# ---- design 1 ----
===== config.mk =====
export PLATFORM = sky130hd
export DESIGN_NAME = snitch_perf_sampler
export DESIGN_NICKNAME = d
export VERILOG_FILES = /design/src/rtl/snitch_perf_sampler_pkg.sv /design/src/rtl/snitch_perf_sampler_timer.sv /design/src/rtl/snitch_perf_sampler.sv
export SDC_FILE = /design/constraint.sdc
export NUM_CORES = 2
export LEC_CHECK = 0
export ABC_CLOCK_PERIOD_IN_PS = 10000
export CAP_MARGIN = 20
export CORE_AREA = 2 2 346 348
export DETAILED_ROUTE_END_ITERATION = 8
export DIE_AREA = 0 0 348 350
export GPL_ROUTABILITY_DRIVEN = 0
export PLACE_DENSITY = 0.58
export SYNTH_ARGS = -nofsm -noshare
export SYNTH_HDL_FRONTEND = slang
export SYNTH_SLANG_ARGS = --single-unit

===== constraint.sdc =====
create_clock -name clk_i -period 10 [get_ports clk_i]
set_clock_uncertainty 0.2 [all_clocks]
set_input_delay 2 -clock clk_i [delete_from_list [all_inputs] [get_ports clk_i]]
set_output_delay 2 -clock clk_i [all_outputs]
set_load 0.03 [all_outputs]

===== src/rtl/snitch_perf_sampler_pkg.sv =====
// Shared types for the performance-counter sampler: FSM encoding, sequence width
// and the helper that sizes the beat index.
package snitch_perf_sampler_pkg;

    typedef enum logic [1:0] {
        IDLE = 2'd0,
        WAIT = 2'd1,
        SNAP = 2'd2,
        EMIT = 2'd3
    } state_e;

    localparam int unsigned SeqWidth = 16;

    // A one-counter bank still needs a 1-bit index port.
    function automatic int unsigned idx_width(input int unsigned n);
        return (n > 1) ? $clog2(n) : 1;
    endfunction

endpackage


===== src/rtl/snitch_perf_sampler_timer.sv =====
// Reloadable down-counter. tick_o is high for the single cycle in which a running
// count sits at zero; that same edge reloads the count so the cadence never drifts.
module snitch_perf_sampler_timer #(
    parameter int unsigned Width = 32
) (
    input  logic             clk_i,
    input  logic             rst_ni,
    input  logic             load_i,
    input  logic             run_i,
    input  logic [Width-1:0] reload_i,
    output logic             tick_o
);

    logic [Width-1:0] cnt_q, cnt_d;

    assign tick_o = run_i && (cnt_q == '0);

    always_comb begin
        cnt_d = cnt_q;
        if (load_i || tick_o) begin
            cnt_d = reload_i;
        end else if (run_i) begin
            cnt_d = cnt_q - Width'(1);
        end
    end

    always_ff @(posedge clk_i or negedge rst_ni) begin
        if (!rst_ni) begin
            cnt_q <= '0;
        end else begin
            cnt_q <= cnt_d;
        end
    end

endmodule


===== src/rtl/snitch_perf_sampler.sv =====
// Periodic snapshot of the perf-counter bank, serialised one counter per beat on a
// valid/ready stream. Ticks arriving while a burst is in flight are only counted.
module snitch_perf_sampler
    import snitch_perf_sampler_pkg::*;
#(
    parameter int unsigned NumPerfCounters = 16,
    parameter int unsigned CounterWidth    = 48,
    parameter int unsigned IntervalWidth   = 32,
    parameter int unsigned DropCntWidth    = 16,
    parameter int unsigned IdxWidth        = idx_width(NumPerfCounters)
) (
    input  logic                                    clk_i,
    input  logic                                    rst_ni,
    input  logic                                    enable_i,
    input  logic [IntervalWidth-1:0]                interval_i,
    input  logic [NumPerfCounters*CounterWidth-1:0] perf_counter_i,
    output logic                                    sample_valid_o,
    input  logic                                    sample_ready_i,
    output logic [CounterWidth-1:0]                 sample_data_o,
    output logic [IdxWidth-1:0]                     sample_idx_o,
    output logic                                    sample_last_o,
    output logic [SeqWidth-1:0]                     sample_seq_o,
    output logic                                    busy_o,
    output logic [DropCntWidth-1:0]                 dropped_o,
    input  logic                                    clear_dropped_i
);

    typedef struct packed {
        logic [CounterWidth-1:0] data;
        logic [IdxWidth-1:0]     idx;
        logic                    last;
        logic [SeqWidth-1:0]     seq;
    } beat_t;

    state_e                                      state_q;
    logic [IdxWidth-1:0]                         idx_q;
    logic [SeqWidth-1:0]                         seq_q;
    logic [DropCntWidth-1:0]                     dropped_q;
    logic [NumPerfCounters-1:0][CounterWidth-1:0] snap_q;

    logic  go, tick, hs, last_beat, last_hs, drop;
    beat_t beat;

    assign go        = enable_i && (interval_i != '0);
    assign hs        = (state_q == EMIT) && sample_ready_i;
    assign last_beat = (idx_q == IdxWidth'(NumPerfCounters - 1));
    assign last_hs   = hs && last_beat;
    // A tick landing on the closing handshake rolls straight into the next burst.
    assign drop      = tick && ((state_q == SNAP) || ((state_q == EMIT) && !last_hs));

    snitch_perf_sampler_timer #(
        .Width (IntervalWidth)
    ) i_timer (
        .clk_i    (clk_i),
        .rst_ni   (rst_ni),
        .load_i   ((state_q == IDLE) && go),
        .run_i    (state_q != IDLE),
        .reload_i (interval_i - IntervalWidth'(1)),
        .tick_o   (tick)
    );

    always_ff @(posedge clk_i or negedge rst_ni) begin
        if (!rst_ni) begin
            state_q   <= IDLE;
            idx_q     <= '0;
            seq_q     <= '0;
            dropped_q <= '0;
        end else begin
            if (clear_dropped_i) begin
                dropped_q <= '0;
            end else if (drop && (dropped_q != '1)) begin
                dropped_q <= dropped_q + DropCntWidth'(1);
            end

            unique case (state_q)
                IDLE: if (go) state_q <= WAIT;
                WAIT: begin
                    if (!go) begin
                        state_q <= IDLE;
                    end else if (tick) begin
                        state_q <= SNAP;
                    end
                end
                SNAP: begin
                    idx_q   <= '0;
                    state_q <= EMIT;
                end
                EMIT: begin
                    if (hs) begin
                        if (last_beat) begin
                            idx_q <= '0;
                            seq_q <= seq_q + SeqWidth'(1);
                            if (go && tick) begin
                                state_q <= SNAP;
                            end else if (go) begin
                                state_q <= WAIT;
                            end else begin
                                state_q <= IDLE;
                            end
                        end else begin
                            idx_q <= idx_q + IdxWidth'(1);
                        end
                    end
                end
                default: state_q <= IDLE;
            endcase
        end
    end

    // Whole bank is latched on one edge so a burst is a coherent snapshot.
    always_ff @(posedge clk_i or negedge rst_ni) begin
        if (!rst_ni) begin
            snap_q <= '0;
        end else if (state_q == SNAP) begin
            snap_q <= perf_counter_i;
        end
    end

    always_comb begin
        beat = '0;
        if (state_q == EMIT) begin
            beat.data = snap_q[idx_q];
            beat.idx  = idx_q;
            beat.last = last_beat;
        end
        beat.seq = seq_q;
    end

    assign sample_valid_o = (state_q == EMIT);
    assign sample_data_o  = beat.data;
    assign sample_idx_o   = beat.idx;
    assign sample_last_o  = beat.last;
    assign sample_seq_o   = beat.seq;
    assign busy_o         = (state_q == SNAP) || (state_q == EMIT);
    assign dropped_o      = dropped_q;

endmodule

Figure 1. Placement density heat map (design 1).
Scale: 1 px per um. 35 x 35 tiles, from white (low) to dark blue (high), 0 to 100% covered.
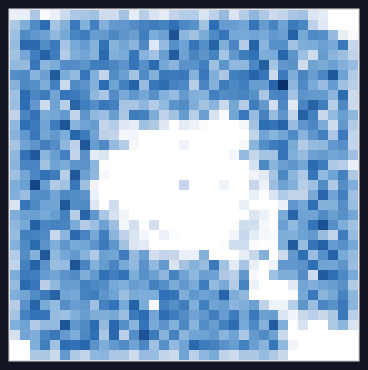
16% of the tiles are nearly empty. The mean over all tiles is 42%. The emptiest ninth of the die: centre.

Figure 2. Met1 routing (design 1).
Scale: 1 px per um. Supply wires on this layer in grey.
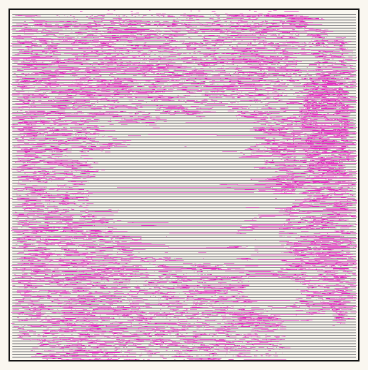
The layer holds 39% of the routed length. The wires run mostly horizontal. 3801 nets have wire on it. The layer carries 50.2 mm of wire. The longest straight run is 168 um.

Figure 3. Metal 3 (design 1).
Scale: 1.5 px per um.
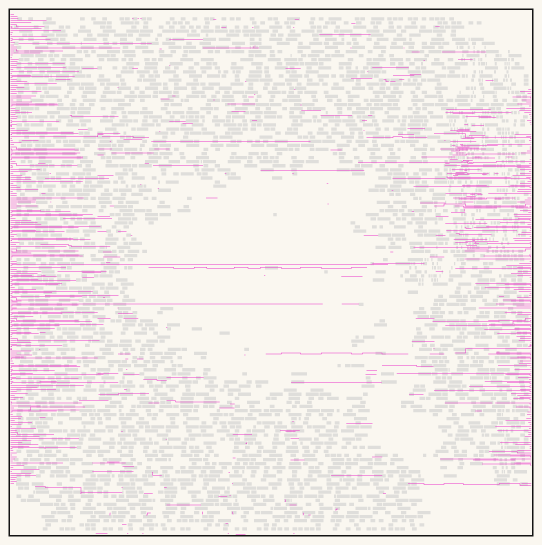
The wires run mostly horizontal. The layer holds 8.5% of the routed length. 519 nets have wire on it. The longest straight run is 251 um.

-- state kept, by name, indices dropped and copies added, names as in the netlist --
register	count
state_q	2
snap_q	768
idx_q	4
sample_seq_o	16
i_timer.cnt_q	32
dropped_o	16
-- cell usage after synthesis, drive strengths merged (4+ instances only) --
cell	number
clkbuf	137
xor2	12
nand2	41
a311oi	6
xnor2	18
mux4	240
mux2	769
or2	8
nor4	16
ha	4
or4	13
nand2b	5
nor2	64
inv	14
or3	15
dfrtp	838
a21oi	51
and2	53
nand3	33
and3	5
a31oi	6
nor3	27
a211oi	6
buf	33
mux2i	4
o31ai	4
nand4	16
o21ai	44
-- where the power goes --
group / switching [mW] / internal [mW] / total (mW)
Combinational: 2.45 / 3.78 / 6.23
Sequential: 1.04 / 5.06 / 6.10
Clock: 1.49 / 2.11 / 3.60
-- per-stage QoR --
stage / cell area [um2] / util / std cells
2_1_floorplan: 38700 / - / 2524
3_3_place_gp: 49200 / 0.418 / 4806
3_5_place_dp: 49200 / 0.418 / 4806
4_1_cts: 52500 / 0.446 / 4981
5_1_grt: 52500 / 0.446 / 5004
6_report: 52600 / 0.446 / 5013
==> reports/qor.yml <==
regArea_um2: 21000
slowest_delay_ps: 750
synth-area-yosys_um2: 38700
largest_cell_class: "registers"
maxSlewViolCount: 0
edf_count: 0
worst_pin_slew_ps: 1100
antenna_found_initial: 64
holdPathStages: 1
r2r_end: "i_timer.cnt_q[28]$_DFFE_PN0P_"
place_ws_ps: 2290
end_kind: "flip-flop"
lay_top_count: "clkdlybuf4s50_1"
firstDrtPassIters: 5
outcome: "complete, no violations"
place_hpwl_um: 91400
muxShareOfSynthArea: 0.365
async_reset_ff_frac: 1.00
grt_max_degree: 193
synthAoiAreaFrac: 0.0244
p_total_mw: 15.9
reg2reg_depth: 13
clockRootBuffer: "clkbuf_16"

# ---- design 2 ----
Figure 4. The clock network (design 2).
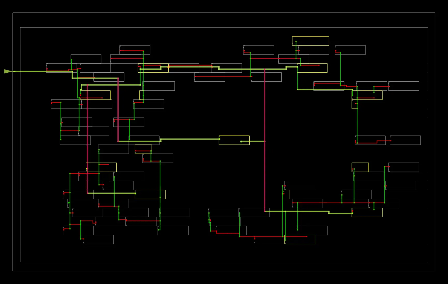
Figure 5. Placement density heat map (design 2).
Scale: 4 px per um. 13 x 8 tiles, from white (low) to dark blue (high), 0 to 100% covered.
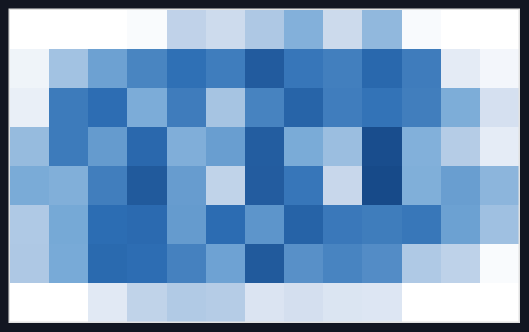
===== config.mk =====
export PLATFORM = sky130hd
export DESIGN_NAME = red_seq_flat
export DESIGN_NICKNAME = d
export VERILOG_FILES = /design/src/rtl/red_seq_pkg.sv /design/src/rtl/red_seq_if.sv /design/src/rtl/red_seq_sat_step.sv /design/src/rtl/red_seq.sv /design/src/flat_wrapper.sv
export SDC_FILE = /design/constraint.sdc
export NUM_CORES = 1
export LEC_CHECK = 0
export CAP_MARGIN = 10
export CORE_ASPECT_RATIO = 0.6
export CORE_MARGIN = 2
export CORE_UTILIZATION = 35
export DETAILED_ROUTE_END_ITERATION = 12
export PLACE_DENSITY = 0.6
export SLEW_MARGIN = 20
export SYNTH_ARGS = -nofsm -noshare
export SYNTH_HDL_FRONTEND = slang
export SYNTH_HIERARCHICAL = 1
export SYNTH_SLANG_ARGS = --single-unit

===== constraint.sdc =====
create_clock -name clk -period 3.11 [get_ports clk]
set_input_delay 0.622 -clock clk [delete_from_list [all_inputs] [get_ports clk]]
set_output_delay 0.622 -clock clk [all_outputs]
set_load 0.005 [all_outputs]

===== src/rtl/red_seq_pkg.sv =====
// Shared constants and types for the red_seq byte-reduction sequencer.
package red_seq_pkg;

    // Controller states; encodings are fixed so external checkers can decode them.
    typedef enum logic [1:0] {
        ST_IDLE = 2'b00,
        ST_ACC  = 2'b01,
        ST_DONE = 2'b10
    } state_e;

    // Four bytes per request, so a 2-bit step count covers steps 0..3.
    localparam int unsigned STEP_W   = 2;
    localparam logic [STEP_W-1:0] LAST_STEP = 2'd3;

    // Accumulator wide enough for four worst-case signed bytes (-512..508).
    localparam int unsigned ACC_W    = 10;
    localparam int unsigned RESULT_W = 16;

    // Saturating-mode clamp limits, as signed bytes.
    localparam logic [7:0] SAT_MAX = 8'h7F;
    localparam logic [7:0] SAT_MIN = 8'h80;

    // Sign-extend the accumulator onto the result bus.
    function automatic logic [RESULT_W-1:0] sext_result(input logic [ACC_W-1:0] acc);
        return {{(RESULT_W-ACC_W){acc[ACC_W-1]}}, acc};
    endfunction

endpackage


===== src/rtl/red_seq_if.sv =====
// Request/response bundle for red_seq.
// Handshake: start is a one-cycle request sampled only when the block is idle
// or finishing (IDLE/DONE); operands and sat are captured on that same edge.
// busy is high while accumulating, done pulses for one cycle when result is
// valid; result then holds until the next completion.
interface red_seq_if;
    import red_seq_pkg::*;

    logic                start;
    logic                sat;
    logic [15:0]         a;
    logic [15:0]         b;
    logic                busy;
    logic                done;
    logic [RESULT_W-1:0] result;

    // Requester side (testbench or upstream logic).
    modport master (
        output start, sat, a, b,
        input  busy, done, result
    );

    // Sequencer side.
    modport slave (
        input  start, sat, a, b,
        output busy, done, result
    );
endinterface


===== src/rtl/red_seq_sat_step.sv =====
// One reduction step: accumulator plus a sign-extended byte, optionally
// clamped to the signed-byte range.
module sat_step
    import red_seq_pkg::*;
(
    input  logic [ACC_W-1:0] acc_i,
    input  logic [7:0]       byte_i,
    input  logic             sat_i,
    output logic [ACC_W-1:0] sum_o
);

    logic signed [ACC_W:0] wide;
    logic signed [ACC_W:0] hi_lim;
    logic signed [ACC_W:0] lo_lim;

    // Add one guard bit wider than the accumulator so the clamp compare never wraps.
    always_comb begin
        hi_lim = $signed({{(ACC_W+1-8){SAT_MAX[7]}}, SAT_MAX});
        lo_lim = $signed({{(ACC_W+1-8){SAT_MIN[7]}}, SAT_MIN});
        wide   = $signed({acc_i[ACC_W-1], acc_i}) +
                 $signed({{(ACC_W+1-8){byte_i[7]}}, byte_i});
        sum_o  = wide[ACC_W-1:0];
        if (sat_i) begin
            if (wide > hi_lim) begin
                sum_o = hi_lim[ACC_W-1:0];
            end else if (wide < lo_lim) begin
                sum_o = lo_lim[ACC_W-1:0];
            end
        end
    end

endmodule


===== src/rtl/red_seq.sv =====
// Byte-reduction sequencer: sums the four signed bytes of {b, a} over four
// cycles with a single shared adder, optionally saturating after every step.
module red_seq
    import red_seq_pkg::*;
(
    input  logic         clk,
    input  logic         rst,
    red_seq_if.slave     bus,
    output state_e       state_o
);

    state_e              state_q, state_d;
    logic [STEP_W-1:0]   step_q, step_d;
    logic [ACC_W-1:0]    acc_q, acc_d;
    logic [31:0]         ops_q, ops_d;
    logic                sat_q, sat_d;
    logic [RESULT_W-1:0] result_q, result_d;

    logic [7:0]          cur_byte;
    logic [ACC_W-1:0]    step_sum;

    // Step k consumes byte k of {b, a}: a[7:0], a[15:8], b[7:0], b[15:8].
    always_comb begin
        cur_byte = ops_q[{step_q, 3'b000} +: 8];
    end

    sat_step u_sat_step (
        .acc_i  (acc_q),
        .byte_i (cur_byte),
        .sat_i  (sat_q),
        .sum_o  (step_sum)
    );

    // Next-state and datapath updates; start is honoured only in IDLE or DONE.
    always_comb begin
        state_d  = state_q;
        step_d   = step_q;
        acc_d    = acc_q;
        ops_d    = ops_q;
        sat_d    = sat_q;
        result_d = result_q;
        case (state_q)
            ST_IDLE, ST_DONE: begin
                if (bus.start) begin
                    ops_d   = {bus.b, bus.a};
                    sat_d   = bus.sat;
                    acc_d   = '0;
                    step_d  = '0;
                    state_d = ST_ACC;
                end else begin
                    state_d = ST_IDLE;
                end
            end
            ST_ACC: begin
                acc_d  = step_sum;
                step_d = step_q + 1'b1;
                if (step_q == LAST_STEP) begin
                    result_d = sext_result(step_sum);
                    state_d  = ST_DONE;
                end
            end
            default: begin
                state_d = ST_IDLE;
            end
        endcase
    end

    // State and datapath registers; reset clears everything asynchronously.
    always_ff @(posedge clk or posedge rst) begin
        if (rst) begin
            state_q  <= ST_IDLE;
            step_q   <= '0;
            acc_q    <= '0;
            ops_q    <= '0;
            sat_q    <= 1'b0;
            result_q <= '0;
        end else begin
            state_q  <= state_d;
            step_q   <= step_d;
            acc_q    <= acc_d;
            ops_q    <= ops_d;
            sat_q    <= sat_d;
            result_q <= result_d;
        end
    end

    // Status outputs are pure state decodes, so reset takes effect at once.
    always_comb begin
        bus.busy   = (state_q == ST_ACC);
        bus.done   = (state_q == ST_DONE);
        bus.result = result_q;
        state_o    = state_q;
    end

endmodule


===== src/flat_wrapper.sv =====
// flat-port wrapper written by rule: the top's interface ports become plain ports
module red_seq_flat import red_seq_pkg::*;
  (clk, rst, state_o, bus_start, bus_sat, bus_a, bus_b, bus_busy, bus_done, bus_result);
  red_seq_if bus_i ();
  input  logic clk;
  input  logic rst;
  output state_e state_o;
  input wire logic [$bits(bus_i.start)-1:0] bus_start;
  input wire logic [$bits(bus_i.sat)-1:0] bus_sat;
  input wire logic [$bits(bus_i.a)-1:0] bus_a;
  input wire logic [$bits(bus_i.b)-1:0] bus_b;
  output wire logic [$bits(bus_i.busy)-1:0] bus_busy;
  output wire logic [$bits(bus_i.done)-1:0] bus_done;
  output wire logic [$bits(bus_i.result)-1:0] bus_result;
  assign bus_i.start = bus_start;
  assign bus_i.sat = bus_sat;
  assign bus_i.a = bus_a;
  assign bus_i.b = bus_b;
  assign bus_busy = bus_i.busy;
  assign bus_done = bus_i.done;
  assign bus_result = bus_i.result;
  red_seq u_core (.clk(clk), .rst(rst), .bus(bus_i), .state_o(state_o));
endmodule

==> reports/qor.yml <==
outcome: "complete, but fails checks"
violations: "setup timing"
crit_fanout: 6
finalSetupViolCount: 18
antenna_found_initial: 0
crit_chain: "buf_12 > mux4_2 > ha_4 > inv_2 > fa_2 > nor2b_2 > o2111a_1 > o31a_1 > o22ai_2 > nand2_2 > a31oi_4 > o21ai_1 > mux2_2 > a22o_1"
crit_arrival_ps: 3610
slowest_delay_ps: 520
synth_flops: 57
netlist_area_um2: 3180
r2r_end: "u_core/acc_q[0]$_DFFE_PP0P_"
gp_congestion: 0.838
synth-area-yosys_um2: 3180
nonClkBufAreaFrac: 0.212
worst_setup_path_start_kind: "flip-flop"
end_kind: "flip-flop"
period_needed_ps: 3390
setup_ws_ps: -282
postRouteAntennaNets: 0
Notes on Figure 4 above:
Sink Count: 57
Worst-Skew Late Latency: 330 ps
clock buffers: 12

Notes on Figure 5 above:
16% of the tiles are over 75% full. 9.6% of the tiles are nearly empty. The mean over all tiles is 46%. The fullest tile reaches 90%.

==> logic make-up after synthesis <==
logic type | Yosys count
and+or+nand+nor | 119
DFF | 57
AOI/OAI and AO/OA | 51
buffers and inverters | 32
muxes | 28
adders and majority gates | 12
xor gates and xnor gates | 11
==> routing by layer <==
layer | wire, um | global-route usage
met1 | 4310 | 0.262
met2 | 3340 | 0.254
met3 | 369 | 0.0648
met4 | 94 | 0.0505
met5 | 0 | 0
==> layout by cell type (no fill, tap or decap), drive strengths merged <==
cell type and n:
a21oi 4, a211o 2, bufinv 1, and3 1
clkbuf 12, buf 52, mux2 20, o31a 2
o31ai 1, ha 11, nand2b 3, nand2 102
clkdlybuf4s50 55, nor2b 3, o21a 3, xnor2 7
inv 13, dfrtp 57, a31oi 2, and2 1
o21ai 16, o2111a 1, a21o 3, o21bai 1
o211ai 1, a32oi 1, nor2 6, xor2 4
a311oi 1, mux4 8, nor3 1, clkinv 2
o22ai 1, a22o 11, fa 1, o2bb2ai 1
nand3 2
==> worst min-delay path, delay by kind of cell (launching register included) <==
kind	cells	cell delay (ps)
flops	1	330
simple gates	2	110

# ---- design 3 ----
File: config.mk
export PLATFORM = sky130hd
export DESIGN_NAME = note_sequencer
export DESIGN_NICKNAME = d
export VERILOG_FILES = /design/src/rtl/note_pkg.sv /design/src/rtl/dur_counter.sv /design/src/rtl/note_sequencer.sv
export SDC_FILE = /design/constraint.sdc
export NUM_CORES = 1
export LEC_CHECK = 0
export ABC_AREA = 1
export CAP_MARGIN = 10
export CORE_ASPECT_RATIO = 1.2
export CORE_MARGIN = 3
export CORE_UTILIZATION = 45
export DETAILED_ROUTE_END_ITERATION = 6
export GPL_TIMING_DRIVEN = 0
export PLACE_DENSITY = 0.71
export SETUP_SLACK_MARGIN = 0.5
export SYNTH_ARGS = -nofsm -noshare
export SYNTH_HDL_FRONTEND = slang
export SYNTH_SLANG_ARGS = --single-unit
File: constraint.sdc
create_clock -name clk -period 2.1 [get_ports clk]
set_clock_uncertainty 0.2 [all_clocks]
set_input_delay 0.42 -clock clk [delete_from_list [all_inputs] [get_ports clk]]
set_output_delay 0.42 -clock clk [all_outputs]
set_load 0.03 [all_outputs]
File: src/rtl/note_pkg.sv
// Shared note-word layout, constants and sequencer state type.
package note_pkg;

    localparam int unsigned END_BIT   = 31;
    localparam int unsigned PITCH_MSB = 23;
    localparam int unsigned PITCH_LSB = 16;
    localparam int unsigned DUR_MSB   = 15;
    localparam int unsigned DUR_LSB   = 0;
    localparam int unsigned ADDR_W    = 32;
    localparam int unsigned PITCH_W   = PITCH_MSB - PITCH_LSB + 1;
    localparam int unsigned FIELD_W   = DUR_MSB - DUR_LSB + 1;

    localparam logic [PITCH_W-1:0] PITCH_REST  = 8'd0;
    localparam logic [ADDR_W-1:0]  WORD_STRIDE = 32'd4;

    typedef struct packed {
        logic               end_flag;
        logic [6:0]         rsvd;
        logic [PITCH_W-1:0] pitch;
        logic [FIELD_W-1:0] dur;
    } note_word_t;

    typedef enum logic [1:0] {IDLE, FETCH, PLAY, DONE} seq_state_t;

endpackage

File: src/rtl/dur_counter.sv
// Loadable tick down-counter; expire flags the tick that ends the count.
module dur_counter
    import note_pkg::*;
#(
    parameter int unsigned DUR_W = 16
) (
    input  logic             clk,
    input  logic             rst_n,
    input  logic             load,
    input  logic [DUR_W-1:0] load_val,
    input  logic             tick,
    output logic             expire
);

    logic [DUR_W-1:0] cnt;

    assign expire = tick && (cnt == DUR_W'(1));

    always_ff @(posedge clk or negedge rst_n) begin
        if (!rst_n) begin
            cnt <= '0;
        end else if (load) begin
            cnt <= load_val;
        end else if (tick && (cnt != '0)) begin
            cnt <= cnt - DUR_W'(1);
        end
    end

endmodule

File: src/rtl/note_sequencer.sv
// Walks note words from memory and plays each as pitch/gate for its tick count.
// Optional build macro SEQ_LOOP_EN: END word rewinds to BASE_ADDR instead of finishing.
module note_sequencer
    import note_pkg::*;
#(
    parameter logic [31:0] BASE_ADDR = 32'h0000_0000,
    parameter int unsigned DUR_W     = 16
) (
    input  logic        clk,
    input  logic        rst_n,
    input  logic        start,
    input  logic        stop,
    input  logic        tick,
    output logic [31:0] mem_addr,
    input  logic [31:0] note,
    input  logic        too_high,
    output logic [7:0]  pitch,
    output logic        gate,
    output logic        note_start,
    output logic        busy,
    output logic        done,
    output logic        err
);

    seq_state_t  state, state_nxt;
    note_word_t  word;
    logic [31:0] addr_nxt;
    logic [7:0]  pitch_nxt;
    logic        gate_nxt, note_start_nxt, busy_nxt, done_nxt, err_nxt;
    logic        cnt_load, cnt_tick, expire;
    logic        unused_rsvd;

    assign word        = note_word_t'(note);
    assign unused_rsvd = ^word.rsvd;

    // Counter controls kept outside the FSM block so expire never feeds back into them.
    assign cnt_load = (state == FETCH) && !stop && !too_high && !word.end_flag
                      && (word.dur != '0);
    assign cnt_tick = (state == PLAY) && tick && !stop;

    dur_counter #(.DUR_W(DUR_W)) u_dur (
        .clk      (clk),
        .rst_n    (rst_n),
        .load     (cnt_load),
        .load_val (DUR_W'(word.dur)),
        .tick     (cnt_tick),
        .expire   (expire)
    );

    always_ff @(posedge clk or negedge rst_n) begin
        if (!rst_n) begin
            state      <= IDLE;
            mem_addr   <= BASE_ADDR;
            pitch      <= PITCH_REST;
            gate       <= 1'b0;
            note_start <= 1'b0;
            busy       <= 1'b0;
            done       <= 1'b0;
            err        <= 1'b0;
        end else begin
            state      <= state_nxt;
            mem_addr   <= addr_nxt;
            pitch      <= pitch_nxt;
            gate       <= gate_nxt;
            note_start <= note_start_nxt;
            busy       <= busy_nxt;
            done       <= done_nxt;
            err        <= err_nxt;
        end
    end

    always_comb begin
        state_nxt      = state;
        addr_nxt       = mem_addr;
        pitch_nxt      = pitch;
        gate_nxt       = gate;
        note_start_nxt = 1'b0;
        done_nxt       = done;
        err_nxt        = err;

        if (stop) begin
            state_nxt = IDLE;
            gate_nxt  = 1'b0;
            pitch_nxt = PITCH_REST;
        end else begin
            case (state)
                IDLE, DONE: begin
                    gate_nxt = 1'b0;
                    if (start) begin
                        addr_nxt  = BASE_ADDR;
                        done_nxt  = 1'b0;
                        err_nxt   = 1'b0;
                        state_nxt = FETCH;
                    end
                end
                FETCH: begin
                    gate_nxt = 1'b0;
                    if (too_high) begin
                        err_nxt   = 1'b1;
                        state_nxt = DONE;
                    end else if (word.end_flag) begin
`ifdef SEQ_LOOP_EN
                        if (mem_addr != BASE_ADDR) begin
                            addr_nxt = BASE_ADDR;
                        end else begin
                            done_nxt  = 1'b1;
                            state_nxt = DONE;
                        end
`else
                        done_nxt  = 1'b1;
                        state_nxt = DONE;
`endif
                    end else if (word.dur == '0) begin
                        addr_nxt = mem_addr + WORD_STRIDE;
                    end else begin
                        pitch_nxt      = word.pitch;
                        gate_nxt       = (word.pitch != PITCH_REST);
                        note_start_nxt = 1'b1;
                        state_nxt      = PLAY;
                    end
                end
                PLAY: begin
                    if (expire) begin
                        addr_nxt  = mem_addr + WORD_STRIDE;
                        gate_nxt  = 1'b0;
                        state_nxt = FETCH;
                    end
                end
                default: state_nxt = IDLE;
            endcase
        end

        busy_nxt = (state_nxt == FETCH) || (state_nxt == PLAY);
    end

endmodule

Figure 6. Placement density heat map (design 3).
Scale: 3 px per um. 9 x 11 tiles, from white (low) to dark blue (high), 0 to 100% covered.
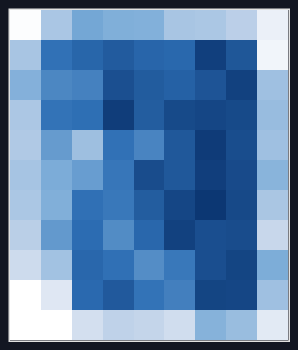
The emptiest ninth of the die: lower left. The mean over all tiles is 60%. 4.0% of the tiles are nearly empty.

==> reports/qor.yml <==
num_vias: 4843
dr_wl_met2_um: 7540
powerClk_mw: 1.15
ios: 83
drcViolationCount: 0
drt-total-wl_um: 14800
wl_met1_um: 5640
crit_end: "mem_addr[2]$_DFFE_PN0P_"
holdPathStages: 2
hold_viol: 0
synth-adder-area-share: 0.0185
grtUsageTotal: 0.270
crit_fanout: 7
outcome: "complete, no violations"
die_area_um2: 10200
pg_comb_mw: 3.37
grtUsageMet3: 0.0597
inv_count: 64
top_area_frac: 0.375
fillers: 698
cts_sinks: 61
die_h_um: 110
maxPowerGroup: "combinational logic"
-- Yosys cell counts --
| cell | instances |
|---|---|
| conb_1 | 1 |
| o21ai_1 | 22 |
| buf_4 | 6 |
| nand2_1 | 174 |
| nor2_2 | 8 |
| nor3_1 | 15 |
| nand3_1 | 89 |
| nor2_8 | 1 |
| a41oi_1 | 1 |
| clkinv_4 | 1 |
| nor2_1 | 76 |
| clkbuf_1 | 2 |
| buf_6 | 4 |
| a21oi_1 | 13 |
| nor3_2 | 1 |
| nor4_1 | 2 |
| nor2_4 | 2 |
| nand3_2 | 1 |
| a31oi_1 | 1 |
| dfrtp_1 | 61 |
| ha_1 | 6 |
| o21ai_0 | 10 |
| nand2_2 | 3 |
| inv_1 | 60 |
| a21o_1 | 2 |
| or2_2 | 2 |
| buf_2 | 6 |
| xor2_1 | 17 |
| o211ai_1 | 1 |
| nand2_4 | 1 |
| nand3_4 | 1 |
| xnor2_1 | 2 |
| inv_2 | 3 |
| o21ai_2 | 2 |
-- cell usage in the layout, fill, tap and decap left out, drive strengths merged, types with 13 or more instances in the layout --
cell type and n:
nand3 92, nor2 87, xor2 17, nand2 178, buf 134, inv 63, dfrtp 61, nor3 16
clkbuf 20, o21ai 34, a21oi 13

# ---- design 4 ----
Figure 7. Placement density heat map (design 4).
Scale: 4 px per um. 9 x 7 tiles, from white (low) to dark blue (high), 0 to 100% covered.
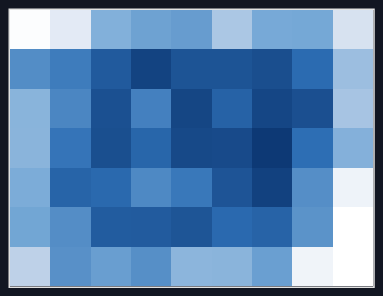
Figure 8. Clock network drawn from the DEF (design 4).
Scale: 4 px per um.
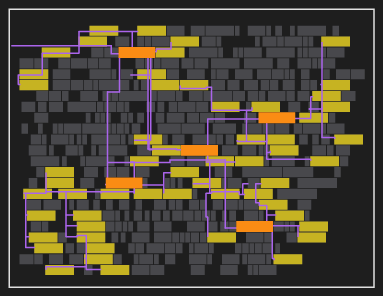
`src/rtl/keypad_scan_debounce.sv`:
```
// 4x3 matrix keypad scanner with frame-based debounce.
// Outputs: 12 clean key levels, a single-key press strobe and a key code.
module keypad_scan_debounce #(
    parameter int SCAN_DIV     = 4,
    parameter int DEBOUNCE_CNT = 3
) (
    input  logic        CLK,
    input  logic        RST,
    input  logic [3:0]  Row_in,
    output logic [2:0]  Col_out,
    output logic [11:0] Key_out,
    output logic        Key_valid,
    output logic [3:0]  Key_code,
    output logic        Press_pulse
);

    localparam int DIV_W = (SCAN_DIV > 2) ? $clog2(SCAN_DIV) : 1;
    localparam int STB_W = $clog2(DEBOUNCE_CNT + 1);
    localparam logic [DIV_W-1:0] DIV_LAST = DIV_W'(SCAN_DIV - 1);
    localparam logic [STB_W-1:0] STB_MAX  = STB_W'(DEBOUNCE_CNT);

    typedef enum logic [1:0] {COL0, COL1, COL2} col_e;

    col_e             col_q, col_d;
    logic [DIV_W-1:0] div_q, div_d;
    logic [3:0]       row_s1_q, row_s1_d, row_s2_q, row_s2_d;
    logic [11:0]      raw_q, raw_d;
    logic             frame_done_q, frame_done_d;
    logic [11:0]      last_frame_q, last_frame_d;
    logic [STB_W-1:0] stable_q, stable_d;
    logic [11:0]      key_q, key_d;
    logic [3:0]       code_q, code_d;
    logic             pulse_q, pulse_d;
    logic             last_cycle;
    int               col_idx;

    always_ff @(posedge CLK) begin
        if (RST) begin
            col_q        <= COL0;
            div_q        <= '0;
            row_s1_q     <= '0;
            row_s2_q     <= '0;
            raw_q        <= '0;
            frame_done_q <= 1'b0;
            last_frame_q <= '0;
            stable_q     <= '0;
            key_q        <= '0;
            code_q       <= '0;
            pulse_q      <= 1'b0;
        end else begin
            col_q        <= col_d;
            div_q        <= div_d;
            row_s1_q     <= row_s1_d;
            row_s2_q     <= row_s2_d;
            raw_q        <= raw_d;
            frame_done_q <= frame_done_d;
            last_frame_q <= last_frame_d;
            stable_q     <= stable_d;
            key_q        <= key_d;
            code_q       <= code_d;
            pulse_q      <= pulse_d;
        end
    end

    // Scan FSM: each column is driven for SCAN_DIV cycles, sampled on the last one.
    always_comb begin
        row_s1_d     = Row_in;
        row_s2_d     = row_s1_q;
        last_cycle   = (div_q == DIV_LAST);
        div_d        = last_cycle ? '0 : div_q + DIV_W'(1);
        col_d        = col_q;
        col_idx      = 0;
        Col_out      = 3'b110;
        case (col_q)
            COL0: begin Col_out = 3'b110; col_idx = 0; if (last_cycle) col_d = COL1; end
            COL1: begin Col_out = 3'b101; col_idx = 1; if (last_cycle) col_d = COL2; end
            COL2: begin Col_out = 3'b011; col_idx = 2; if (last_cycle) col_d = COL0; end
            default: col_d = COL0;
        endcase
        raw_d = raw_q;
        if (last_cycle) begin
            for (int r = 0; r < 4; r++) raw_d[r*3 + col_idx] = ~row_s2_q[r];
        end
        frame_done_d = last_cycle && (col_q == COL2);
    end

    // Debounce: a frame must repeat DEBOUNCE_CNT more times before it is accepted.
    always_comb begin
        last_frame_d = last_frame_q;
        stable_d     = stable_q;
        key_d        = key_q;
        code_d       = code_q;
        pulse_d      = 1'b0;
        if (frame_done_q) begin
            if (raw_q != last_frame_q) begin
                last_frame_d = raw_q;
                stable_d     = '0;
            end else begin
                if (stable_q < STB_MAX) stable_d = stable_q + STB_W'(1);
                if (stable_d == STB_MAX && last_frame_q != key_q) begin
                    key_d = last_frame_q;
                    if ($onehot(last_frame_q)) begin
                        pulse_d = 1'b1;
                        for (int i = 0; i < 12; i++)
                            if (last_frame_q[i]) code_d = 4'(i);
                    end
                end
            end
        end
    end

    assign Key_out     = key_q;
    assign Key_valid   = $onehot(key_q);
    assign Key_code    = code_q;
    assign Press_pulse = pulse_q;

endmodule

```
`config.mk`:
```
export PLATFORM = sky130hd
export DESIGN_NAME = keypad_scan_debounce
export DESIGN_NICKNAME = d
export VERILOG_FILES = /design/src/rtl/keypad_scan_debounce.sv
export SDC_FILE = /design/constraint.sdc
export NUM_CORES = 1
export LEC_CHECK = 0
export ABC_CLOCK_PERIOD_IN_PS = 10500
export CORE_ASPECT_RATIO = 0.75
export CORE_MARGIN = 2
export CORE_UTILIZATION = 64
export CTS_BUF_LIST = sky130_fd_sc_hd__clkbuf_16
export CTS_CLUSTER_SIZE = 28
export DETAILED_ROUTE_END_ITERATION = 8
export MAX_ROUTING_LAYER = met4
export PLACE_DENSITY_LB_ADDON = 0.3
export SLEW_MARGIN = 20
export SYNTH_ARGS = -nofsm -noshare
export SYNTH_HDL_FRONTEND = slang
export SYNTH_SLANG_ARGS = --single-unit
```
`constraint.sdc`:
```
create_clock -name CLK -period 10.5 [get_ports CLK]
set_clock_uncertainty 0.2 [all_clocks]
set_input_delay 2.1 -clock CLK [delete_from_list [all_inputs] [get_ports CLK]]
set_output_delay 2.1 -clock CLK [all_outputs]
set_load 0.01 [all_outputs]
```
==> reports/qor.yml <==
pg_comb_mw: 0.0433
clockBufferCount: 5
synth-adder-area-share: 0.150
synth-area-yosys_um2: 3620
ys_types: 52
inv_count: 44
grt_max_degree: 58
initCoreUtil: 0.668
period_needed_ps: 6910
outcome: "complete, no violations"
cts_tree: "built"
nonClkBufAreaFrac: 0.0649
diodes: 0
grtUsageTotal: 0.251
worst_setup_path_start_kind: "flip-flop"
r2r_start: "last_frame_q[9]$_SDFFE_PP0P_"
cap_violations: 0
hold_viol: 0
postLayoutCellArea_um2: 3930
yosys_cells: 375
seq_power_mw: 0.220
post-route-period-util: 0.658
fp_nets: 416
sw_frac_of_total: 0.254
place_ws_ps: 3920
path_class: "flip-flop to output port"
switching_power_mw: 0.110
About Figure 7:
4.8% of the tiles are nearly empty. The densest ninth of the die: centre. The fullest tile reaches 97%. The emptiest ninth of the die: lower right. The mean over all tiles is 61%. 41% of the tiles are over 75% full.

About Figure 8:
Purple shows clock wires, length 577 um. Orange shows clock-net drivers, count 5. Yellow shows flip-flops, count 56.
Position of the flops: widely spread.

==> cell usage after synthesis, drive strengths merged <==
| cell | instances |
|---|---|
| or3b | 1 |
| xnor2 | 12 |
| nor4b | 1 |
| and2 | 2 |
| a211oi | 10 |
| o311ai | 1 |
| dfxtp | 56 |
| and4 | 1 |
| nand2 | 8 |
| clkbuf | 8 |
| a41oi | 3 |
| nor3b | 4 |
| o31ai | 13 |
| mux2i | 16 |
| nand2b | 3 |
| a21oi | 31 |
| or3 | 2 |
| nor4 | 6 |
| a22oi | 1 |
| ha | 21 |
| o21ai | 4 |
| inv | 44 |
| a2111oi | 1 |
| nor3 | 7 |
| nor2 | 32 |
| a311oi | 4 |
| o21bai | 1 |
| nand3 | 4 |
| a31oi | 1 |
| and3b | 1 |
| nand4 | 16 |
| nor2b | 12 |
| xor2 | 12 |
| o2111ai | 1 |
| and3 | 2 |
| fa | 14 |
| buf | 19 |
==> metal layers <==
| layer | track usage | up-vias |
|---|---|---|
| li1 | - | 1297 |
| met1 | 0.350 | 1264 |
| met2 | 0.372 | 77 |
| met3 | 0.0514 | 9 |
| met4 | 0.0758 | 0 |
| met5 | - | - |

# ---- design 5 ----
Figure 9. Metal 3 (design 5).
Scale: 2 px per um.
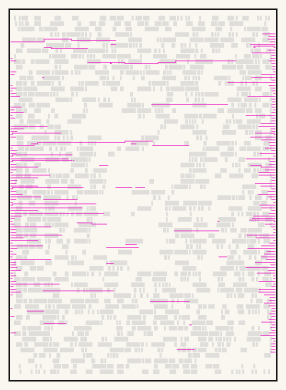
<file path="src/rtl/pe_array_pkg.sv">
// Shared types and helpers for the PE array feeder and its skew lines.
package pe_array_pkg;

  typedef enum logic [1:0] {
    IDLE    = 2'd0,
    LOAD_W  = 2'd1,
    COMPUTE = 2'd2,
    FLUSH   = 2'd3
  } state_e;

  // Cycles needed after the last activation so its deepest lane and the
  // partial sums have drained out of the array.
  function automatic int flush_cycles(input int rows, input int cols);
    return rows + cols - 1;
  endfunction

  // LSB position of element `lane` in a flat lane-packed bus.
  function automatic int lane_lsb(input int lane, input int width);
    return lane * width;
  endfunction

  // Counter width able to hold 0..n-1 (at least one bit).
  function automatic int cnt_w(input int n);
    return (n <= 1) ? 1 : $clog2(n);
  endfunction

endpackage

</file>
<file path="src/rtl/pe_array_feeder_skew_line.sv">
// Per-lane delay line: DEPTH register stages, advancing only when en is high.
module pe_skew_line #(
  parameter int W     = 19,
  parameter int DEPTH = 0
) (
  input  logic         clk,
  input  logic         rst,
  input  logic         en,
  input  logic [W-1:0] d,
  output logic [W-1:0] q
);

  generate
    if (DEPTH == 0) begin : g_pass
      // Lane 0 has no extra delay; control inputs are intentionally unused.
      logic unused_ok;
      assign unused_ok = ^{clk, rst, en};
      assign q = d;
    end else begin : g_dly
      logic [DEPTH-1:0][W-1:0] pipe_q, pipe_d;

      // Shift one stage per enabled cycle, otherwise hold.
      always_comb begin
        pipe_d = pipe_q;
        if (en) begin
          pipe_d[0] = d;
          for (int i = 1; i < DEPTH; i++) pipe_d[i] = pipe_q[i-1];
        end
      end

      // Stage registers with synchronous clear.
      always_ff @(posedge clk) begin
        if (rst) pipe_q <= '0;
        else     pipe_q <= pipe_d;
      end

      assign q = pipe_q[DEPTH-1];
    end
  endgenerate

endmodule

</file>
<file path="src/rtl/pe_array_feeder.sv">
// Sequencer feeding a weight tile then skewed activation vectors to PE_array.
module pe_array_feeder
  import pe_array_pkg::*;
#(
  parameter int data_width         = 19,
  parameter int a_tile_row_size    = 4,
  parameter int w_tile_column_size = 2
) (
  input  logic                                       clk,
  input  logic                                       rst,
  input  logic                                       start,
  input  logic                                       w_valid,
  output logic                                       w_ready,
  input  logic [data_width*w_tile_column_size-1:0]   w_data,
  input  logic                                       a_valid,
  output logic                                       a_ready,
  input  logic [data_width*a_tile_row_size-1:0]      a_data,
  input  logic                                       a_last,
  output logic                                       w_en,
  output logic                                       w_compute,
  output logic [data_width*w_tile_column_size-1:0]   in_weight_above,
  output logic [data_width*a_tile_row_size-1:0]      active_left,
  output logic [2*data_width*w_tile_column_size-1:0] in_sum,
  output logic                                       busy,
  output logic                                       done
);

  localparam int DW      = data_width;
  localparam int ROWS    = a_tile_row_size;
  localparam int COLS    = w_tile_column_size;
  localparam int FLUSH_N = flush_cycles(ROWS, COLS);
  localparam int WCW     = cnt_w(ROWS);
  localparam int FCW     = cnt_w(FLUSH_N);

  state_e                  state_q, state_d;
  logic [WCW-1:0]          wcnt_q, wcnt_d;
  logic [FCW-1:0]          fcnt_q, fcnt_d;
  logic                    w_en_q, w_en_d;
  logic [DW*COLS-1:0]      wgt_q, wgt_d;
  logic [ROWS-1:0][DW-1:0] ain_q, ain_d;
  logic [ROWS-1:0][DW-1:0] lane_out;
  logic                    w_hs, a_hs, shift_en;

  assign w_hs = w_valid & w_ready;
  assign a_hs = a_valid & a_ready;

  // State, counters and datapath registers.
  always_ff @(posedge clk) begin
    if (rst) begin
      state_q <= IDLE;
      wcnt_q  <= '0;
      fcnt_q  <= '0;
      w_en_q  <= 1'b0;
      wgt_q   <= '0;
      ain_q   <= '0;
    end else begin
      state_q <= state_d;
      wcnt_q  <= wcnt_d;
      fcnt_q  <= fcnt_d;
      w_en_q  <= w_en_d;
      wgt_q   <= wgt_d;
      ain_q   <= ain_d;
    end
  end

  // Next state and beat/flush counters.
  always_comb begin
    state_d = state_q;
    wcnt_d  = wcnt_q;
    fcnt_d  = fcnt_q;
    case (state_q)
      IDLE: if (start) begin
        state_d = LOAD_W;
        wcnt_d  = '0;
      end
      LOAD_W: if (w_hs) begin
        if (wcnt_q == WCW'(ROWS - 1)) begin
          state_d = COMPUTE;
          wcnt_d  = '0;
        end else begin
          wcnt_d = wcnt_q + WCW'(1);
        end
      end
      COMPUTE: if (a_hs && a_last) begin
        state_d = FLUSH;
        fcnt_d  = '0;
      end
      FLUSH: begin
        if (fcnt_q == FCW'(FLUSH_N - 1)) begin
          state_d = IDLE;
          fcnt_d  = '0;
        end else begin
          fcnt_d = fcnt_q + FCW'(1);
        end
      end
      default: state_d = IDLE;
    endcase
  end

  // Handshake and mode outputs decoded from state only.
  always_comb begin
    w_ready   = 1'b0;
    a_ready   = 1'b0;
    w_compute = 1'b0;
    shift_en  = 1'b0;
    busy      = (state_q != IDLE);
    done      = 1'b0;
    case (state_q)
      LOAD_W:  w_ready = 1'b1;
      COMPUTE: begin
        a_ready   = 1'b1;
        w_compute = 1'b1;
        shift_en  = 1'b1;
      end
      FLUSH: begin
        w_compute = 1'b1;
        shift_en  = 1'b1;
        done      = (fcnt_q == FCW'(FLUSH_N - 1));
      end
      default: ;
    endcase
  end

  // Weight capture and activation input register; non-beats inject zeros.
  always_comb begin
    w_en_d = w_hs;
    wgt_d  = w_hs ? w_data : wgt_q;
    ain_d  = a_hs ? a_data : '0;
  end

  genvar g;
  generate
    for (g = 0; g < ROWS; g++) begin : g_lane
      pe_skew_line #(.W(DW), .DEPTH(g)) u_skew (
        .clk (clk),
        .rst (rst),
        .en  (shift_en),
        .d   (ain_q[g]),
        .q   (lane_out[g])
      );
      assign active_left[lane_lsb(g, DW) +: DW] = lane_out[g];
    end
  endgenerate

  assign w_en            = w_en_q;
  assign in_weight_above = wgt_q;
  assign in_sum          = '0;

endmodule

</file>
<file path="config.mk">
export PLATFORM = sky130hd
export DESIGN_NAME = pe_array_feeder
export DESIGN_NICKNAME = d
export VERILOG_FILES = /design/src/rtl/pe_array_pkg.sv /design/src/rtl/pe_array_feeder_skew_line.sv /design/src/rtl/pe_array_feeder.sv
export SDC_FILE = /design/constraint.sdc
export NUM_CORES = 1
export LEC_CHECK = 0
export CORE_ASPECT_RATIO = 1.4
export CORE_MARGIN = 1.5
export CORE_UTILIZATION = 37
export CTS_CLUSTER_DIAMETER = 120
export CTS_CLUSTER_SIZE = 10
export DETAILED_ROUTE_END_ITERATION = 6
export PLACE_DENSITY_LB_ADDON = 0.12
export REMOVE_ABC_BUFFERS = 1
export SYNTH_ARGS = -nofsm -noshare
export SYNTH_HDL_FRONTEND = slang
export SYNTH_SLANG_ARGS = --single-unit
</file>
<file path="constraint.sdc">
create_clock -name clk -period 3.4 [get_ports clk]
set_input_delay 0.68 -clock clk [delete_from_list [all_inputs] [get_ports clk]]
set_output_delay 0.68 -clock clk [all_outputs]
set_load 0.03 [all_outputs]
</file>
==> reports/qor.yml <==
grt_max_degree: 89
r2r_start: "state_q[0]$_SDFFE_PP0P_"
relSlewSlack: 0.543
dpl_cell_area_um2: 10600
diodes: 0
clock_path_buffers: 3
holdBufCountCts: 0
holdWs_ps: 434
ys_warn_count: 0
firstDrtPassIters: 4
wl_met3_um: 1700
edf_count: 0
syn_to_final_growth_pct: 29.5
outcome: "complete, no violations"
numCtsBuffers: 27
p_per_area_nw_per_um2: 595
antenna_found_initial: 1
synth_flops: 236
cp_slowest_cell: "clkdlybuf4s50_1"
path_class: "flip-flop to output port"
reg2reg_depth: 7
fp.dieW_um: 133
postRouteAntennaNets: 0
Notes on Figure 9 above:
The layer holds 9.3% of the routed length. The longest straight run is 46.2 um. 202 nets have wire on it. The layer carries 1700 um of wire.
via count: 6426
GR Util met3: 0.0465

-- critical path: cells and delay by family (launching register included) --
kind,cells,cell delay (ps)
adder cells (fa/ha/maj),1,320
AND/OR/NAND/NOR,1,210
buffers and inverters,1,670
flip-flops,1,390
-- how the worst max path moves through the flow --
stage	cells past startpoint	endpoint
after floorplan	4	w_compute
after global placement	7	g_lane[2].u_skew.q[9]$_SDFFE_PP0P_
after detailed placement	7	g_lane[2].u_skew.q[5]$_SDFFE_PP0P_
after CTS	5	w_compute
after global routing	5	w_compute
final	3	done
-- cell families after synthesis --
logic type                 share of synthesized area
AOI/OAI and AO/OA                             0.0962
adders and majority gates                     0.0114
buffers and inverters                          0.149
DFF                                            0.540
muxes                                        0.00229
other                                       0.000429
and+or+nand+nor                                0.200
-- per-stage QoR --
stage	TNS, ps	worst slack [ps]
floorplan	-21760	-414
global placement	0	1020
detailed placement	0	968
CTS	0	605
global route	0	526
finish	0	628
-- final cells by class --
type / count / area [um2]
flip-flops and latches: 236 / 4720
inverters: 8 / 32.5
fillers: 2298 / 11900
clock inverters: 1 / 30.0
multi-input cells: 654 / 3010
repair buffers: 247 / 2480
well taps: 306 / 383
clock buffers: 27 / 676

# ---- design 6 ----
===== src/rtl/charge_session_timer.sv =====
// Charge-session timer: computes ticks-to-full by iterative subtraction, then counts down.
// Define CHARGE_RESUME_EN to keep ChargeLevel across sessions and aborts.
module charge_session_timer #(
  parameter int unsigned TARGET   = 100,
  parameter int unsigned TICK_DIV = 4
) (
  input  logic        Clock,
  input  logic        Resetn,
  input  logic        CounterEnable,
  input  logic [3:0]  CounterInput,
  input  logic        Stop,
  output logic [11:0] PresentTime,
  output logic [6:0]  ChargeLevel,
  output logic        Charging,
  output logic        Done
);

  typedef enum logic [1:0] {
    S_IDLE,
    S_CALC,
    S_CHARGING,
    S_DONE
  } state_t;

  localparam logic [7:0]  TGT8     = 8'(TARGET);
  localparam logic [6:0]  TGT7     = 7'(TARGET);
  localparam logic [11:0] DIV_LAST = 12'(TICK_DIV - 1);

  state_t      state;
  logic [3:0]  rate;
  logic [7:0]  remaining;
  logic [7:0]  quot;
  logic [11:0] presc;

  logic [7:0]  start_rem;
  logic [7:0]  lvl_sum;
  logic [6:0]  lvl_next;
  logic        tick;
  logic        accept;

  always_comb begin
`ifdef CHARGE_RESUME_EN
    start_rem = TGT8 - {1'b0, ChargeLevel};
`else
    start_rem = TGT8;
`endif
    lvl_sum  = {1'b0, ChargeLevel} + {4'b0, rate};
    lvl_next = (lvl_sum > TGT8) ? TGT7 : lvl_sum[6:0];
    tick     = (presc == DIV_LAST);
    // X or Z on the enable must not start a session
    accept   = (CounterEnable == 1'b1) && (CounterInput != 4'd0);
  end

  always_ff @(posedge Clock or negedge Resetn) begin
    if (!Resetn) begin
      state       <= S_IDLE;
      rate        <= '0;
      remaining   <= '0;
      quot        <= '0;
      presc       <= '0;
      PresentTime <= '0;
      ChargeLevel <= '0;
      Charging    <= 1'b0;
      Done        <= 1'b0;
    end else begin
      Done <= 1'b0;
      unique case (state)
        S_IDLE: begin
          if (accept) begin
            rate      <= CounterInput;
            remaining <= start_rem;
            quot      <= '0;
`ifndef CHARGE_RESUME_EN
            ChargeLevel <= '0;
`endif
            if (start_rem == 8'd0) begin
              state <= S_DONE;
              Done  <= 1'b1;
            end else begin
              state <= S_CALC;
            end
          end
        end
        S_CALC: begin
          if (Stop) begin
            state       <= S_IDLE;
            PresentTime <= '0;
          end else if (remaining > {4'b0, rate}) begin
            remaining <= remaining - {4'b0, rate};
            quot      <= quot + 8'd1;
          end else begin
            quot        <= quot + 8'd1;
            PresentTime <= {4'b0, quot + 8'd1};
            presc       <= '0;
            Charging    <= 1'b1;
            state       <= S_CHARGING;
          end
        end
        S_CHARGING: begin
          if (Stop) begin
            state       <= S_IDLE;
            PresentTime <= '0;
            Charging    <= 1'b0;
            presc       <= '0;
          end else if (tick) begin
            presc       <= '0;
            ChargeLevel <= lvl_next;
            PresentTime <= PresentTime - 12'd1;
            if (PresentTime == 12'd1) begin
              state    <= S_DONE;
              Charging <= 1'b0;
              Done     <= 1'b1;
            end
          end else begin
            presc <= presc + 12'd1;
          end
        end
        S_DONE: begin
          state <= S_IDLE;
        end
        default: begin
          state <= S_IDLE;
        end
      endcase
    end
  end

endmodule


===== config.mk =====
export PLATFORM = sky130hd
export DESIGN_NAME = charge_session_timer
export DESIGN_NICKNAME = d
export VERILOG_FILES = /design/src/rtl/charge_session_timer.sv
export SDC_FILE = /design/constraint.sdc
export NUM_CORES = 1
export LEC_CHECK = 0
export CELL_PAD_IN_SITES_DETAIL_PLACEMENT = 1
export CELL_PAD_IN_SITES_GLOBAL_PLACEMENT = 1
export CORE_UTILIZATION = 45
export DETAILED_ROUTE_END_ITERATION = 8
export GPL_TIMING_DRIVEN = 0
export PLACE_DENSITY = 0.77
export SKIP_CTS_REPAIR_TIMING = 1
export SLEW_MARGIN = 30
export SYNTH_ARGS = -nofsm -noshare
export SYNTH_HDL_FRONTEND = slang
export SYNTH_SLANG_ARGS = --single-unit

===== constraint.sdc =====
create_clock -name Clock -period 3.35 [get_ports Clock]
set_input_delay 0.8375 -clock Clock [delete_from_list [all_inputs] [get_ports Clock]]
set_output_delay 0.8375 -clock Clock [all_outputs]
set_load 0.05 [all_outputs]

Figure 10. Placement density heat map (design 6).
Scale: 4 px per um. 9 x 9 tiles, from white (low) to dark blue (high), 0 to 100% covered.
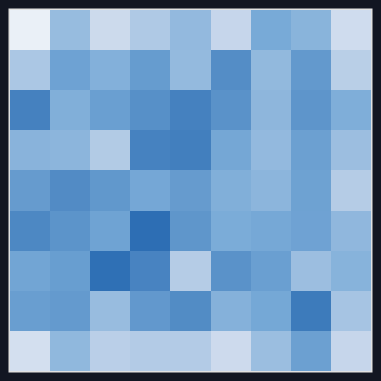
The densest ninth of the die: centre. The fullest tile reaches 75%. 1.2% of the tiles are over 75% full. The mean over all tiles is 48%.

Figure 11. Met1 routing (design 6).
Scale: 3 px per um. Supply wires on this layer in grey.
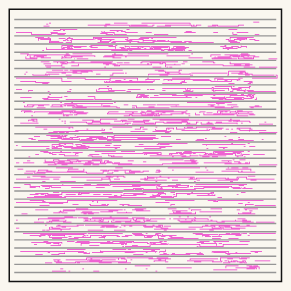
The layer carries 4630 um of wire. The wires run mostly horizontal. The layer holds 50% of the routed length.

==> reports/qor.yml <==
outcome: "complete, no violations"
p_total_mw: 3.21
edf_count: 0
initCoreUtil: 0.475
crit_chain: "clkdlybuf4s50_1 > buf_4 > nand2b_1 > a31oi_4 > or4_1 > buf_2 > clkbuf_1 > o21ai_0 > o31ai_1"
buffers_excl_clock: 47
hold_viol: 0
yosys_cells: 392
fillers: 884
inv_count: 17
nMultiInputCombCells: 301
skew_ps: 15.6
fmax_mhz: 323
grtUsageMet3: 0.0313
maxSlewViolCount: 0
clk_pin_slew_worst_paths_ps: 110
setup_ws_ps: 256
vdd_ir_drop_max_mv: 0.384
firstDrtPassIters: 4
clock_path_buffers: 2
p_per_area_nw_per_um2: 799
cts_sinks: 55
grt_max_degree: 32
largest_registers: "PresentTime: 12 flops, presc: 12 flops"
clockBufferCount: 6
clockRootBuffer: "clkbuf_8"
synth_area_per_cell_um2: 8.94
wl_met3_um: 155
Figure 12. Clock network drawn from the DEF (design 6).
Scale: 4 px per um.
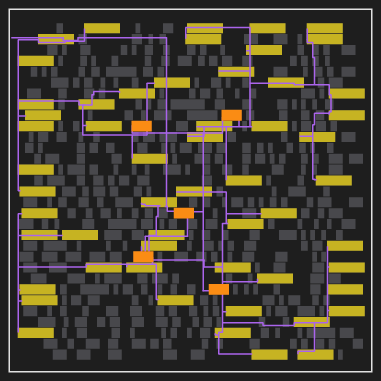
Purple shows clock wires, length 759 um. Yellow shows flip-flops, count 55. Orange shows clock-net drivers, count 5.
There are 6 routed clock nets.
clock network power share: 0.117
Clk. pwr: 0.375 mW

[path summary, 6_finish.rpt]
check	startpoint	to	slack [ps]	cells past startpoint
setup reg to reg	state[1]$_DFFE_PN0P_	PresentTime[7]$_DFFE_PN0P_	320	11
setup / recovery	Stop	PresentTime[7]$_DFFE_PN0P_	260	9
max in group asynchronous	Resetn	presc[3]$_DFFE_PN0P_	2440	2
hold reg to reg	Charging$_DFFE_PN0P_	Charging$_DFFE_PN0P_	550	2
min in group Clock	Charging$_DFFE_PN0P_	Charging$_DFFE_PN0P_	550	2
hold / removal	Resetn	quot[2]$_DFFE_PN0P_	400	1
[kinds of logic after synthesis]
kind of cell             Yosys count  synth area share
AND-OR/OR-AND                    120             0.225
XOR/XNOR                          10            0.0250
adder cells (fa/ha/maj)           17            0.0650
buffers and inverters             36            0.0400
flip-flops                        55             0.393
multiplexers                      10            0.0307
AND/OR/NAND/NOR                  144             0.221
[power breakdown]
group / switching, mW / internal (mW) / leakage, nW
Sequential: 0.177 / 0.816 / 0.733
Combinational: 1.16 / 0.678 / 0.857
Clock: 0.228 / 0.147 / 0.0412

# ---- design 7 ----
File: src/rtl/lz4_byte_packer.sv
// Purpose : LZ4 input stage. Packs a byte stream into 32-bit words, buffers them in a FIFO and flags the block tail.
// Latency : a word is stored one cycle after its last byte is accepted; popped data appears one cycle after rd_fifo_en.
// Backpr. : in_ready drops while the FIFO is full, and while an ended block waits for its final word to be popped.
//
// Ports   : clk/rstN (async active-low); in_byte/in_valid/in_last/in_ready byte input;
//           rd_fifo_en -> fifo_data/fifo_valid registered pop port, fifo_empty;
//           last_5bytes/tail_bytes/block_done block-tail flags; byte_count accepted-byte counter.
// Config  : define LZ4_PACKER_BYTECNT_EN to build the byte counter; otherwise byte_count is tied to 0.
module lz4_byte_packer #(
    parameter int DEPTH       = 16,
    parameter int LAST_THRESH = 5
) (
    input  logic        clk,
    input  logic        rstN,
    input  logic [7:0]  in_byte,
    input  logic        in_valid,
    input  logic        in_last,
    output logic        in_ready,
    input  logic        rd_fifo_en,
    output logic [31:0] fifo_data,
    output logic        fifo_valid,
    output logic        fifo_empty,
    output logic        last_5bytes,
    output logic [1:0]  tail_bytes,
    output logic        block_done,
    output logic [31:0] byte_count
);
    localparam int AW = $clog2(DEPTH);
    localparam int VW = AW + 3;

    typedef enum logic {PACK, DRAIN} state_t;

    state_t        state_q, state_d;
    logic          ready_en_q;   // keeps in_ready low during the first cycle after reset
    logic [31:0]   pack_reg;
    logic [1:0]    pack_cnt;
    logic [31:0]   mem [DEPTH];
    logic [AW:0]   wr_ptr, rd_ptr, fill;
    logic          fifo_full;
    logic          accept, push, pop, last_pop;
    logic [31:0]   push_word;
    logic [2:0]    push_bytes, tail_val, push_add, pop_sub;
    logic [VW-1:0] vbytes;
    logic [1:0]    tail_q;

    assign fill       = wr_ptr - rd_ptr;
    assign fifo_empty = (wr_ptr == rd_ptr);
    // fill never exceeds DEPTH, so its MSB alone marks a full FIFO
    assign fifo_full  = fill[AW];

    assign accept   = in_valid && in_ready;
    assign push     = accept && ((pack_cnt == 2'd3) || in_last);
    assign pop      = rd_fifo_en && !fifo_empty;
    // While draining the FIFO holds only the ended block, so its last word is the final one
    assign last_pop = pop && (state_q == DRAIN) && (fill == (AW+1)'(1));

    assign push_bytes = {1'b0, pack_cnt} + 3'd1;
    assign tail_val   = (tail_q == 2'd0) ? 3'd4 : {1'b0, tail_q};
    assign push_add   = push ? push_bytes : 3'd0;
    assign pop_sub    = pop ? (last_pop ? tail_val : 3'd4) : 3'd0;

    assign last_5bytes = (state_q == DRAIN) && (vbytes <= VW'(LAST_THRESH));
    assign tail_bytes  = tail_q;

    // Merge the incoming byte into its lane; lane 3 holds the first byte of the word
    always_comb begin
        push_word = pack_reg;
        case (pack_cnt)
            2'd0: push_word[31:24] = in_byte;
            2'd1: push_word[23:16] = in_byte;
            2'd2: push_word[15:8]  = in_byte;
            2'd3: push_word[7:0]   = in_byte;
        endcase
    end

    always_comb begin
        state_d  = state_q;
        in_ready = 1'b0;
        case (state_q)
            PACK: begin
                in_ready = ready_en_q && !fifo_full;
                if (in_valid && ready_en_q && !fifo_full && in_last) state_d = DRAIN;
            end
            DRAIN: begin
                if (last_pop) state_d = PACK;
            end
        endcase
    end

    always_ff @(posedge clk or negedge rstN) begin
        if (!rstN) begin
            state_q    <= PACK;
            ready_en_q <= 1'b0;
            pack_reg   <= 32'd0;
            pack_cnt   <= 2'd0;
            wr_ptr     <= '0;
            rd_ptr     <= '0;
            vbytes     <= '0;
            tail_q     <= 2'd0;
            fifo_data  <= 32'd0;
            fifo_valid <= 1'b0;
            block_done <= 1'b0;
        end else begin
            state_q    <= state_d;
            ready_en_q <= 1'b1;
            fifo_valid <= pop;
            block_done <= last_pop;
            vbytes     <= vbytes + {{(VW-3){1'b0}}, push_add} - {{(VW-3){1'b0}}, pop_sub};
            if (pop) begin
                fifo_data <= mem[rd_ptr[AW-1:0]];
                rd_ptr    <= rd_ptr + (AW+1)'(1);
            end
            if (push) wr_ptr <= wr_ptr + (AW+1)'(1);
            if (accept) begin
                // Any non-final byte belongs to a new or ongoing block, so the old tail is dropped
                tail_q <= in_last ? push_bytes[1:0] : 2'd0;
                if (push) begin
                    pack_reg <= 32'd0;
                    pack_cnt <= 2'd0;
                end else begin
                    pack_reg <= push_word;
                    pack_cnt <= pack_cnt + 2'd1;
                end
            end
        end
    end

    always_ff @(posedge clk) begin
        if (push) mem[wr_ptr[AW-1:0]] <= push_word;
    end

`ifdef LZ4_PACKER_BYTECNT_EN
    logic [31:0] byte_cnt_q;
    always_ff @(posedge clk or negedge rstN) begin
        if (!rstN)       byte_cnt_q <= 32'd0;
        else if (accept) byte_cnt_q <= byte_cnt_q + 32'd1;
    end
    assign byte_count = byte_cnt_q;
`else
    assign byte_count = 32'd0;
`endif

endmodule

File: config.mk
export PLATFORM = sky130hd
export DESIGN_NAME = lz4_byte_packer
export DESIGN_NICKNAME = d
export VERILOG_FILES = /design/src/rtl/lz4_byte_packer.sv
export SDC_FILE = /design/constraint.sdc
export NUM_CORES = 1
export LEC_CHECK = 0
export ABC_AREA = 0
export CAP_MARGIN = 20
export CORE_ASPECT_RATIO = 1.5
export CORE_MARGIN = 2
export CORE_UTILIZATION = 45
export DETAILED_ROUTE_END_ITERATION = 10
export PLACE_DENSITY = 0.62
export SYNTH_ARGS = -nofsm -noshare
export SYNTH_HDL_FRONTEND = slang
export SYNTH_SLANG_ARGS = --single-unit
File: constraint.sdc
create_clock -name clk -period 6.1 [get_ports clk]
set_input_delay 0.61 -clock clk [delete_from_list [all_inputs] [get_ports clk]]
set_output_delay 0.61 -clock clk [all_outputs]
set_load 0.02 [all_outputs]
Figure 13. Placement density heat map (design 7).
Scale: 1 px per um. 19 x 29 tiles, from white (low) to dark blue (high), 0 to 100% covered.
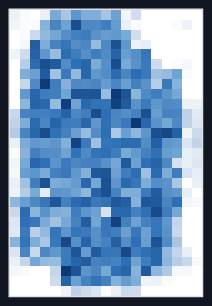
The emptiest ninth of the die: upper right. 14% of the tiles are nearly empty. The fullest tile reaches 97%. The mean over all tiles is 48%. 17% of the tiles are over 75% full.
floorplan core density: 0.454
fin util: 0.514
core area: 52500 um2

==> reports/qor.yml <==
pwr-share-comb: 0.294
path_delay_family: "adder cells"
cap_violations: 0
p_per_area_nw_per_um2: 448
end_kind: "flip-flop"
largest_cell_class: "registers"
crit_fanout: 55
switching_power_mw: 3.75
top_logic_kind: "multiplexers"
cts_setup_buffers: 0
grt_pass1_vias: 12600
netlist_area_um2: 23800
outcome: "complete, no violations"
p_seq_frac: 0.427
yosys.area_share.simple: 0.0341
die_h_um: 286
finalSetupViolCount: 0
ys.flop_type: "edfxtp_1"
postRouteAntennaNets: 0
ys_warn_count: 0
grtUsageTotal: 0.202
postLayoutCellArea_um2: 27000
ios: 84
hold_viol: 0
placed_cells: 2056
taps: 682
comb_area_share: 0.216
Figure 14. Clock network drawn from the DEF (design 7).
Scale: 1 px per um.
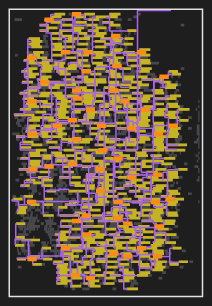
Yellow shows flip-flops, count 601. Orange shows clock-net drivers, count 53. Purple shows clock wires, length 6510 um.
There are 54 routed clock nets. Position of the flops: widely spread.

metal layers:
metal / GRT usage / vias up / share of wire
met2: 0.364 / 339 / 0.54
met4: 0.0606 / 0 / 0.027
met3: 0.0239 / 77 / 0.044
met1: 0.255 / 6295 / 0.39
li1: - / 5369 / -
met5: 0 / - / 0
cells in the final DEF (no fill, tap or decap), types with 34 or more instances in the layout:
cell type	count
edfxtp_1	512
mux2i_1	128
dfrtp_1	87
nor2_1	69
o22ai_1	65
mux4_2	64
nand2_1	57
clkbuf_16	54
clkdlybuf4s50_1	50
mux2_2	34
buf_4	34
cell usage after synthesis (2+ instances only):
master	count
conb_1	2
a31oi_1	32
nand3_1	15
nor2_1	83
o22ai_1	65
nor3_1	7
mux4_2	64
clkbuf_1	36
o21ai_1	12
ha_1	24
and2_1	2
edfxtp_1	512
xnor2_1	8
buf_2	29
inv_1	23
or2_2	2
buf_1	4
mux2_2	34
o21bai_1	2
a22oi_1	32
nand4_1	3
nand2_1	57
a21o_1	3
xor2_1	8
mux2i_1	129
fa_1	4
o21ai_0	16
nor2b_1	8
buf_4	36
nand2b_1	3
a21oi_1	5
dfrtp_1	89

# ---- design 8 ----
Figure 15. Placement density heat map (design 8).
Scale: 3 px per um. 8 x 16 tiles, from white (low) to dark blue (high), 0 to 100% covered.
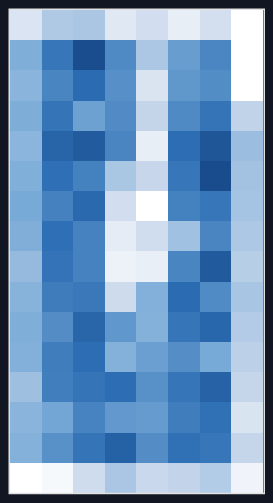
Figure 16. Clock network drawn from the DEF (design 8).
Scale: 3 px per um.
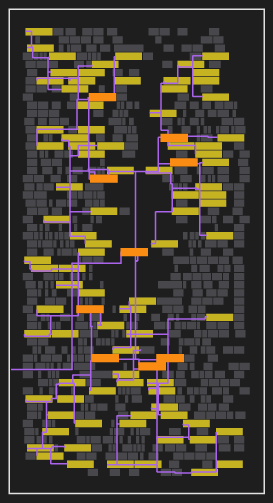
Figure 17. Met1 routing (design 8).
Scale: 2 px per um. Supply wires on this layer in grey.
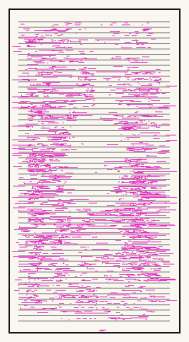
$ cat src/rtl/riscv_pkg.sv
// -----------------------------------------------------------------------------
// riscv_pkg
//   Shared constants and types for the memory-stage load/store sequencer.
//   Contents:
//     LOAD / STORE          opcode constants
//     F3_B/H/W/BU/HU        Funct3 access size/sign encodings
//     lsu_state_t           sequencer FSM states
//     f3_illegal()          Funct3 legality per access direction
//     misaligned()          natural-alignment check for the access size
// -----------------------------------------------------------------------------
package riscv_pkg;

    localparam logic [6:0] LOAD  = 7'b0000011;
    localparam logic [6:0] STORE = 7'b0100011;

    localparam logic [2:0] F3_B  = 3'b000;
    localparam logic [2:0] F3_H  = 3'b001;
    localparam logic [2:0] F3_W  = 3'b010;
    localparam logic [2:0] F3_BU = 3'b100;
    localparam logic [2:0] F3_HU = 3'b101;

    typedef enum logic [1:0] {
        IDLE   = 2'd0,
        REQ    = 2'd1,
        WAIT_R = 2'd2,
        DONE   = 2'd3
    } lsu_state_t;

    // Unsigned variants only make sense for loads; 011/110/111 are never legal.
    function automatic logic f3_illegal(input logic is_store, input logic [2:0] f3);
        case (f3)
            F3_B, F3_H, F3_W: f3_illegal = 1'b0;
            F3_BU, F3_HU:     f3_illegal = is_store;
            default:          f3_illegal = 1'b1;
        endcase
    endfunction

    // Size is encoded in f3[1:0]: 00 byte, 01 half, 10 word.
    function automatic logic misaligned(input logic [2:0] f3, input logic [1:0] off);
        case (f3[1:0])
            2'b10:   misaligned = (off != 2'b00);
            2'b01:   misaligned = off[0];
            default: misaligned = 1'b0;
        endcase
    endfunction

endpackage

$ cat src/rtl/mem_access_unit_load_extend.sv
// -----------------------------------------------------------------------------
// load_extend
//   Combinational lane selection and sign/zero extension of a returned
//   data-memory word.
//   Ports:
//     rdata    in   raw read word from memory
//     offset   in   byte offset of the access within the word
//     Funct3   in   access size/sign
//     ext_data out  extended load result (word loads pass through)
// -----------------------------------------------------------------------------
module load_extend
    import riscv_pkg::*;
#(
    parameter int WIDTH = 32
) (
    input  logic [WIDTH-1:0] rdata,
    input  logic [1:0]       offset,
    input  logic [2:0]       Funct3,
    output logic [WIDTH-1:0] ext_data
);

    logic [7:0]  sel_byte;
    logic [15:0] sel_half;

    assign sel_byte = rdata[{offset, 3'b000} +: 8];
    // Half accesses are aligned, so only offset[1] picks the lane.
    assign sel_half = rdata[{offset[1], 4'b0000} +: 16];

    always_comb begin
        case (Funct3)
            F3_B:    ext_data = {{(WIDTH-8){sel_byte[7]}}, sel_byte};
            F3_H:    ext_data = {{(WIDTH-16){sel_half[15]}}, sel_half};
            F3_BU:   ext_data = {{(WIDTH-8){1'b0}}, sel_byte};
            F3_HU:   ext_data = {{(WIDTH-16){1'b0}}, sel_half};
            default: ext_data = rdata;
        endcase
    end

endmodule

$ cat src/rtl/mem_access_unit.sv
// -----------------------------------------------------------------------------
// mem_access_unit
//   Memory-stage load/store sequencer. Turns the ALU effective address and
//   rs2 store data into a handshaked data-memory request with byte enables,
//   extends returned load data into data_mem for writeback, and stalls the
//   pipeline until the access completes.
//
//   Optional build macro: LSU_TIMEOUT_EN -- when defined, an access stuck in
//   REQ/WAIT_R for TIMEOUT_CYCLES cycles is aborted with a mem_fault pulse.
//   When undefined the unit waits indefinitely.
//
//   Ports:
//     clk, reset                clock / asynchronous active-high reset
//     issue_valid, Opcode,      instruction in the memory stage
//     Funct3, aluResult, rs2_data
//     mem_req, mem_we, mem_addr,  request to data memory (held until mem_gnt)
//     mem_be, mem_wdata
//     mem_gnt, mem_rvalid,      memory handshake and read data
//     mem_rdata
//     stall                     freeze upstream pipeline (combinational)
//     data_mem, data_valid      extended load result and its update pulse
//     mem_fault                 pulse on misalign / illegal Funct3 / timeout
// -----------------------------------------------------------------------------
module mem_access_unit
    import riscv_pkg::*;
#(
    parameter int WIDTH          = 32,
    parameter int ADDR_W         = 9,
    parameter int TIMEOUT_CYCLES = 64
) (
    input  logic              clk,
    input  logic              reset,
    input  logic              issue_valid,
    input  logic [6:0]        Opcode,
    input  logic [2:0]        Funct3,
    input  logic [WIDTH-1:0]  aluResult,
    input  logic [WIDTH-1:0]  rs2_data,
    output logic              mem_req,
    output logic              mem_we,
    output logic [ADDR_W-1:0] mem_addr,
    output logic [3:0]        mem_be,
    output logic [WIDTH-1:0]  mem_wdata,
    input  logic              mem_gnt,
    input  logic              mem_rvalid,
    input  logic [WIDTH-1:0]  mem_rdata,
    output logic              stall,
    output logic [WIDTH-1:0]  data_mem,
    output logic              data_valid,
    output logic              mem_fault
);

    lsu_state_t       state_reg;
    logic [2:0]       f3_reg;
    logic [1:0]       off_reg;

    logic             is_store;
    logic             memop;
    logic             fault;
    logic             accept;
    logic             timeout_hit;
    logic [3:0]       store_be;
    logic [WIDTH-1:0] store_wdata;
    logic [WIDTH-1:0] byte_rep;
    logic [WIDTH-1:0] half_rep;
    logic [WIDTH-1:0] ext_data;
    logic             unused_addr_bits;

    assign unused_addr_bits = ^aluResult[WIDTH-1:ADDR_W+2];

    assign is_store = (Opcode == STORE);
    assign memop    = issue_valid && ((Opcode == LOAD) || is_store);
    assign fault    = f3_illegal(is_store, Funct3) || misaligned(Funct3, aluResult[1:0]);
    assign accept   = (state_reg == IDLE) && memop && !fault;

    assign stall = (state_reg == REQ) || (state_reg == WAIT_R) || accept;

    // Store lane replication.
    genvar gi;
    generate
        for (gi = 0; gi < WIDTH/8; gi++) begin : g_byte_rep
            assign byte_rep[gi*8 +: 8] = rs2_data[7:0];
        end
        for (gi = 0; gi < WIDTH/16; gi++) begin : g_half_rep
            assign half_rep[gi*16 +: 16] = rs2_data[15:0];
        end
    endgenerate

    always_comb begin
        store_be    = 4'b1111;
        store_wdata = rs2_data;
        if (is_store) begin
            case (Funct3)
                F3_B: begin
                    store_be    = 4'b0001 << aluResult[1:0];
                    store_wdata = byte_rep;
                end
                F3_H: begin
                    store_be    = 4'b0011 << aluResult[1:0];
                    store_wdata = half_rep;
                end
                default: ;
            endcase
        end else begin
            store_wdata = '0;
        end
    end

    load_extend #(.WIDTH(WIDTH)) u_load_extend (
        .rdata    (mem_rdata),
        .offset   (off_reg),
        .Funct3   (f3_reg),
        .ext_data (ext_data)
    );

`ifdef LSU_TIMEOUT_EN
    localparam int TMO_W = $clog2(TIMEOUT_CYCLES) + 1;
    logic [TMO_W-1:0] tmo_cnt_reg;

    always_ff @(posedge clk or posedge reset) begin
        if (reset) begin
            tmo_cnt_reg <= '0;
        end else if (accept) begin
            tmo_cnt_reg <= '0;
        end else if ((state_reg == REQ) || (state_reg == WAIT_R)) begin
            tmo_cnt_reg <= tmo_cnt_reg + 1'b1;
        end
    end

    // Last waiting cycle before the abort takes effect at the next edge.
    assign timeout_hit = ((state_reg == REQ) || (state_reg == WAIT_R)) &&
                         (tmo_cnt_reg == TMO_W'(TIMEOUT_CYCLES - 1));
`else
    logic unused_timeout_cfg;
    assign unused_timeout_cfg = ^TIMEOUT_CYCLES;
    assign timeout_hit        = 1'b0;
`endif

    always_ff @(posedge clk or posedge reset) begin
        if (reset) begin
            state_reg  <= IDLE;
            f3_reg     <= '0;
            off_reg    <= '0;
            mem_req    <= 1'b0;
            mem_we     <= 1'b0;
            mem_addr   <= '0;
            mem_be     <= '0;
            mem_wdata  <= '0;
            data_mem   <= '0;
            data_valid <= 1'b0;
            mem_fault  <= 1'b0;
        end else begin
            data_valid <= 1'b0;
            mem_fault  <= 1'b0;
            case (state_reg)
                IDLE: begin
                    if (memop && fault) begin
                        mem_fault <= 1'b1;
                    end else if (accept) begin
                        mem_req   <= 1'b1;
                        mem_we    <= is_store;
                        mem_addr  <= aluResult[ADDR_W+1:2];
                        mem_be    <= store_be;
                        mem_wdata <= store_wdata;
                        f3_reg    <= Funct3;
                        off_reg   <= aluResult[1:0];
                        state_reg <= REQ;
                    end
                end
                REQ: begin
                    if (mem_gnt) begin
                        mem_req <= 1'b0;
                        if (mem_we) begin
                            state_reg <= DONE;
                        end else if (mem_rvalid) begin
                            data_mem   <= ext_data;
                            data_valid <= 1'b1;
                            state_reg  <= DONE;
                        end else begin
                            state_reg <= WAIT_R;
                        end
                    end else if (timeout_hit) begin
                        mem_req   <= 1'b0;
                        mem_fault <= 1'b1;
                        state_reg <= DONE;
                    end
                end
                WAIT_R: begin
                    if (mem_rvalid) begin
                        data_mem   <= ext_data;
                        data_valid <= 1'b1;
                        state_reg  <= DONE;
                    end else if (timeout_hit) begin
                        mem_fault <= 1'b1;
                        state_reg <= DONE;
                    end
                end
                DONE: begin
                    state_reg <= IDLE;
                end
                default: begin
                    state_reg <= IDLE;
                end
            endcase
        end
    end

endmodule

$ cat config.mk
export PLATFORM = sky130hd
export DESIGN_NAME = mem_access_unit
export DESIGN_NICKNAME = d
export VERILOG_FILES = /design/src/rtl/riscv_pkg.sv /design/src/rtl/mem_access_unit_load_extend.sv /design/src/rtl/mem_access_unit.sv
export SDC_FILE = /design/constraint.sdc
export NUM_CORES = 1
export LEC_CHECK = 0
export CORE_ASPECT_RATIO = 2
export CORE_MARGIN = 4
export CORE_UTILIZATION = 40
export CTS_CLUSTER_SIZE = 8
export DETAILED_ROUTE_END_ITERATION = 10
export GPL_ROUTABILITY_DRIVEN = 0
export GPL_TIMING_DRIVEN = 0
export PLACE_DENSITY = 0.75
export SLEW_MARGIN = 20
export SYNTH_ARGS = -nofsm -noshare
export SYNTH_HDL_FRONTEND = slang
export SYNTH_HIERARCHICAL = 1
export SYNTH_SLANG_ARGS = --single-unit
$ cat constraint.sdc
create_clock -name clk -period 3.95 [get_ports clk]
set_clock_uncertainty 0.05 [all_clocks]
set_input_delay 0.79 -clock clk [delete_from_list [all_inputs] [get_ports clk]]
set_output_delay 0.79 -clock clk [all_outputs]
set_load 0.01 [all_outputs]
==> reports/qor.yml <==
crit_chain: "clkdlybuf4s50_1 > inv_1 > ha_1 > o211a_1 > a211oi_4 > nand3_4 > nand2b_1 > clkdlybuf4s50_1"
final_cell_mix: "clkdlybuf4s50_1 (170), nand2_1 (91), dfrtp_1 (88)"
die_h_um: 161
end_kind: "output port"
path_class: "primary input to output port"
wl_met3_um: 1000
drcViolationCount: 0
final_core_util: 0.609
initCoreUtil: 0.412
crit_end: "stall"
drtIter0Drc: 198
holdBufCountCts: 0
clockRootBuffer: "clkbuf_16"
outcome: "complete, no violations"
grtUsageTotal: 0.227
ys_seq_frac: 0.471
cap_violations: 0
synth_flops: 88
tool_warnings: 52
About Figure 15:
The mean over all tiles is 50%. The fullest tile reaches 89%. The emptiest ninth of the die: centre. 13% of the tiles are over 75% full. 3.9% of the tiles are nearly empty. The densest ninth of the die: middle left.

About Figure 16:
Orange shows clock-net drivers, count 9. Purple shows clock wires, length 1100 um. Yellow shows flip-flops, count 88.
There are 10 routed clock nets.
clock network power share: 0.259
Clk. pwr: 0.869 mW
Worst-Skew Late Latency: 330 ps

About Figure 17:
The longest straight run is 26.2 um. The layer holds 32% of the routed length. 636 nets have wire on it.
DRT Wirelength: 15300 um
met1 Usage GRT: 0.213
via count: 4266

-- cell usage after synthesis (all sizes together) --
master   instances  area (um2)
a21oi            9        45.0
o211a            2        20.0
a211oi           1        20.0
a21boi           1        7.51
nand2b           4        32.5
a31oi            1        6.26
nor2b           13        81.3
mux4             1        22.5
o22ai            1        12.5
o22a            11        96.3
nand3b           7        52.6
o21ai           44         254
a221o           17         170
a22o            18         159
and3             2        12.5
buf             20         118
or2              1        6.26
ha               7        87.6
nand3            1        10.0
a211o            1        8.76
clkbuf          12        45.0
mux2            34         383
nor4b            1        23.8
o2bb2ai          1        8.76
nand4b           2        17.5
mux2i           26         260
dfrtp           88        2200
and4b            2        20.0
a221oi           1        15.0
inv              9        33.8
nor4             1        12.5
nor2            24        92.6
nand2           91         342
-- final cells by class --
type	count	area, um2
well taps	142	178
flip-flops and latches	88	2200
clock inverters	6	67.6
fillers	981	4440
inverters	9	36.3
repair buffers	173	1740
plain buffers	31	159
multi-input cells	325	2290
clock buffers	10	239
-- kinds of logic after synthesis --
family	share of synthesized area
simple gates	0.150
compound gates	0.176
flops	0.471
mux	0.142
buf+inv	0.0420
fa+ha+maj	0.0187

# ---- design 9 ----
Figure 18. The clock network (design 9).
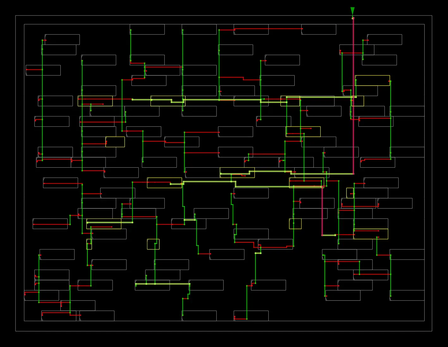
===== config.mk =====
export PLATFORM = sky130hd
export DESIGN_NAME = ifetch_flat
export DESIGN_NICKNAME = d
export VERILOG_FILES = /design/src/rtl/proc_pkg.sv /design/src/rtl/ifetch_if.sv /design/src/rtl/fetch_fifo.sv /design/src/rtl/ifetch.sv /design/src/flat_wrapper.sv
export SDC_FILE = /design/constraint.sdc
export NUM_CORES = 1
export LEC_CHECK = 0
export CAP_MARGIN = 40
export CORE_ASPECT_RATIO = 0.75
export CORE_MARGIN = 2
export CORE_UTILIZATION = 54
export DETAILED_ROUTE_END_ITERATION = 8
export GPL_TIMING_DRIVEN = 0
export PLACE_DENSITY = 0.85
export SYNTH_ARGS = -nofsm -noshare
export SYNTH_HDL_FRONTEND = slang
export SYNTH_SLANG_ARGS = --single-unit

===== constraint.sdc =====
create_clock -name clk -period 3.8 [get_ports clk]
set_clock_uncertainty 0.1 [all_clocks]
set_input_delay 0.57 -clock clk [delete_from_list [all_inputs] [get_ports clk]]
set_output_delay 0.57 -clock clk [all_outputs]
set_load 0.005 [all_outputs]

===== src/rtl/proc_pkg.sv =====
// Constants and payload types shared by the fetch, decode and execute stages.
package proc_pkg;

    localparam int unsigned PC_W   = 16;
    localparam int unsigned COM_W  = 16;
    localparam int unsigned FCNT_W = 16;

    localparam logic [PC_W-1:0] DEFAULT_RESET_PC = 16'h0000;

    // One prefetched instruction together with the address it came from.
    typedef struct packed {
        logic [PC_W-1:0]  pc;
        logic [COM_W-1:0] com;
    } fetch_entry_t;

endpackage


===== src/rtl/ifetch_if.sv =====
// Instruction-memory, decode-handshake and redirect signals of the fetch unit.
interface ifetch_if;
    import proc_pkg::*;

    logic [PC_W-1:0]   imem_addr;
    logic [COM_W-1:0]  imem_com;
    logic              out_valid;
    logic              out_ready;
    logic [COM_W-1:0]  out_com;
    logic [PC_W-1:0]   out_pc;
    logic              redir_valid;
    logic [PC_W-1:0]   redir_pc;
    logic              halt;
    logic [FCNT_W-1:0] fetch_cnt;

    modport master (
        output imem_addr, out_valid, out_com, out_pc, fetch_cnt,
        input  imem_com, out_ready, redir_valid, redir_pc, halt
    );

    modport slave (
        input  imem_addr, out_valid, out_com, out_pc, fetch_cnt,
        output imem_com, out_ready, redir_valid, redir_pc, halt
    );

endinterface


===== src/rtl/fetch_fifo.sv =====
// Circular prefetch buffer; flush wins over push/pop and empties it in one cycle.
module fetch_fifo
    import proc_pkg::*;
#(
    parameter  int unsigned DEPTH = 2,
    localparam int unsigned PTR_W = $clog2(DEPTH),
    localparam int unsigned CNT_W = PTR_W + 1
) (
    input  logic             clk,
    input  logic             rst_n,
    input  logic             push,
    input  logic             pop,
    input  logic             flush,
    input  fetch_entry_t     din,
    output fetch_entry_t     dout,
    output logic [CNT_W-1:0] count
);

    fetch_entry_t     mem_q [DEPTH];
    logic [PTR_W-1:0] rd_ptr_q, rd_ptr_d;
    logic [PTR_W-1:0] wr_ptr_q, wr_ptr_d;
    logic [CNT_W-1:0] count_q, count_d;

    always_comb begin
        rd_ptr_d = rd_ptr_q;
        wr_ptr_d = wr_ptr_q;
        count_d  = count_q;
        if (flush) begin
            rd_ptr_d = '0;
            wr_ptr_d = '0;
            count_d  = '0;
        end else begin
            if (push) wr_ptr_d = wr_ptr_q + PTR_W'(1);
            if (pop)  rd_ptr_d = rd_ptr_q + PTR_W'(1);
            // Simultaneous push and pop leaves the occupancy unchanged.
            case ({push, pop})
                2'b10:   count_d = count_q + CNT_W'(1);
                2'b01:   count_d = count_q - CNT_W'(1);
                default: count_d = count_q;
            endcase
        end
    end

    always_ff @(posedge clk or negedge rst_n) begin
        if (!rst_n) begin
            rd_ptr_q <= '0;
            wr_ptr_q <= '0;
            count_q  <= '0;
            mem_q    <= '{default: '0};
        end else begin
            rd_ptr_q <= rd_ptr_d;
            wr_ptr_q <= wr_ptr_d;
            count_q  <= count_d;
            if (push && !flush) mem_q[wr_ptr_q] <= din;
        end
    end

    assign dout  = mem_q[rd_ptr_q];
    assign count = count_q;

endmodule


===== src/rtl/ifetch.sv =====
// Instruction fetch: PC register, prefetch control and fetch counter in front of decode.
module ifetch
    import proc_pkg::*;
#(
    parameter logic [PC_W-1:0] RESET_PC = DEFAULT_RESET_PC,
    parameter int unsigned     DEPTH    = 2
) (
    input  logic      clk,
    input  logic      rst_n,
    ifetch_if.master  bus
);

    localparam int unsigned CNT_W = $clog2(DEPTH) + 1;

    logic [PC_W-1:0]   pc_q, pc_d;
    logic [FCNT_W-1:0] fetch_cnt_q, fetch_cnt_d;
    logic [CNT_W-1:0]  count;
    logic              push, pop, head_valid;
    fetch_entry_t      wr_entry, head;

    // A redirect hides the head so nothing stale can be handed to decode.
    assign head_valid    = (count != '0);
    assign bus.out_valid = head_valid && !bus.redir_valid;
    assign pop           = bus.out_valid && bus.out_ready;
    assign push          = !bus.redir_valid && !bus.halt &&
                           ((count < CNT_W'(DEPTH)) || pop);

    assign wr_entry = '{pc: pc_q, com: bus.imem_com};

    always_comb begin
        pc_d        = pc_q;
        fetch_cnt_d = fetch_cnt_q;
        if (bus.redir_valid) begin
            pc_d = bus.redir_pc;
        end else if (push) begin
            pc_d        = pc_q + PC_W'(1);
            fetch_cnt_d = fetch_cnt_q + FCNT_W'(1);
        end
    end

    always_ff @(posedge clk or negedge rst_n) begin
        if (!rst_n) begin
            pc_q        <= RESET_PC;
            fetch_cnt_q <= '0;
        end else begin
            pc_q        <= pc_d;
            fetch_cnt_q <= fetch_cnt_d;
        end
    end

    fetch_fifo #(.DEPTH(DEPTH)) u_fifo (
        .clk   (clk),
        .rst_n (rst_n),
        .push  (push),
        .pop   (pop),
        .flush (bus.redir_valid),
        .din   (wr_entry),
        .dout  (head),
        .count (count)
    );

    assign bus.imem_addr = pc_q;
    assign bus.out_com   = head.com;
    assign bus.out_pc    = head.pc;
    assign bus.fetch_cnt = fetch_cnt_q;

endmodule


===== src/flat_wrapper.sv =====
// flat-port wrapper written by rule: the top's interface ports become plain ports
module ifetch_flat import proc_pkg::*;
#(
    parameter logic [PC_W-1:0] RESET_PC = DEFAULT_RESET_PC,
    parameter int unsigned     DEPTH    = 2
)
  (clk, rst_n, bus_imem_addr, bus_out_valid, bus_out_com, bus_out_pc, bus_fetch_cnt, bus_imem_com, bus_out_ready, bus_redir_valid, bus_redir_pc, bus_halt);
  ifetch_if bus_i ();
  input  logic clk;
  input  logic rst_n;
  output wire logic [$bits(bus_i.imem_addr)-1:0] bus_imem_addr;
  output wire logic [$bits(bus_i.out_valid)-1:0] bus_out_valid;
  output wire logic [$bits(bus_i.out_com)-1:0] bus_out_com;
  output wire logic [$bits(bus_i.out_pc)-1:0] bus_out_pc;
  output wire logic [$bits(bus_i.fetch_cnt)-1:0] bus_fetch_cnt;
  input wire logic [$bits(bus_i.imem_com)-1:0] bus_imem_com;
  input wire logic [$bits(bus_i.out_ready)-1:0] bus_out_ready;
  input wire logic [$bits(bus_i.redir_valid)-1:0] bus_redir_valid;
  input wire logic [$bits(bus_i.redir_pc)-1:0] bus_redir_pc;
  input wire logic [$bits(bus_i.halt)-1:0] bus_halt;
  assign bus_imem_addr = bus_i.imem_addr;
  assign bus_out_valid = bus_i.out_valid;
  assign bus_out_com = bus_i.out_com;
  assign bus_out_pc = bus_i.out_pc;
  assign bus_fetch_cnt = bus_i.fetch_cnt;
  assign bus_i.imem_com = bus_imem_com;
  assign bus_i.out_ready = bus_out_ready;
  assign bus_i.redir_valid = bus_redir_valid;
  assign bus_i.redir_pc = bus_redir_pc;
  assign bus_i.halt = bus_halt;
  ifetch #(.RESET_PC(RESET_PC), .DEPTH(DEPTH)) u_core (.clk(clk), .rst_n(rst_n), .bus(bus_i));
endmodule

==> reports/qor.yml <==
clockRootBuffer: "clkbuf_16"
taps: 108
numCtsBuffers: 9
crit_fanout: 10
maxSlewViolCount: 0
outcome: "complete, no violations"
relSlewSlack: 0.503
cap_violations: 0
worstSetupStartpoint: "u_core.u_fifo.rd_ptr_q$_DFFE_PN0P_"
sh_seq_area: 0.414
hold_class: "primary input to asynchronous set/reset pin"
syn_to_final_growth_pct: 31.5
holdBufCountCts: 0
cp_slowest_cell: "clkbuf_1"
edf_count: 0
worstPathRequired_ps: 3130
async_reset_ff_frac: 1.00
fp.dieW_um: 111
About Figure 18:
Clk. pwr: 0.885 mW
Worst-Skew Late Latency: 350 ps
Flops: 100

==> kinds of logic (layout without fill, tap and decap cells) <==
group	after synthesis	after routing	synth area share
flip-flops	100	100	0.544
multiplexers	96	96	0.235
AND/OR/NAND/NOR	93	93	0.108
AND-OR/OR-AND	28	28	0.0367
XOR/XNOR	25	25	0.0476
buffers and inverters	25	142	0.0234
adder cells (fa/ha/maj)	2	2	0.00544
==> worst paths after layout <==
kind	to	slack, ps	cells past startpoint
max	bus_out_pc[8]	720	4
min	u_core.u_fifo.mem_q[55]$_DFFE_PN0P_	80	1
max reg2reg	u_core.u_fifo.mem_q[27]$_DFFE_PN0P_	1340	6
min reg2reg	u_core.bus.fetch_cnt[15]$_DFFE_PN0P_	390	1
max in group asynchronous	u_core.bus.fetch_cnt[10]$_DFFE_PN0P_	2850	2
min in group clk	u_core.bus.fetch_cnt[15]$_DFFE_PN0P_	390	1
==> power by group <==
part | switching [mW] | internal, mW
registers | 0.178 | 1.32
logic | 0.285 | 0.567
clock network | 0.400 | 0.485
total | 0.862 | 2.37
==> per-layer routing <==
metal / share of wire / global-route usage
met5: 0 / 0
met4: 0.011 / 0.0841
met3: 0.054 / 0.0552
met2: 0.50 / 0.395
met1: 0.44 / 0.318

# ---- design 10 ----
Figure 19. Met1 routing (design 10).
Scale: 1 px per um. Supply wires on this layer in grey.
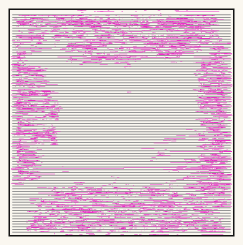
`src/rtl/mem_arb_pkg.sv`:
```
// ---------------------------------------------------------------------------
// mem_arb_pkg
// Shared definitions for the memory port arbiter: FSM state encoding,
// granted-port select values and default parameter values.
// ---------------------------------------------------------------------------
package mem_arb_pkg;

   // Arbiter FSM states.
   typedef enum logic [1:0] {
      ST_IDLE  = 2'd0,
      ST_ISSUE = 2'd1,
      ST_WAIT  = 2'd2,
      ST_RESP  = 2'd3
   } arb_state_e;

   // Granted-port register encoding.
   localparam logic PORT_IF = 1'b0;
   localparam logic PORT_LS = 1'b1;

   // Default parameter values.
   localparam int DEF_ADDR_W     = 16;
   localparam int DEF_DATA_W     = 128;
   localparam int DEF_RD_LAT     = 2;
   localparam int DEF_STREAK_MAX = 4;

endpackage : mem_arb_pkg

```
`src/rtl/mem_port_arbiter_if.sv`:
```
// ---------------------------------------------------------------------------
// mem_port_arbiter_if
// Bundles the fetch port, the load/store port and the memory-side bus of the
// memory port arbiter.
//   slave  : the arbiter's view (requests and mem_rdata in; grants, rvalids,
//            rdata, memory address/data/strobes and busy out)
//   master : the environment's view (requesters plus external memory)
//
// Handshake: a requester raises req with address/data and keeps all of them
// stable until the cycle in which its gnt pulses. gnt is a one-cycle pulse
// marking the issue of that request to memory. Holding req high in the cycle
// after gnt presents a new request. Read data arrives later with a one-cycle
// rvalid pulse; rdata is shared and only meaningful while rvalid is high.
// ---------------------------------------------------------------------------
interface mem_port_arbiter_if
   import mem_arb_pkg::*;
#(
   parameter int ADDR_W = DEF_ADDR_W,
   parameter int DATA_W = DEF_DATA_W
);

   // fetch port
   logic              if_req;
   logic [ADDR_W-1:0] if_addr;
   logic              if_gnt;
   logic              if_rvalid;

   // load/store port
   logic              ls_req;
   logic              ls_we;
   logic [ADDR_W-1:0] ls_addr;
   logic [DATA_W-1:0] ls_wdata;
   logic              ls_gnt;
   logic              ls_rvalid;

   // shared read data
   logic [DATA_W-1:0] rdata;

   // memory side
   logic [ADDR_W-1:0] mem_addr;
   logic [DATA_W-1:0] mem_wdata;
   logic              mw_en;
   logic              mem_re;
   logic [DATA_W-1:0] mem_rdata;

   logic              busy;

   modport slave (
      input  if_req, if_addr, ls_req, ls_we, ls_addr, ls_wdata, mem_rdata,
      output if_gnt, if_rvalid, ls_gnt, ls_rvalid, rdata,
             mem_addr, mem_wdata, mw_en, mem_re, busy
   );

   modport master (
      output if_req, if_addr, ls_req, ls_we, ls_addr, ls_wdata, mem_rdata,
      input  if_gnt, if_rvalid, ls_gnt, ls_rvalid, rdata,
             mem_addr, mem_wdata, mw_en, mem_re, busy
   );

endinterface : mem_port_arbiter_if

```
`src/rtl/mem_port_arbiter.sv`:
```
// ---------------------------------------------------------------------------
// mem_port_arbiter
// Shares one memory port between instruction fetch and load/store. One
// transaction is outstanding at a time. Load/store wins by default; a streak
// counter forces a fetch grant after STREAK_MAX load/store grants made while
// fetch was waiting.
//
// Ports:
//   clk          rising-edge clock
//   reset        synchronous, active-high
//   bus          mem_port_arbiter_if.slave (requesters + memory bus)
//   dbg_state_o  current FSM state
//
// Parameters: ADDR_W, DATA_W, RD_LAT (1..7), STREAK_MAX (1..15).
// ---------------------------------------------------------------------------
module mem_port_arbiter
   import mem_arb_pkg::*;
#(
   parameter int ADDR_W     = DEF_ADDR_W,
   parameter int DATA_W     = DEF_DATA_W,
   parameter int RD_LAT     = DEF_RD_LAT,
   parameter int STREAK_MAX = DEF_STREAK_MAX
) (
   input  logic                 clk,
   input  logic                 reset,
   mem_port_arbiter_if.slave    bus,
   output arb_state_e           dbg_state_o
);

   localparam logic [2:0] RD_LAT_C     = 3'(RD_LAT);
   localparam logic [3:0] STREAK_MAX_C = 4'(STREAK_MAX);

   arb_state_e        state_q, state_d;
   logic              port_q, port_d;
   logic              we_q, we_d;
   logic [3:0]        streak_q, streak_d;
   logic [2:0]        wcnt_q, wcnt_d;
   logic [ADDR_W-1:0] mem_addr_q, mem_addr_d;
   logic [DATA_W-1:0] mem_wdata_q, mem_wdata_d;
   logic [DATA_W-1:0] rdata_q, rdata_d;

   logic arb_point;
   logic grant;
   logic pick_if;

   // Decisions are only taken at the edge ending an IDLE or RESP cycle;
   // requests seen during ISSUE/WAIT simply stay pending.
   assign arb_point = (state_q == ST_IDLE) || (state_q == ST_RESP);
   assign grant     = arb_point && (bus.if_req || bus.ls_req);
   // Fetch wins when alone, or when load/store has used up its streak.
   assign pick_if   = bus.if_req && (!bus.ls_req || (streak_q == STREAK_MAX_C));

   // ---------------- state register ----------------
   always_ff @(posedge clk) begin
      if (reset) begin
         state_q     <= ST_IDLE;
         port_q      <= PORT_IF;
         we_q        <= 1'b0;
         streak_q    <= 4'd0;
         wcnt_q      <= 3'd0;
         mem_addr_q  <= '0;
         mem_wdata_q <= '0;
         rdata_q     <= '0;
      end else begin
         state_q     <= state_d;
         port_q      <= port_d;
         we_q        <= we_d;
         streak_q    <= streak_d;
         wcnt_q      <= wcnt_d;
         mem_addr_q  <= mem_addr_d;
         mem_wdata_q <= mem_wdata_d;
         rdata_q     <= rdata_d;
      end
   end

   // ---------------- next-state logic ----------------
   always_comb begin
      state_d     = state_q;
      port_d      = port_q;
      we_d        = we_q;
      streak_d    = streak_q;
      wcnt_d      = wcnt_q;
      mem_addr_d  = mem_addr_q;
      mem_wdata_d = mem_wdata_q;
      rdata_d     = rdata_q;

      case (state_q)
         ST_IDLE, ST_RESP: begin
            if (grant) state_d = ST_ISSUE;
            else       state_d = ST_IDLE;
         end
         ST_ISSUE: begin
            if (we_q) begin
               state_d = ST_IDLE;
            end else begin
               state_d = ST_WAIT;
               wcnt_d  = RD_LAT_C;
            end
         end
         ST_WAIT: begin
            wcnt_d = wcnt_q - 3'd1;
            // Last WAIT cycle: memory data is valid now.
            if (wcnt_q == 3'd1) begin
               state_d = ST_RESP;
               rdata_d = bus.mem_rdata;
            end
         end
         default: state_d = ST_IDLE;
      endcase

      if (grant) begin
         port_d     = pick_if ? PORT_IF : PORT_LS;
         // Fetch is read-only, so only a load/store grant can become a write.
         we_d       = !pick_if && bus.ls_we;
         mem_addr_d = pick_if ? bus.if_addr : bus.ls_addr;
         if (!pick_if && bus.ls_we) mem_wdata_d = bus.ls_wdata;
         // The streak only grows while fetch is actually being held off.
         if (pick_if || !bus.if_req) streak_d = 4'd0;
         else                        streak_d = streak_q + 4'd1;
      end
   end

   // ---------------- output logic ----------------
   always_comb begin
      bus.if_gnt    = (state_q == ST_ISSUE) && (port_q == PORT_IF);
      bus.ls_gnt    = (state_q == ST_ISSUE) && (port_q == PORT_LS);
      bus.mw_en     = (state_q == ST_ISSUE) && we_q;
      bus.mem_re    = (state_q == ST_ISSUE) && !we_q;
      bus.if_rvalid = (state_q == ST_RESP) && (port_q == PORT_IF);
      bus.ls_rvalid = (state_q == ST_RESP) && (port_q == PORT_LS);
      bus.busy      = (state_q != ST_IDLE);
      bus.mem_addr  = mem_addr_q;
      bus.mem_wdata = mem_wdata_q;
      bus.rdata     = rdata_q;
      dbg_state_o   = state_q;
   end

endmodule : mem_port_arbiter

```
`src/flat_wrapper.sv`:
```
// flat-port wrapper written by rule: the top's interface ports become plain ports
module mem_port_arbiter_flat import mem_arb_pkg::*;
#(
   parameter int ADDR_W     = DEF_ADDR_W,
   parameter int DATA_W     = DEF_DATA_W,
   parameter int RD_LAT     = DEF_RD_LAT,
   parameter int STREAK_MAX = DEF_STREAK_MAX
)
  (clk, reset, dbg_state_o, bus_if_req, bus_if_addr, bus_ls_req, bus_ls_we, bus_ls_addr, bus_ls_wdata, bus_mem_rdata, bus_if_gnt, bus_if_rvalid, bus_ls_gnt, bus_ls_rvalid, bus_rdata, bus_mem_addr, bus_mem_wdata, bus_mw_en, bus_mem_re, bus_busy);
  mem_port_arbiter_if #(.ADDR_W(ADDR_W), .DATA_W(DATA_W)) bus_i ();
  input  logic clk;
  input  logic reset;
  output arb_state_e dbg_state_o;
  input wire logic [$bits(bus_i.if_req)-1:0] bus_if_req;
  input wire logic [$bits(bus_i.if_addr)-1:0] bus_if_addr;
  input wire logic [$bits(bus_i.ls_req)-1:0] bus_ls_req;
  input wire logic [$bits(bus_i.ls_we)-1:0] bus_ls_we;
  input wire logic [$bits(bus_i.ls_addr)-1:0] bus_ls_addr;
  input wire logic [$bits(bus_i.ls_wdata)-1:0] bus_ls_wdata;
  input wire logic [$bits(bus_i.mem_rdata)-1:0] bus_mem_rdata;
  output wire logic [$bits(bus_i.if_gnt)-1:0] bus_if_gnt;
  output wire logic [$bits(bus_i.if_rvalid)-1:0] bus_if_rvalid;
  output wire logic [$bits(bus_i.ls_gnt)-1:0] bus_ls_gnt;
  output wire logic [$bits(bus_i.ls_rvalid)-1:0] bus_ls_rvalid;
  output wire logic [$bits(bus_i.rdata)-1:0] bus_rdata;
  output wire logic [$bits(bus_i.mem_addr)-1:0] bus_mem_addr;
  output wire logic [$bits(bus_i.mem_wdata)-1:0] bus_mem_wdata;
  output wire logic [$bits(bus_i.mw_en)-1:0] bus_mw_en;
  output wire logic [$bits(bus_i.mem_re)-1:0] bus_mem_re;
  output wire logic [$bits(bus_i.busy)-1:0] bus_busy;
  assign bus_i.if_req = bus_if_req;
  assign bus_i.if_addr = bus_if_addr;
  assign bus_i.ls_req = bus_ls_req;
  assign bus_i.ls_we = bus_ls_we;
  assign bus_i.ls_addr = bus_ls_addr;
  assign bus_i.ls_wdata = bus_ls_wdata;
  assign bus_i.mem_rdata = bus_mem_rdata;
  assign bus_if_gnt = bus_i.if_gnt;
  assign bus_if_rvalid = bus_i.if_rvalid;
  assign bus_ls_gnt = bus_i.ls_gnt;
  assign bus_ls_rvalid = bus_i.ls_rvalid;
  assign bus_rdata = bus_i.rdata;
  assign bus_mem_addr = bus_i.mem_addr;
  assign bus_mem_wdata = bus_i.mem_wdata;
  assign bus_mw_en = bus_i.mw_en;
  assign bus_mem_re = bus_i.mem_re;
  assign bus_busy = bus_i.busy;
  mem_port_arbiter #(.ADDR_W(ADDR_W), .DATA_W(DATA_W), .RD_LAT(RD_LAT), .STREAK_MAX(STREAK_MAX)) u_core (.clk(clk), .reset(reset), .bus(bus_i), .dbg_state_o(dbg_state_o));
endmodule
```
`config.mk`:
```
export PLATFORM = sky130hd
export DESIGN_NAME = mem_port_arbiter_flat
export DESIGN_NICKNAME = d
export VERILOG_FILES = /design/src/rtl/mem_arb_pkg.sv /design/src/rtl/mem_port_arbiter_if.sv /design/src/rtl/mem_port_arbiter.sv /design/src/flat_wrapper.sv
export SDC_FILE = /design/constraint.sdc
export NUM_CORES = 1
export LEC_CHECK = 0
export CAP_MARGIN = 10
export CORE_AREA = 2 2 221 223
export DETAILED_ROUTE_END_ITERATION = 7
export DIE_AREA = 0 0 223 225
export HOLD_SLACK_MARGIN = 0.06
export SLEW_MARGIN = 20
export SYNTH_ARGS = -nofsm -noshare
export SYNTH_HDL_FRONTEND = slang
export SYNTH_SLANG_ARGS = --single-unit
```
`constraint.sdc`:
```
create_clock -name clk -period 3.9 [get_ports clk]
set_input_delay 0.39 -clock clk [delete_from_list [all_inputs] [get_ports clk]]
set_output_delay 0.39 -clock clk [all_outputs]
set_load 0.02 [all_outputs]
```
==> reports/qor.yml <==
ys.flop_type: "dfxtp_1"
buffers_excl_clock: 588
gp_congestion: 0.774
top_cells_by_count: "nand2_1 (538), dfxtp_1 (283), a21oi_1 (279), buf_2 (40), clkbuf_1 (34)"
postLayoutCellArea_um2: 17500
worstSetupStartpoint: "u_core.dbg_state_o[1]$_SDFFE_PP0P_"
inv_count: 10
tool_warnings: 37
cap_violations: 0
top_logic_kind: "simple AND/OR/NAND/NOR gates"
diodes: 2
clockRootBuffer: "clkbuf_16"
crit_end: "bus_mem_re"
clock_area_frac: 0.0640
grt_pass1_vias: 9934
outcome: "complete, no violations"
layout-drive-gt1-share: 0.0431
skew_ps: 13.2
final_nets: 2113
Notes on Figure 19 above:
The wires run mostly horizontal. The layer holds 39% of the routed length. The layer carries 14500 um of wire. The longest straight run is 87.4 um.
DRT Wirelength: 37500 um
via count: 10400

-- cells by family (layout without fill, tap and decap cells) --
family	Yosys count	in the layout
AND/OR/NAND/NOR	574	574
AND-OR/OR-AND	310	310
flip-flops	283	283
buffers and inverters	103	657
adder cells (fa/ha/maj)	8	8
XOR/XNOR	2	2
other	0	2
-- through the flow --
stage | worst slack [ps] | instances
floorplan | 2100 | 1280
detailed placement | 1540 | 2390
CTS | 1340 | 2449
global route | 1300 | 2451
finish | 1420 | 2451
global placement | 1570 | 2390
-- layer usage --
layer	up-vias	part of all wire	GRT usage
li1	5187	-	-
met1	4796	0.39	0.154
met2	347	0.51	0.251
met3	77	0.069	0.0385
met4	0	0.034	0.0639
met5	-	0	0
-- worst max-delay path: stages (launching register included) --
cell	delay, ps
dfxtp_1	370
inv_1	100
ha_1	230
nor2b_1	220
clkdlybuf4s50_1	650
-- flip-flops by register name, indices dropped and copies added, names as in the netlist --
| name | flops |
|---|---|
| u_core.wcnt_q | 3 |
| u_core.bus.mem_wdata | 128 |
| u_core.we_q | 1 |
| u_core.dbg_state_o | 2 |
| u_core.port_q | 1 |
| u_core.bus.rdata | 128 |
| u_core.bus.mem_addr | 16 |
| u_core.streak_q | 4 |

# ---- design 11 ----
$ cat config.mk
export PLATFORM = sky130hd
export DESIGN_NAME = inst_ctrl
export DESIGN_NICKNAME = d
export VERILOG_FILES = /design/src/rtl/inst_ctrl_pkg.sv /design/src/rtl/inst_ctrl_decode.sv /design/src/rtl/inst_ctrl.sv
export SDC_FILE = /design/constraint.sdc
export NUM_CORES = 1
export LEC_CHECK = 0
export CORE_MARGIN = 4
export CORE_UTILIZATION = 38
export CTS_CLUSTER_SIZE = 20
export DETAILED_ROUTE_END_ITERATION = 8
export PLACE_DENSITY = 0.81
export SYNTH_ARGS = -nofsm -noshare
export SYNTH_HDL_FRONTEND = slang
export SYNTH_HIERARCHICAL = 1
export SYNTH_SLANG_ARGS = --single-unit
$ cat constraint.sdc
create_clock -name clk -period 2.25 [get_ports clk]
set_input_delay 0.3375 -clock clk [delete_from_list [all_inputs] [get_ports clk]]
set_output_delay 0.3375 -clock clk [all_outputs]
set_load 0.01 [all_outputs]
$ cat src/rtl/inst_ctrl_pkg.sv
// Shared encodings for the multi-cycle MIPS control path: FSM state codes,
// opcode/funct constants, ALU operation codes and decoded instruction classes.
package inst_ctrl_pkg;

  typedef enum logic [2:0] {
    S_IDLE = 3'd0,
    S_IF   = 3'd1,
    S_ID   = 3'd2,
    S_EX   = 3'd3,
    S_MEM  = 3'd4,
    S_WB   = 3'd5
  } state_t;

  localparam logic [5:0] OP_RTYPE = 6'b000000;
  localparam logic [5:0] OP_J     = 6'b000010;
  localparam logic [5:0] OP_BEQ   = 6'b000100;
  localparam logic [5:0] OP_BNE   = 6'b000101;
  localparam logic [5:0] OP_ADDI  = 6'b001000;
  localparam logic [5:0] OP_ANDI  = 6'b001100;
  localparam logic [5:0] OP_ORI   = 6'b001101;
  localparam logic [5:0] OP_XORI  = 6'b001110;
  localparam logic [5:0] OP_LW    = 6'b100011;
  localparam logic [5:0] OP_SW    = 6'b101011;

  localparam logic [5:0] FN_ADD = 6'b100000;
  localparam logic [5:0] FN_SUB = 6'b100010;
  localparam logic [5:0] FN_AND = 6'b100100;
  localparam logic [5:0] FN_OR  = 6'b100101;
  localparam logic [5:0] FN_XOR = 6'b100110;
  localparam logic [5:0] FN_NOR = 6'b100111;
  localparam logic [5:0] FN_SLT = 6'b101010;

  localparam logic [2:0] ALU_AND = 3'b000;
  localparam logic [2:0] ALU_OR  = 3'b001;
  localparam logic [2:0] ALU_ADD = 3'b010;
  localparam logic [2:0] ALU_XOR = 3'b011;
  localparam logic [2:0] ALU_NOR = 3'b100;
  localparam logic [2:0] ALU_SUB = 3'b110;
  localparam logic [2:0] ALU_SLT = 3'b111;

  typedef enum logic [2:0] {
    C_ILL, C_RTYPE, C_IMM, C_LW, C_SW, C_BEQ, C_BNE, C_J
  } iclass_t;

endpackage

$ cat src/rtl/inst_ctrl_decode.sv
// Combinational instruction decode: opcode/funct -> class, ALU op,
// destination select (rt vs rd) and immediate extension mode.
module inst_decode
  import inst_ctrl_pkg::*;
(
    input  logic [5:0] op,
    input  logic [5:0] funct,
    output iclass_t    cls,
    output logic [2:0] alu_op,
    output logic       wr_rt,
    output logic       zext
);

    always_comb begin
        cls    = C_ILL;
        alu_op = ALU_AND;
        wr_rt  = 1'b0;
        zext   = 1'b0;
        case (op)
            OP_RTYPE: begin
                cls = C_RTYPE;
                case (funct)
                    FN_ADD:  alu_op = ALU_ADD;
                    FN_SUB:  alu_op = ALU_SUB;
                    FN_AND:  alu_op = ALU_AND;
                    FN_OR:   alu_op = ALU_OR;
                    FN_XOR:  alu_op = ALU_XOR;
                    FN_NOR:  alu_op = ALU_NOR;
                    FN_SLT:  alu_op = ALU_SLT;
                    default: cls = C_ILL;
                endcase
            end
            OP_ADDI: begin cls = C_IMM; alu_op = ALU_ADD; wr_rt = 1'b1; end
            OP_ANDI: begin cls = C_IMM; alu_op = ALU_AND; wr_rt = 1'b1; zext = 1'b1; end
            OP_ORI:  begin cls = C_IMM; alu_op = ALU_OR;  wr_rt = 1'b1; zext = 1'b1; end
            OP_XORI: begin cls = C_IMM; alu_op = ALU_XOR; wr_rt = 1'b1; zext = 1'b1; end
            OP_LW:   begin cls = C_LW;  alu_op = ALU_ADD; wr_rt = 1'b1; end
            OP_SW:   begin cls = C_SW;  alu_op = ALU_ADD; wr_rt = 1'b1; end
            OP_BEQ:  begin cls = C_BEQ; alu_op = ALU_SUB; end
            OP_BNE:  begin cls = C_BNE; alu_op = ALU_SUB; end
            OP_J:    cls = C_J;
            default: cls = C_ILL;
        endcase
    end

endmodule

$ cat src/rtl/inst_ctrl.sv
// Multi-cycle Moore control FSM: owns the IR, sequences IF/ID/EX/MEM/WB and
// decodes strobes from state + IR (zero only qualifies the branch strobe).
module inst_ctrl
  import inst_ctrl_pkg::*;
(
    input  logic        clk,
    input  logic        rst,
    input  logic [31:0] Inst_code,
    input  logic        zero,
    output logic [2:0]  state,
    output logic        pc_write,
    output logic        pc_write_cond,
    output logic [1:0]  pc_src,
    output logic        ir_write,
    output logic        reg_write,
    output logic        mem_write,
    output logic [2:0]  ALU_OP,
    output logic [4:0]  rs_addr,
    output logic [4:0]  rt_addr,
    output logic [4:0]  wr_addr,
    output logic [31:0] imm_ext,
    output logic        illegal
);

    state_t      cur, nxt;
    logic [31:0] ir;
    iclass_t     cls;
    logic [2:0]  dec_alu;
    logic        wr_rt, zext;
    logic        unused_shamt;

    inst_decode u_dec (
        .op     (ir[31:26]),
        .funct  (ir[5:0]),
        .cls    (cls),
        .alu_op (dec_alu),
        .wr_rt  (wr_rt),
        .zext   (zext)
    );

    always_ff @(posedge clk) begin
        if (!rst) begin
            cur <= S_IDLE;
            ir  <= '0;
        end else begin
            cur <= nxt;
            if (cur == S_IF) ir <= Inst_code;
        end
    end

    always_comb begin
        nxt = cur;
        case (cur)
            S_IDLE: nxt = S_IF;
            S_IF:   nxt = S_ID;
            S_ID:   nxt = (cls == C_J || cls == C_ILL) ? S_IF : S_EX;
            S_EX: begin
                if (cls == C_BEQ || cls == C_BNE)     nxt = S_IF;
                else if (cls == C_LW || cls == C_SW)  nxt = S_MEM;
                else                                  nxt = S_WB;
            end
            S_MEM:  nxt = (cls == C_LW) ? S_WB : S_IF;
            S_WB:   nxt = S_IF;
            default: nxt = S_IDLE;
        endcase
    end

    always_comb begin
        pc_write      = 1'b0;
        pc_write_cond = 1'b0;
        pc_src        = 2'b00;
        ir_write      = 1'b0;
        reg_write     = 1'b0;
        mem_write     = 1'b0;
        ALU_OP        = ALU_AND;
        illegal       = 1'b0;
        case (cur)
            S_IF: begin
                ir_write = 1'b1;
                pc_write = 1'b1;
            end
            S_ID: begin
                if (cls == C_J) begin
                    pc_write = 1'b1;
                    pc_src   = 2'b10;
                end
                illegal = (cls == C_ILL);
            end
            S_EX: begin
                ALU_OP = dec_alu;
                if (cls == C_BEQ || cls == C_BNE) begin
                    pc_src        = 2'b01;
                    pc_write_cond = (cls == C_BEQ) ? zero : ~zero;
                end
            end
            S_MEM:   mem_write = (cls == C_SW);
            S_WB:    reg_write = 1'b1;
            default: ;
        endcase
    end

    assign state        = cur;
    assign rs_addr      = ir[25:21];
    assign rt_addr      = ir[20:16];
    assign wr_addr      = wr_rt ? ir[20:16] : ir[15:11];
    assign imm_ext      = zext ? {16'h0000, ir[15:0]} : {{16{ir[15]}}, ir[15:0]};
    assign unused_shamt = ^ir[10:6];

endmodule
Figure 20. The clock network (design 11).
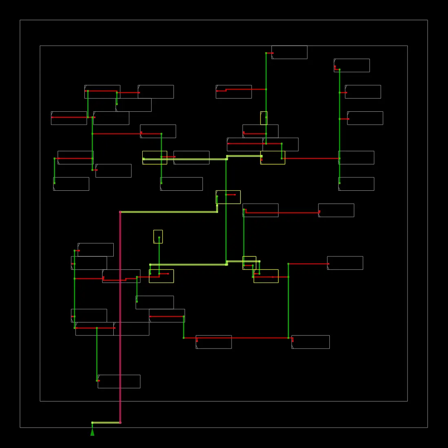
Sink Count: 35
cts bufs inserted: 5
Clk. pwr: 0.446 mW
clock buffers: 6

==> reports/qor.yml <==
finalSetupViolCount: 12
synth-adder-area-share: 0.00964
clock_area_frac: 0.0248
synth-area-yosys_um2: 2210
crit_top_cell: "buf_4"
ys_seq_frac: 0.318
sh_seq_area: 0.208
die_h_um: 84.2
outcome: "complete, but fails checks"
wl_met3_um: 461
crit_fanout: 4
fp_nets: 313
violations: "setup timing"
place_hpwl_um: 4390
ys_types: 49
synth_flops: 35
placementRows: 27
top_area_cell: "dfxtp_1"
synth_area_per_cell_um2: 7.93
wire_per_inst_um: 14.9
setup_ws_ps: -294
path_delay_family: "buffers and inverters"
vias_per_cell: 4.96
crit_arrival_ps: 2210
period_needed_ps: 2540
fillers: 464
final_core_util: 0.616
syn_inst: 278
Figure 21. Metal 3 (design 11).
Scale: 6 px per um.
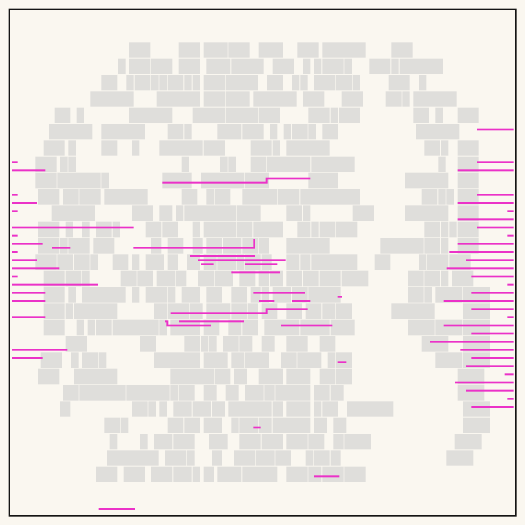
The layer carries 461 um of wire. 63 nets have wire on it. The layer holds 7.1% of the routed length.

-- final timing paths --
kind / from / to / slack, ps / cells past startpoint
max: ir[2]$_SDFFE_PN0P_ / mem_write / -290 / 9
min: ir[9]$_SDFFE_PN0P_ / ir[9]$_SDFFE_PN0P_ / 450 / 2
max reg2reg: ir[31]$_SDFFE_PN0P_ / state[1]$_SDFF_PN0_ / 200 / 8
min reg2reg: ir[9]$_SDFFE_PN0P_ / ir[9]$_SDFFE_PN0P_ / 450 / 2
-- worst min-delay path, delay by kind of cell (launching register included) --
family | cells | cell delay [ps]
simple gates | 1 | 50
flops | 1 | 310
compound gates | 1 | 50
-- cell usage in the layout, fill, tap and decap left out, types with 4 or more instances in the layout --
cell type	synthesis	final
dfxtp_2	0	4
a21boi_1	32	32
clkbuf_8	0	5
or3b_1	5	4
dlymetal6s2s_1	0	16
buf_4	43	37
dfxtp_1	35	29
buf_6	5	14
mux2_4	0	5
nand2_1	72	72
buf_2	4	5
clkdlybuf4s50_1	0	65
-- where the power goes --
group | internal [mW] | switching, mW | total (mW)
registers | 0.666 | 0.0469 | 0.713
clock network | 0.216 | 0.230 | 0.446
logic | 0.369 | 0.288 | 0.657

# ---- design 12 ----
Figure 22. Clock network drawn from the DEF (design 12).
Scale: 3 px per um.
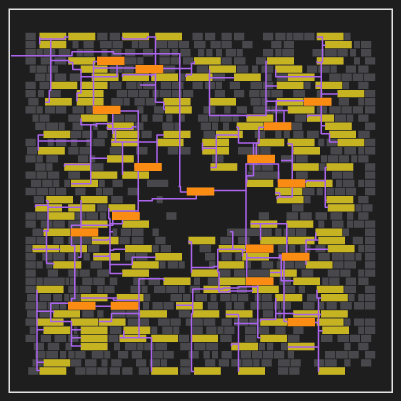
Figure 23. Placement density heat map (design 12).
Scale: 3 px per um. 13 x 13 tiles, from white (low) to dark blue (high), 0 to 100% covered.
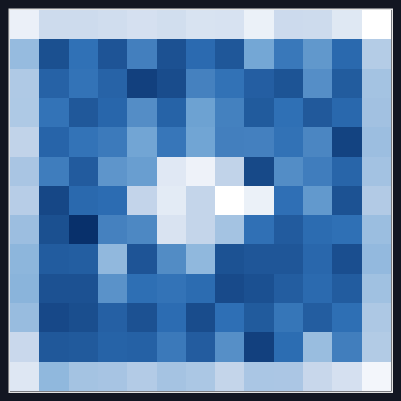
### config.mk
export PLATFORM = sky130hd
export DESIGN_NAME = id_ex
export DESIGN_NICKNAME = d
export VERILOG_FILES = /design/src/rtl/id_ex.sv
export SDC_FILE = /design/constraint.sdc
export NUM_CORES = 1
export LEC_CHECK = 0
export CAP_MARGIN = 20
export CORE_MARGIN = 5
export CORE_UTILIZATION = 45
export CTS_CLUSTER_SIZE = 20
export DETAILED_ROUTE_END_ITERATION = 12
export PLACE_DENSITY = 0.82
export SYNTH_ARGS = -nofsm -noshare
export SYNTH_HDL_FRONTEND = slang
export SYNTH_SLANG_ARGS = --single-unit
### constraint.sdc
create_clock -name clk -period 3.5 [get_ports clk]
set_input_delay 0.525 -clock clk [delete_from_list [all_inputs] [get_ports clk]]
set_output_delay 0.525 -clock clk [all_outputs]
set_load 0.01 [all_outputs]
### src/rtl/id_ex.sv
// ID/EX pipeline register with valid/ready handshake on both sides.
// Optional macro ID_EX_SKID_EN adds a second (skid) entry so id_ready is
// driven purely from registered state; without it the block is a single
// entry whose id_ready looks through to ex_ready.
module id_ex #(
   parameter logic [31:0] NOP_INS = 32'h00000013,
   parameter int unsigned OH_W    = 5
) (
   input  logic            clk,
   input  logic            rst_n,
   input  logic [31:0]     id_ins,
   input  logic [31:0]     id_ins_addr,
   input  logic [31:0]     id_op1,
   input  logic [31:0]     id_op2,
   input  logic [4:0]      id_rd_addr,
   input  logic            id_rd_wen,
   input  logic [OH_W-1:0] id_oh,
   input  logic            id_valid,
   output logic            id_ready,
   output logic [31:0]     ex_ins,
   output logic [31:0]     ex_ins_addr,
   output logic [31:0]     ex_op1,
   output logic [31:0]     ex_op2,
   output logic [4:0]      ex_rd_addr,
   output logic            ex_rd_wen,
   output logic [OH_W-1:0] ex_oh,
   output logic            ex_valid,
   input  logic            ex_ready,
   input  logic            flush
);

   localparam int unsigned PW = 32 * 4 + 5 + 1 + OH_W;

   typedef enum logic [1:0] {
      StEmpty = 2'd0,
      StMain  = 2'd1,
      StSkid  = 2'd2
   } state_e;

   state_e          r_state, w_state_nxt;
   logic [PW-1:0]   w_id_pld;
   logic [PW-1:0]   r_main, w_main_nxt;
   logic            w_in_xfer, w_out_xfer;

   logic [31:0]     w_m_ins, w_m_addr, w_m_op1, w_m_op2;
   logic [4:0]      w_m_rd;
   logic            w_m_wen;
   logic [OH_W-1:0] w_m_oh;

   assign w_id_pld = {id_ins, id_ins_addr, id_op1, id_op2, id_rd_addr, id_rd_wen, id_oh};
   assign {w_m_ins, w_m_addr, w_m_op1, w_m_op2, w_m_rd, w_m_wen, w_m_oh} = r_main;

   assign ex_valid   = (r_state != StEmpty);
   assign w_in_xfer  = id_valid && id_ready;
   assign w_out_xfer = ex_valid && ex_ready;

`ifdef ID_EX_SKID_EN
   logic [PW-1:0] r_skid, w_skid_nxt;

   // Registered-only ready: the skid entry absorbs the one beat in flight.
   assign id_ready = (r_state != StSkid);

   // Skid entry register; only written when main is stalled and input arrives.
   always_ff @(posedge clk or negedge rst_n) begin
      if (!rst_n) r_skid <= '0;
      else        r_skid <= w_skid_nxt;
   end
`else
   // Single entry: accept when empty or when the held entry leaves this cycle.
   assign id_ready = !ex_valid || ex_ready;
`endif

   // Occupancy state register.
   always_ff @(posedge clk or negedge rst_n) begin
      if (!rst_n) r_state <= StEmpty;
      else        r_state <= w_state_nxt;
   end

   // Main entry register; ex_* always reflect it.
   always_ff @(posedge clk or negedge rst_n) begin
      if (!rst_n) r_main <= '0;
      else        r_main <= w_main_nxt;
   end

   // Next-state and register-load decisions.
   always_comb begin
      w_state_nxt = r_state;
      w_main_nxt  = r_main;
`ifdef ID_EX_SKID_EN
      w_skid_nxt  = r_skid;
`endif
      case (r_state)
         StEmpty: begin
            if (w_in_xfer) begin
               w_main_nxt  = w_id_pld;
               w_state_nxt = StMain;
            end
         end
         StMain: begin
            if (w_in_xfer && w_out_xfer) begin
               w_main_nxt = w_id_pld;
`ifdef ID_EX_SKID_EN
            end else if (w_in_xfer) begin
               w_skid_nxt  = w_id_pld;
               w_state_nxt = StSkid;
`endif
            end else if (w_out_xfer) begin
               w_state_nxt = StEmpty;
            end
         end
`ifdef ID_EX_SKID_EN
         StSkid: begin
            if (w_out_xfer) begin
               w_main_nxt  = r_skid;
               w_state_nxt = StMain;
            end
         end
`endif
         default: w_state_nxt = StEmpty;
      endcase
      // Flush drops everything; an output transfer this cycle still counts downstream.
      if (flush) w_state_nxt = StEmpty;
   end

   // Output mux: bubble payload whenever nothing valid is held.
   always_comb begin
      ex_ins      = NOP_INS;
      ex_ins_addr = '0;
      ex_op1      = '0;
      ex_op2      = '0;
      ex_rd_addr  = '0;
      ex_rd_wen   = 1'b0;
      ex_oh       = '0;
      if (ex_valid) begin
         ex_ins      = w_m_ins;
         ex_ins_addr = w_m_addr;
         ex_op1      = w_m_op1;
         ex_op2      = w_m_op2;
         ex_rd_addr  = w_m_rd;
         ex_rd_wen   = w_m_wen;
         ex_oh       = w_m_oh;
      end
   end

endmodule

==> reports/qor.yml <==
synth_area_per_cell_um2: 13.7
pwr-share-comb: 0.190
ys_warn_count: 0
taps: 176
fp_nets: 596
ys_sh_xor: 0
grt_max_degree: 86
sw_frac_of_total: 0.227
worst_setup_path_start_kind: "flip-flop"
crit_arrival_ps: 2260
clockBufferCount: 24
drt-total-wl_um: 16300
clockRootBuffer: "clkbuf_16"
wire_per_inst_um: 17.7
synth-area-yosys_um2: 6170
comb_area_share: 0.255
path_delay_family: "buffers and inverters"
cp_slowest_cell: "dfrtp_2"
skew_ps: 4.85
inv_count: 1
vdd_ir_drop_max_mv: 0.296
end_kind: "output port"
antenna_found_initial: 0
flop-count: 140
seq_power_mw: 1.92
outcome: "complete, no violations"
p_per_area_nw_per_um2: 464
path_class: "flip-flop to output port"
worstSetupStartpoint: "r_state[0]$_DFFE_PN0P_"
About Figure 22:
Orange shows clock-net drivers, count 17. Yellow shows flip-flops, count 140. Purple shows clock wires, length 1640 um.
There are 18 routed clock nets. Position of the flops: widely spread.
Worst-Skew Late Latency: 400 ps
clock network power share: 0.383
Clk. pwr: 1.72 mW

About Figure 23:
37% of the tiles are over 75% full. 1.2% of the tiles are nearly empty. The mean over all tiles is 59%.
fin util: 0.726
floorplan core density: 0.463

## logic make-up (layout without fill, tap and decap cells)
family                 count (synthesis)  after routing
buffers and inverters                 31            322
muxes                                139            139
DFF                                  140            140
AOI/OAI and AO/OA                      1              1
and+or+nand+nor                      141            141
## stage by stage
stage,instances,util,total power [mW]
floorplan,452,-,2.32
global placement,888,0.684,2.77
detailed placement,888,0.684,2.81
CTS,919,0.726,4.55
global route,919,0.726,4.71
finish,919,0.726,4.49
## sequential cells by signal (all words and copies together), names as in the netlist
| signal | count |
|---|---|
| r_main | 139 |
| r_state | 1 |
## cells in the mapped netlist
cell type  number  area (um2)
a21oi_1         1        5.00
nand2_2         1        6.26
and2_1        136         851
dfrtp_1       140        3500
clkbuf_1       15        56.3
mux2_2        139        1570
buf_2           2        10.0
nand2b_1        3        18.8
buf_6          13         146
inv_1           1        3.75
nand2b_2        1        8.76
## worst register-to-register path, stage by stage (launching register included)
cell	delay [ps]
dfrtp_2	680
nand2b_2	200
nand2_8	460
buf_4	380
mux2_2	370


==> gallery <==
The clock network.
picture 1
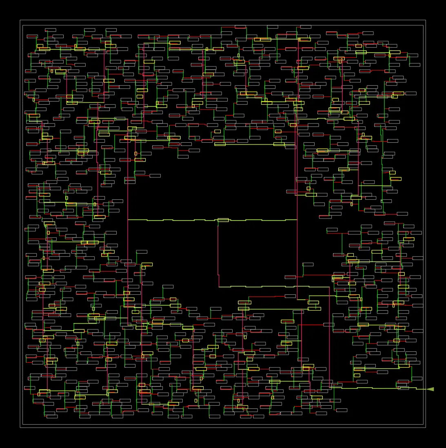
picture 2
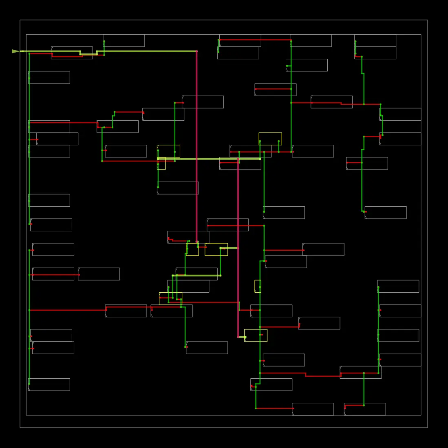
picture 3
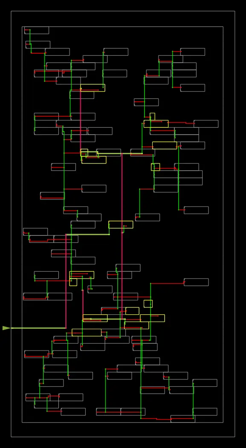
picture 4
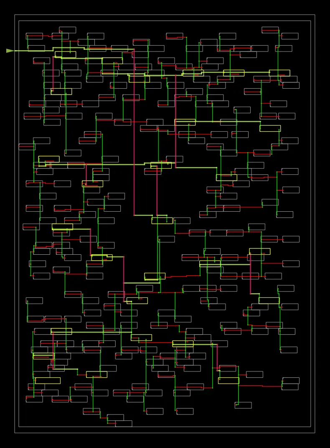
picture 5
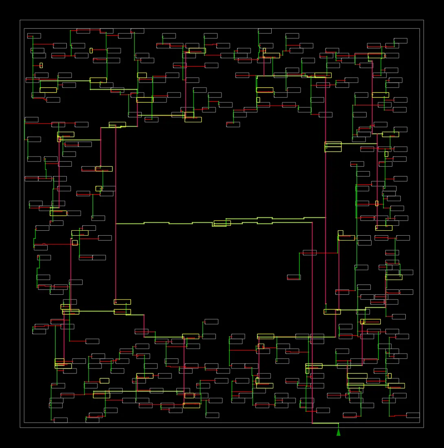
picture 6
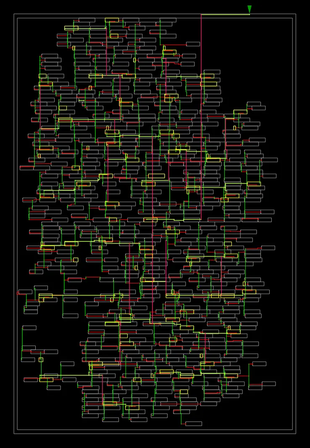
- fewest clock buffers: picture 2
For design 10, see picture 5.
For design 7, see picture 6.
For design 8, see picture 3.
For design 6, see picture 2.
For design 1, see picture 1.
For design 5, see picture 4.


==> layout pictures side by side <==
The clock network.
panel A
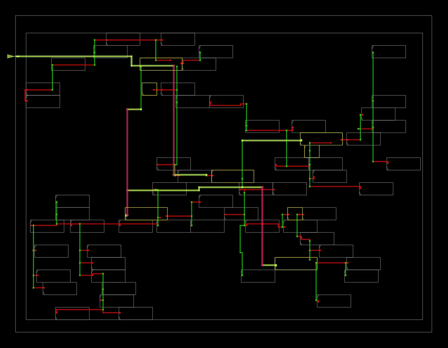
panel B
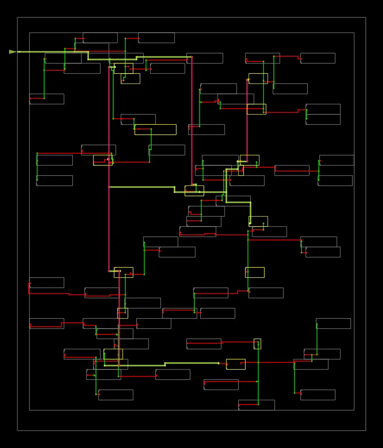
panel C
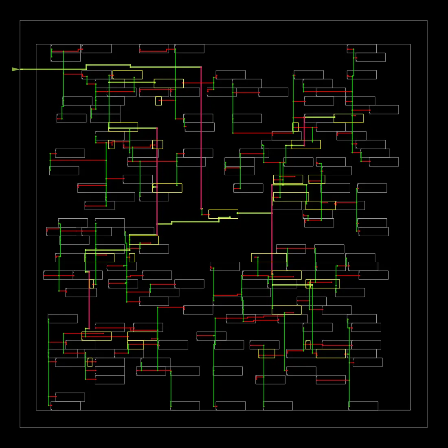
- design 12 = panel C
- design 3 = panel B
- design 4 = panel A
Of these, fewest clock buffers: panel A
Of these, most clock buffers: panel C

Power figures rest on the tool's default switching activity, not on a simulated workload.
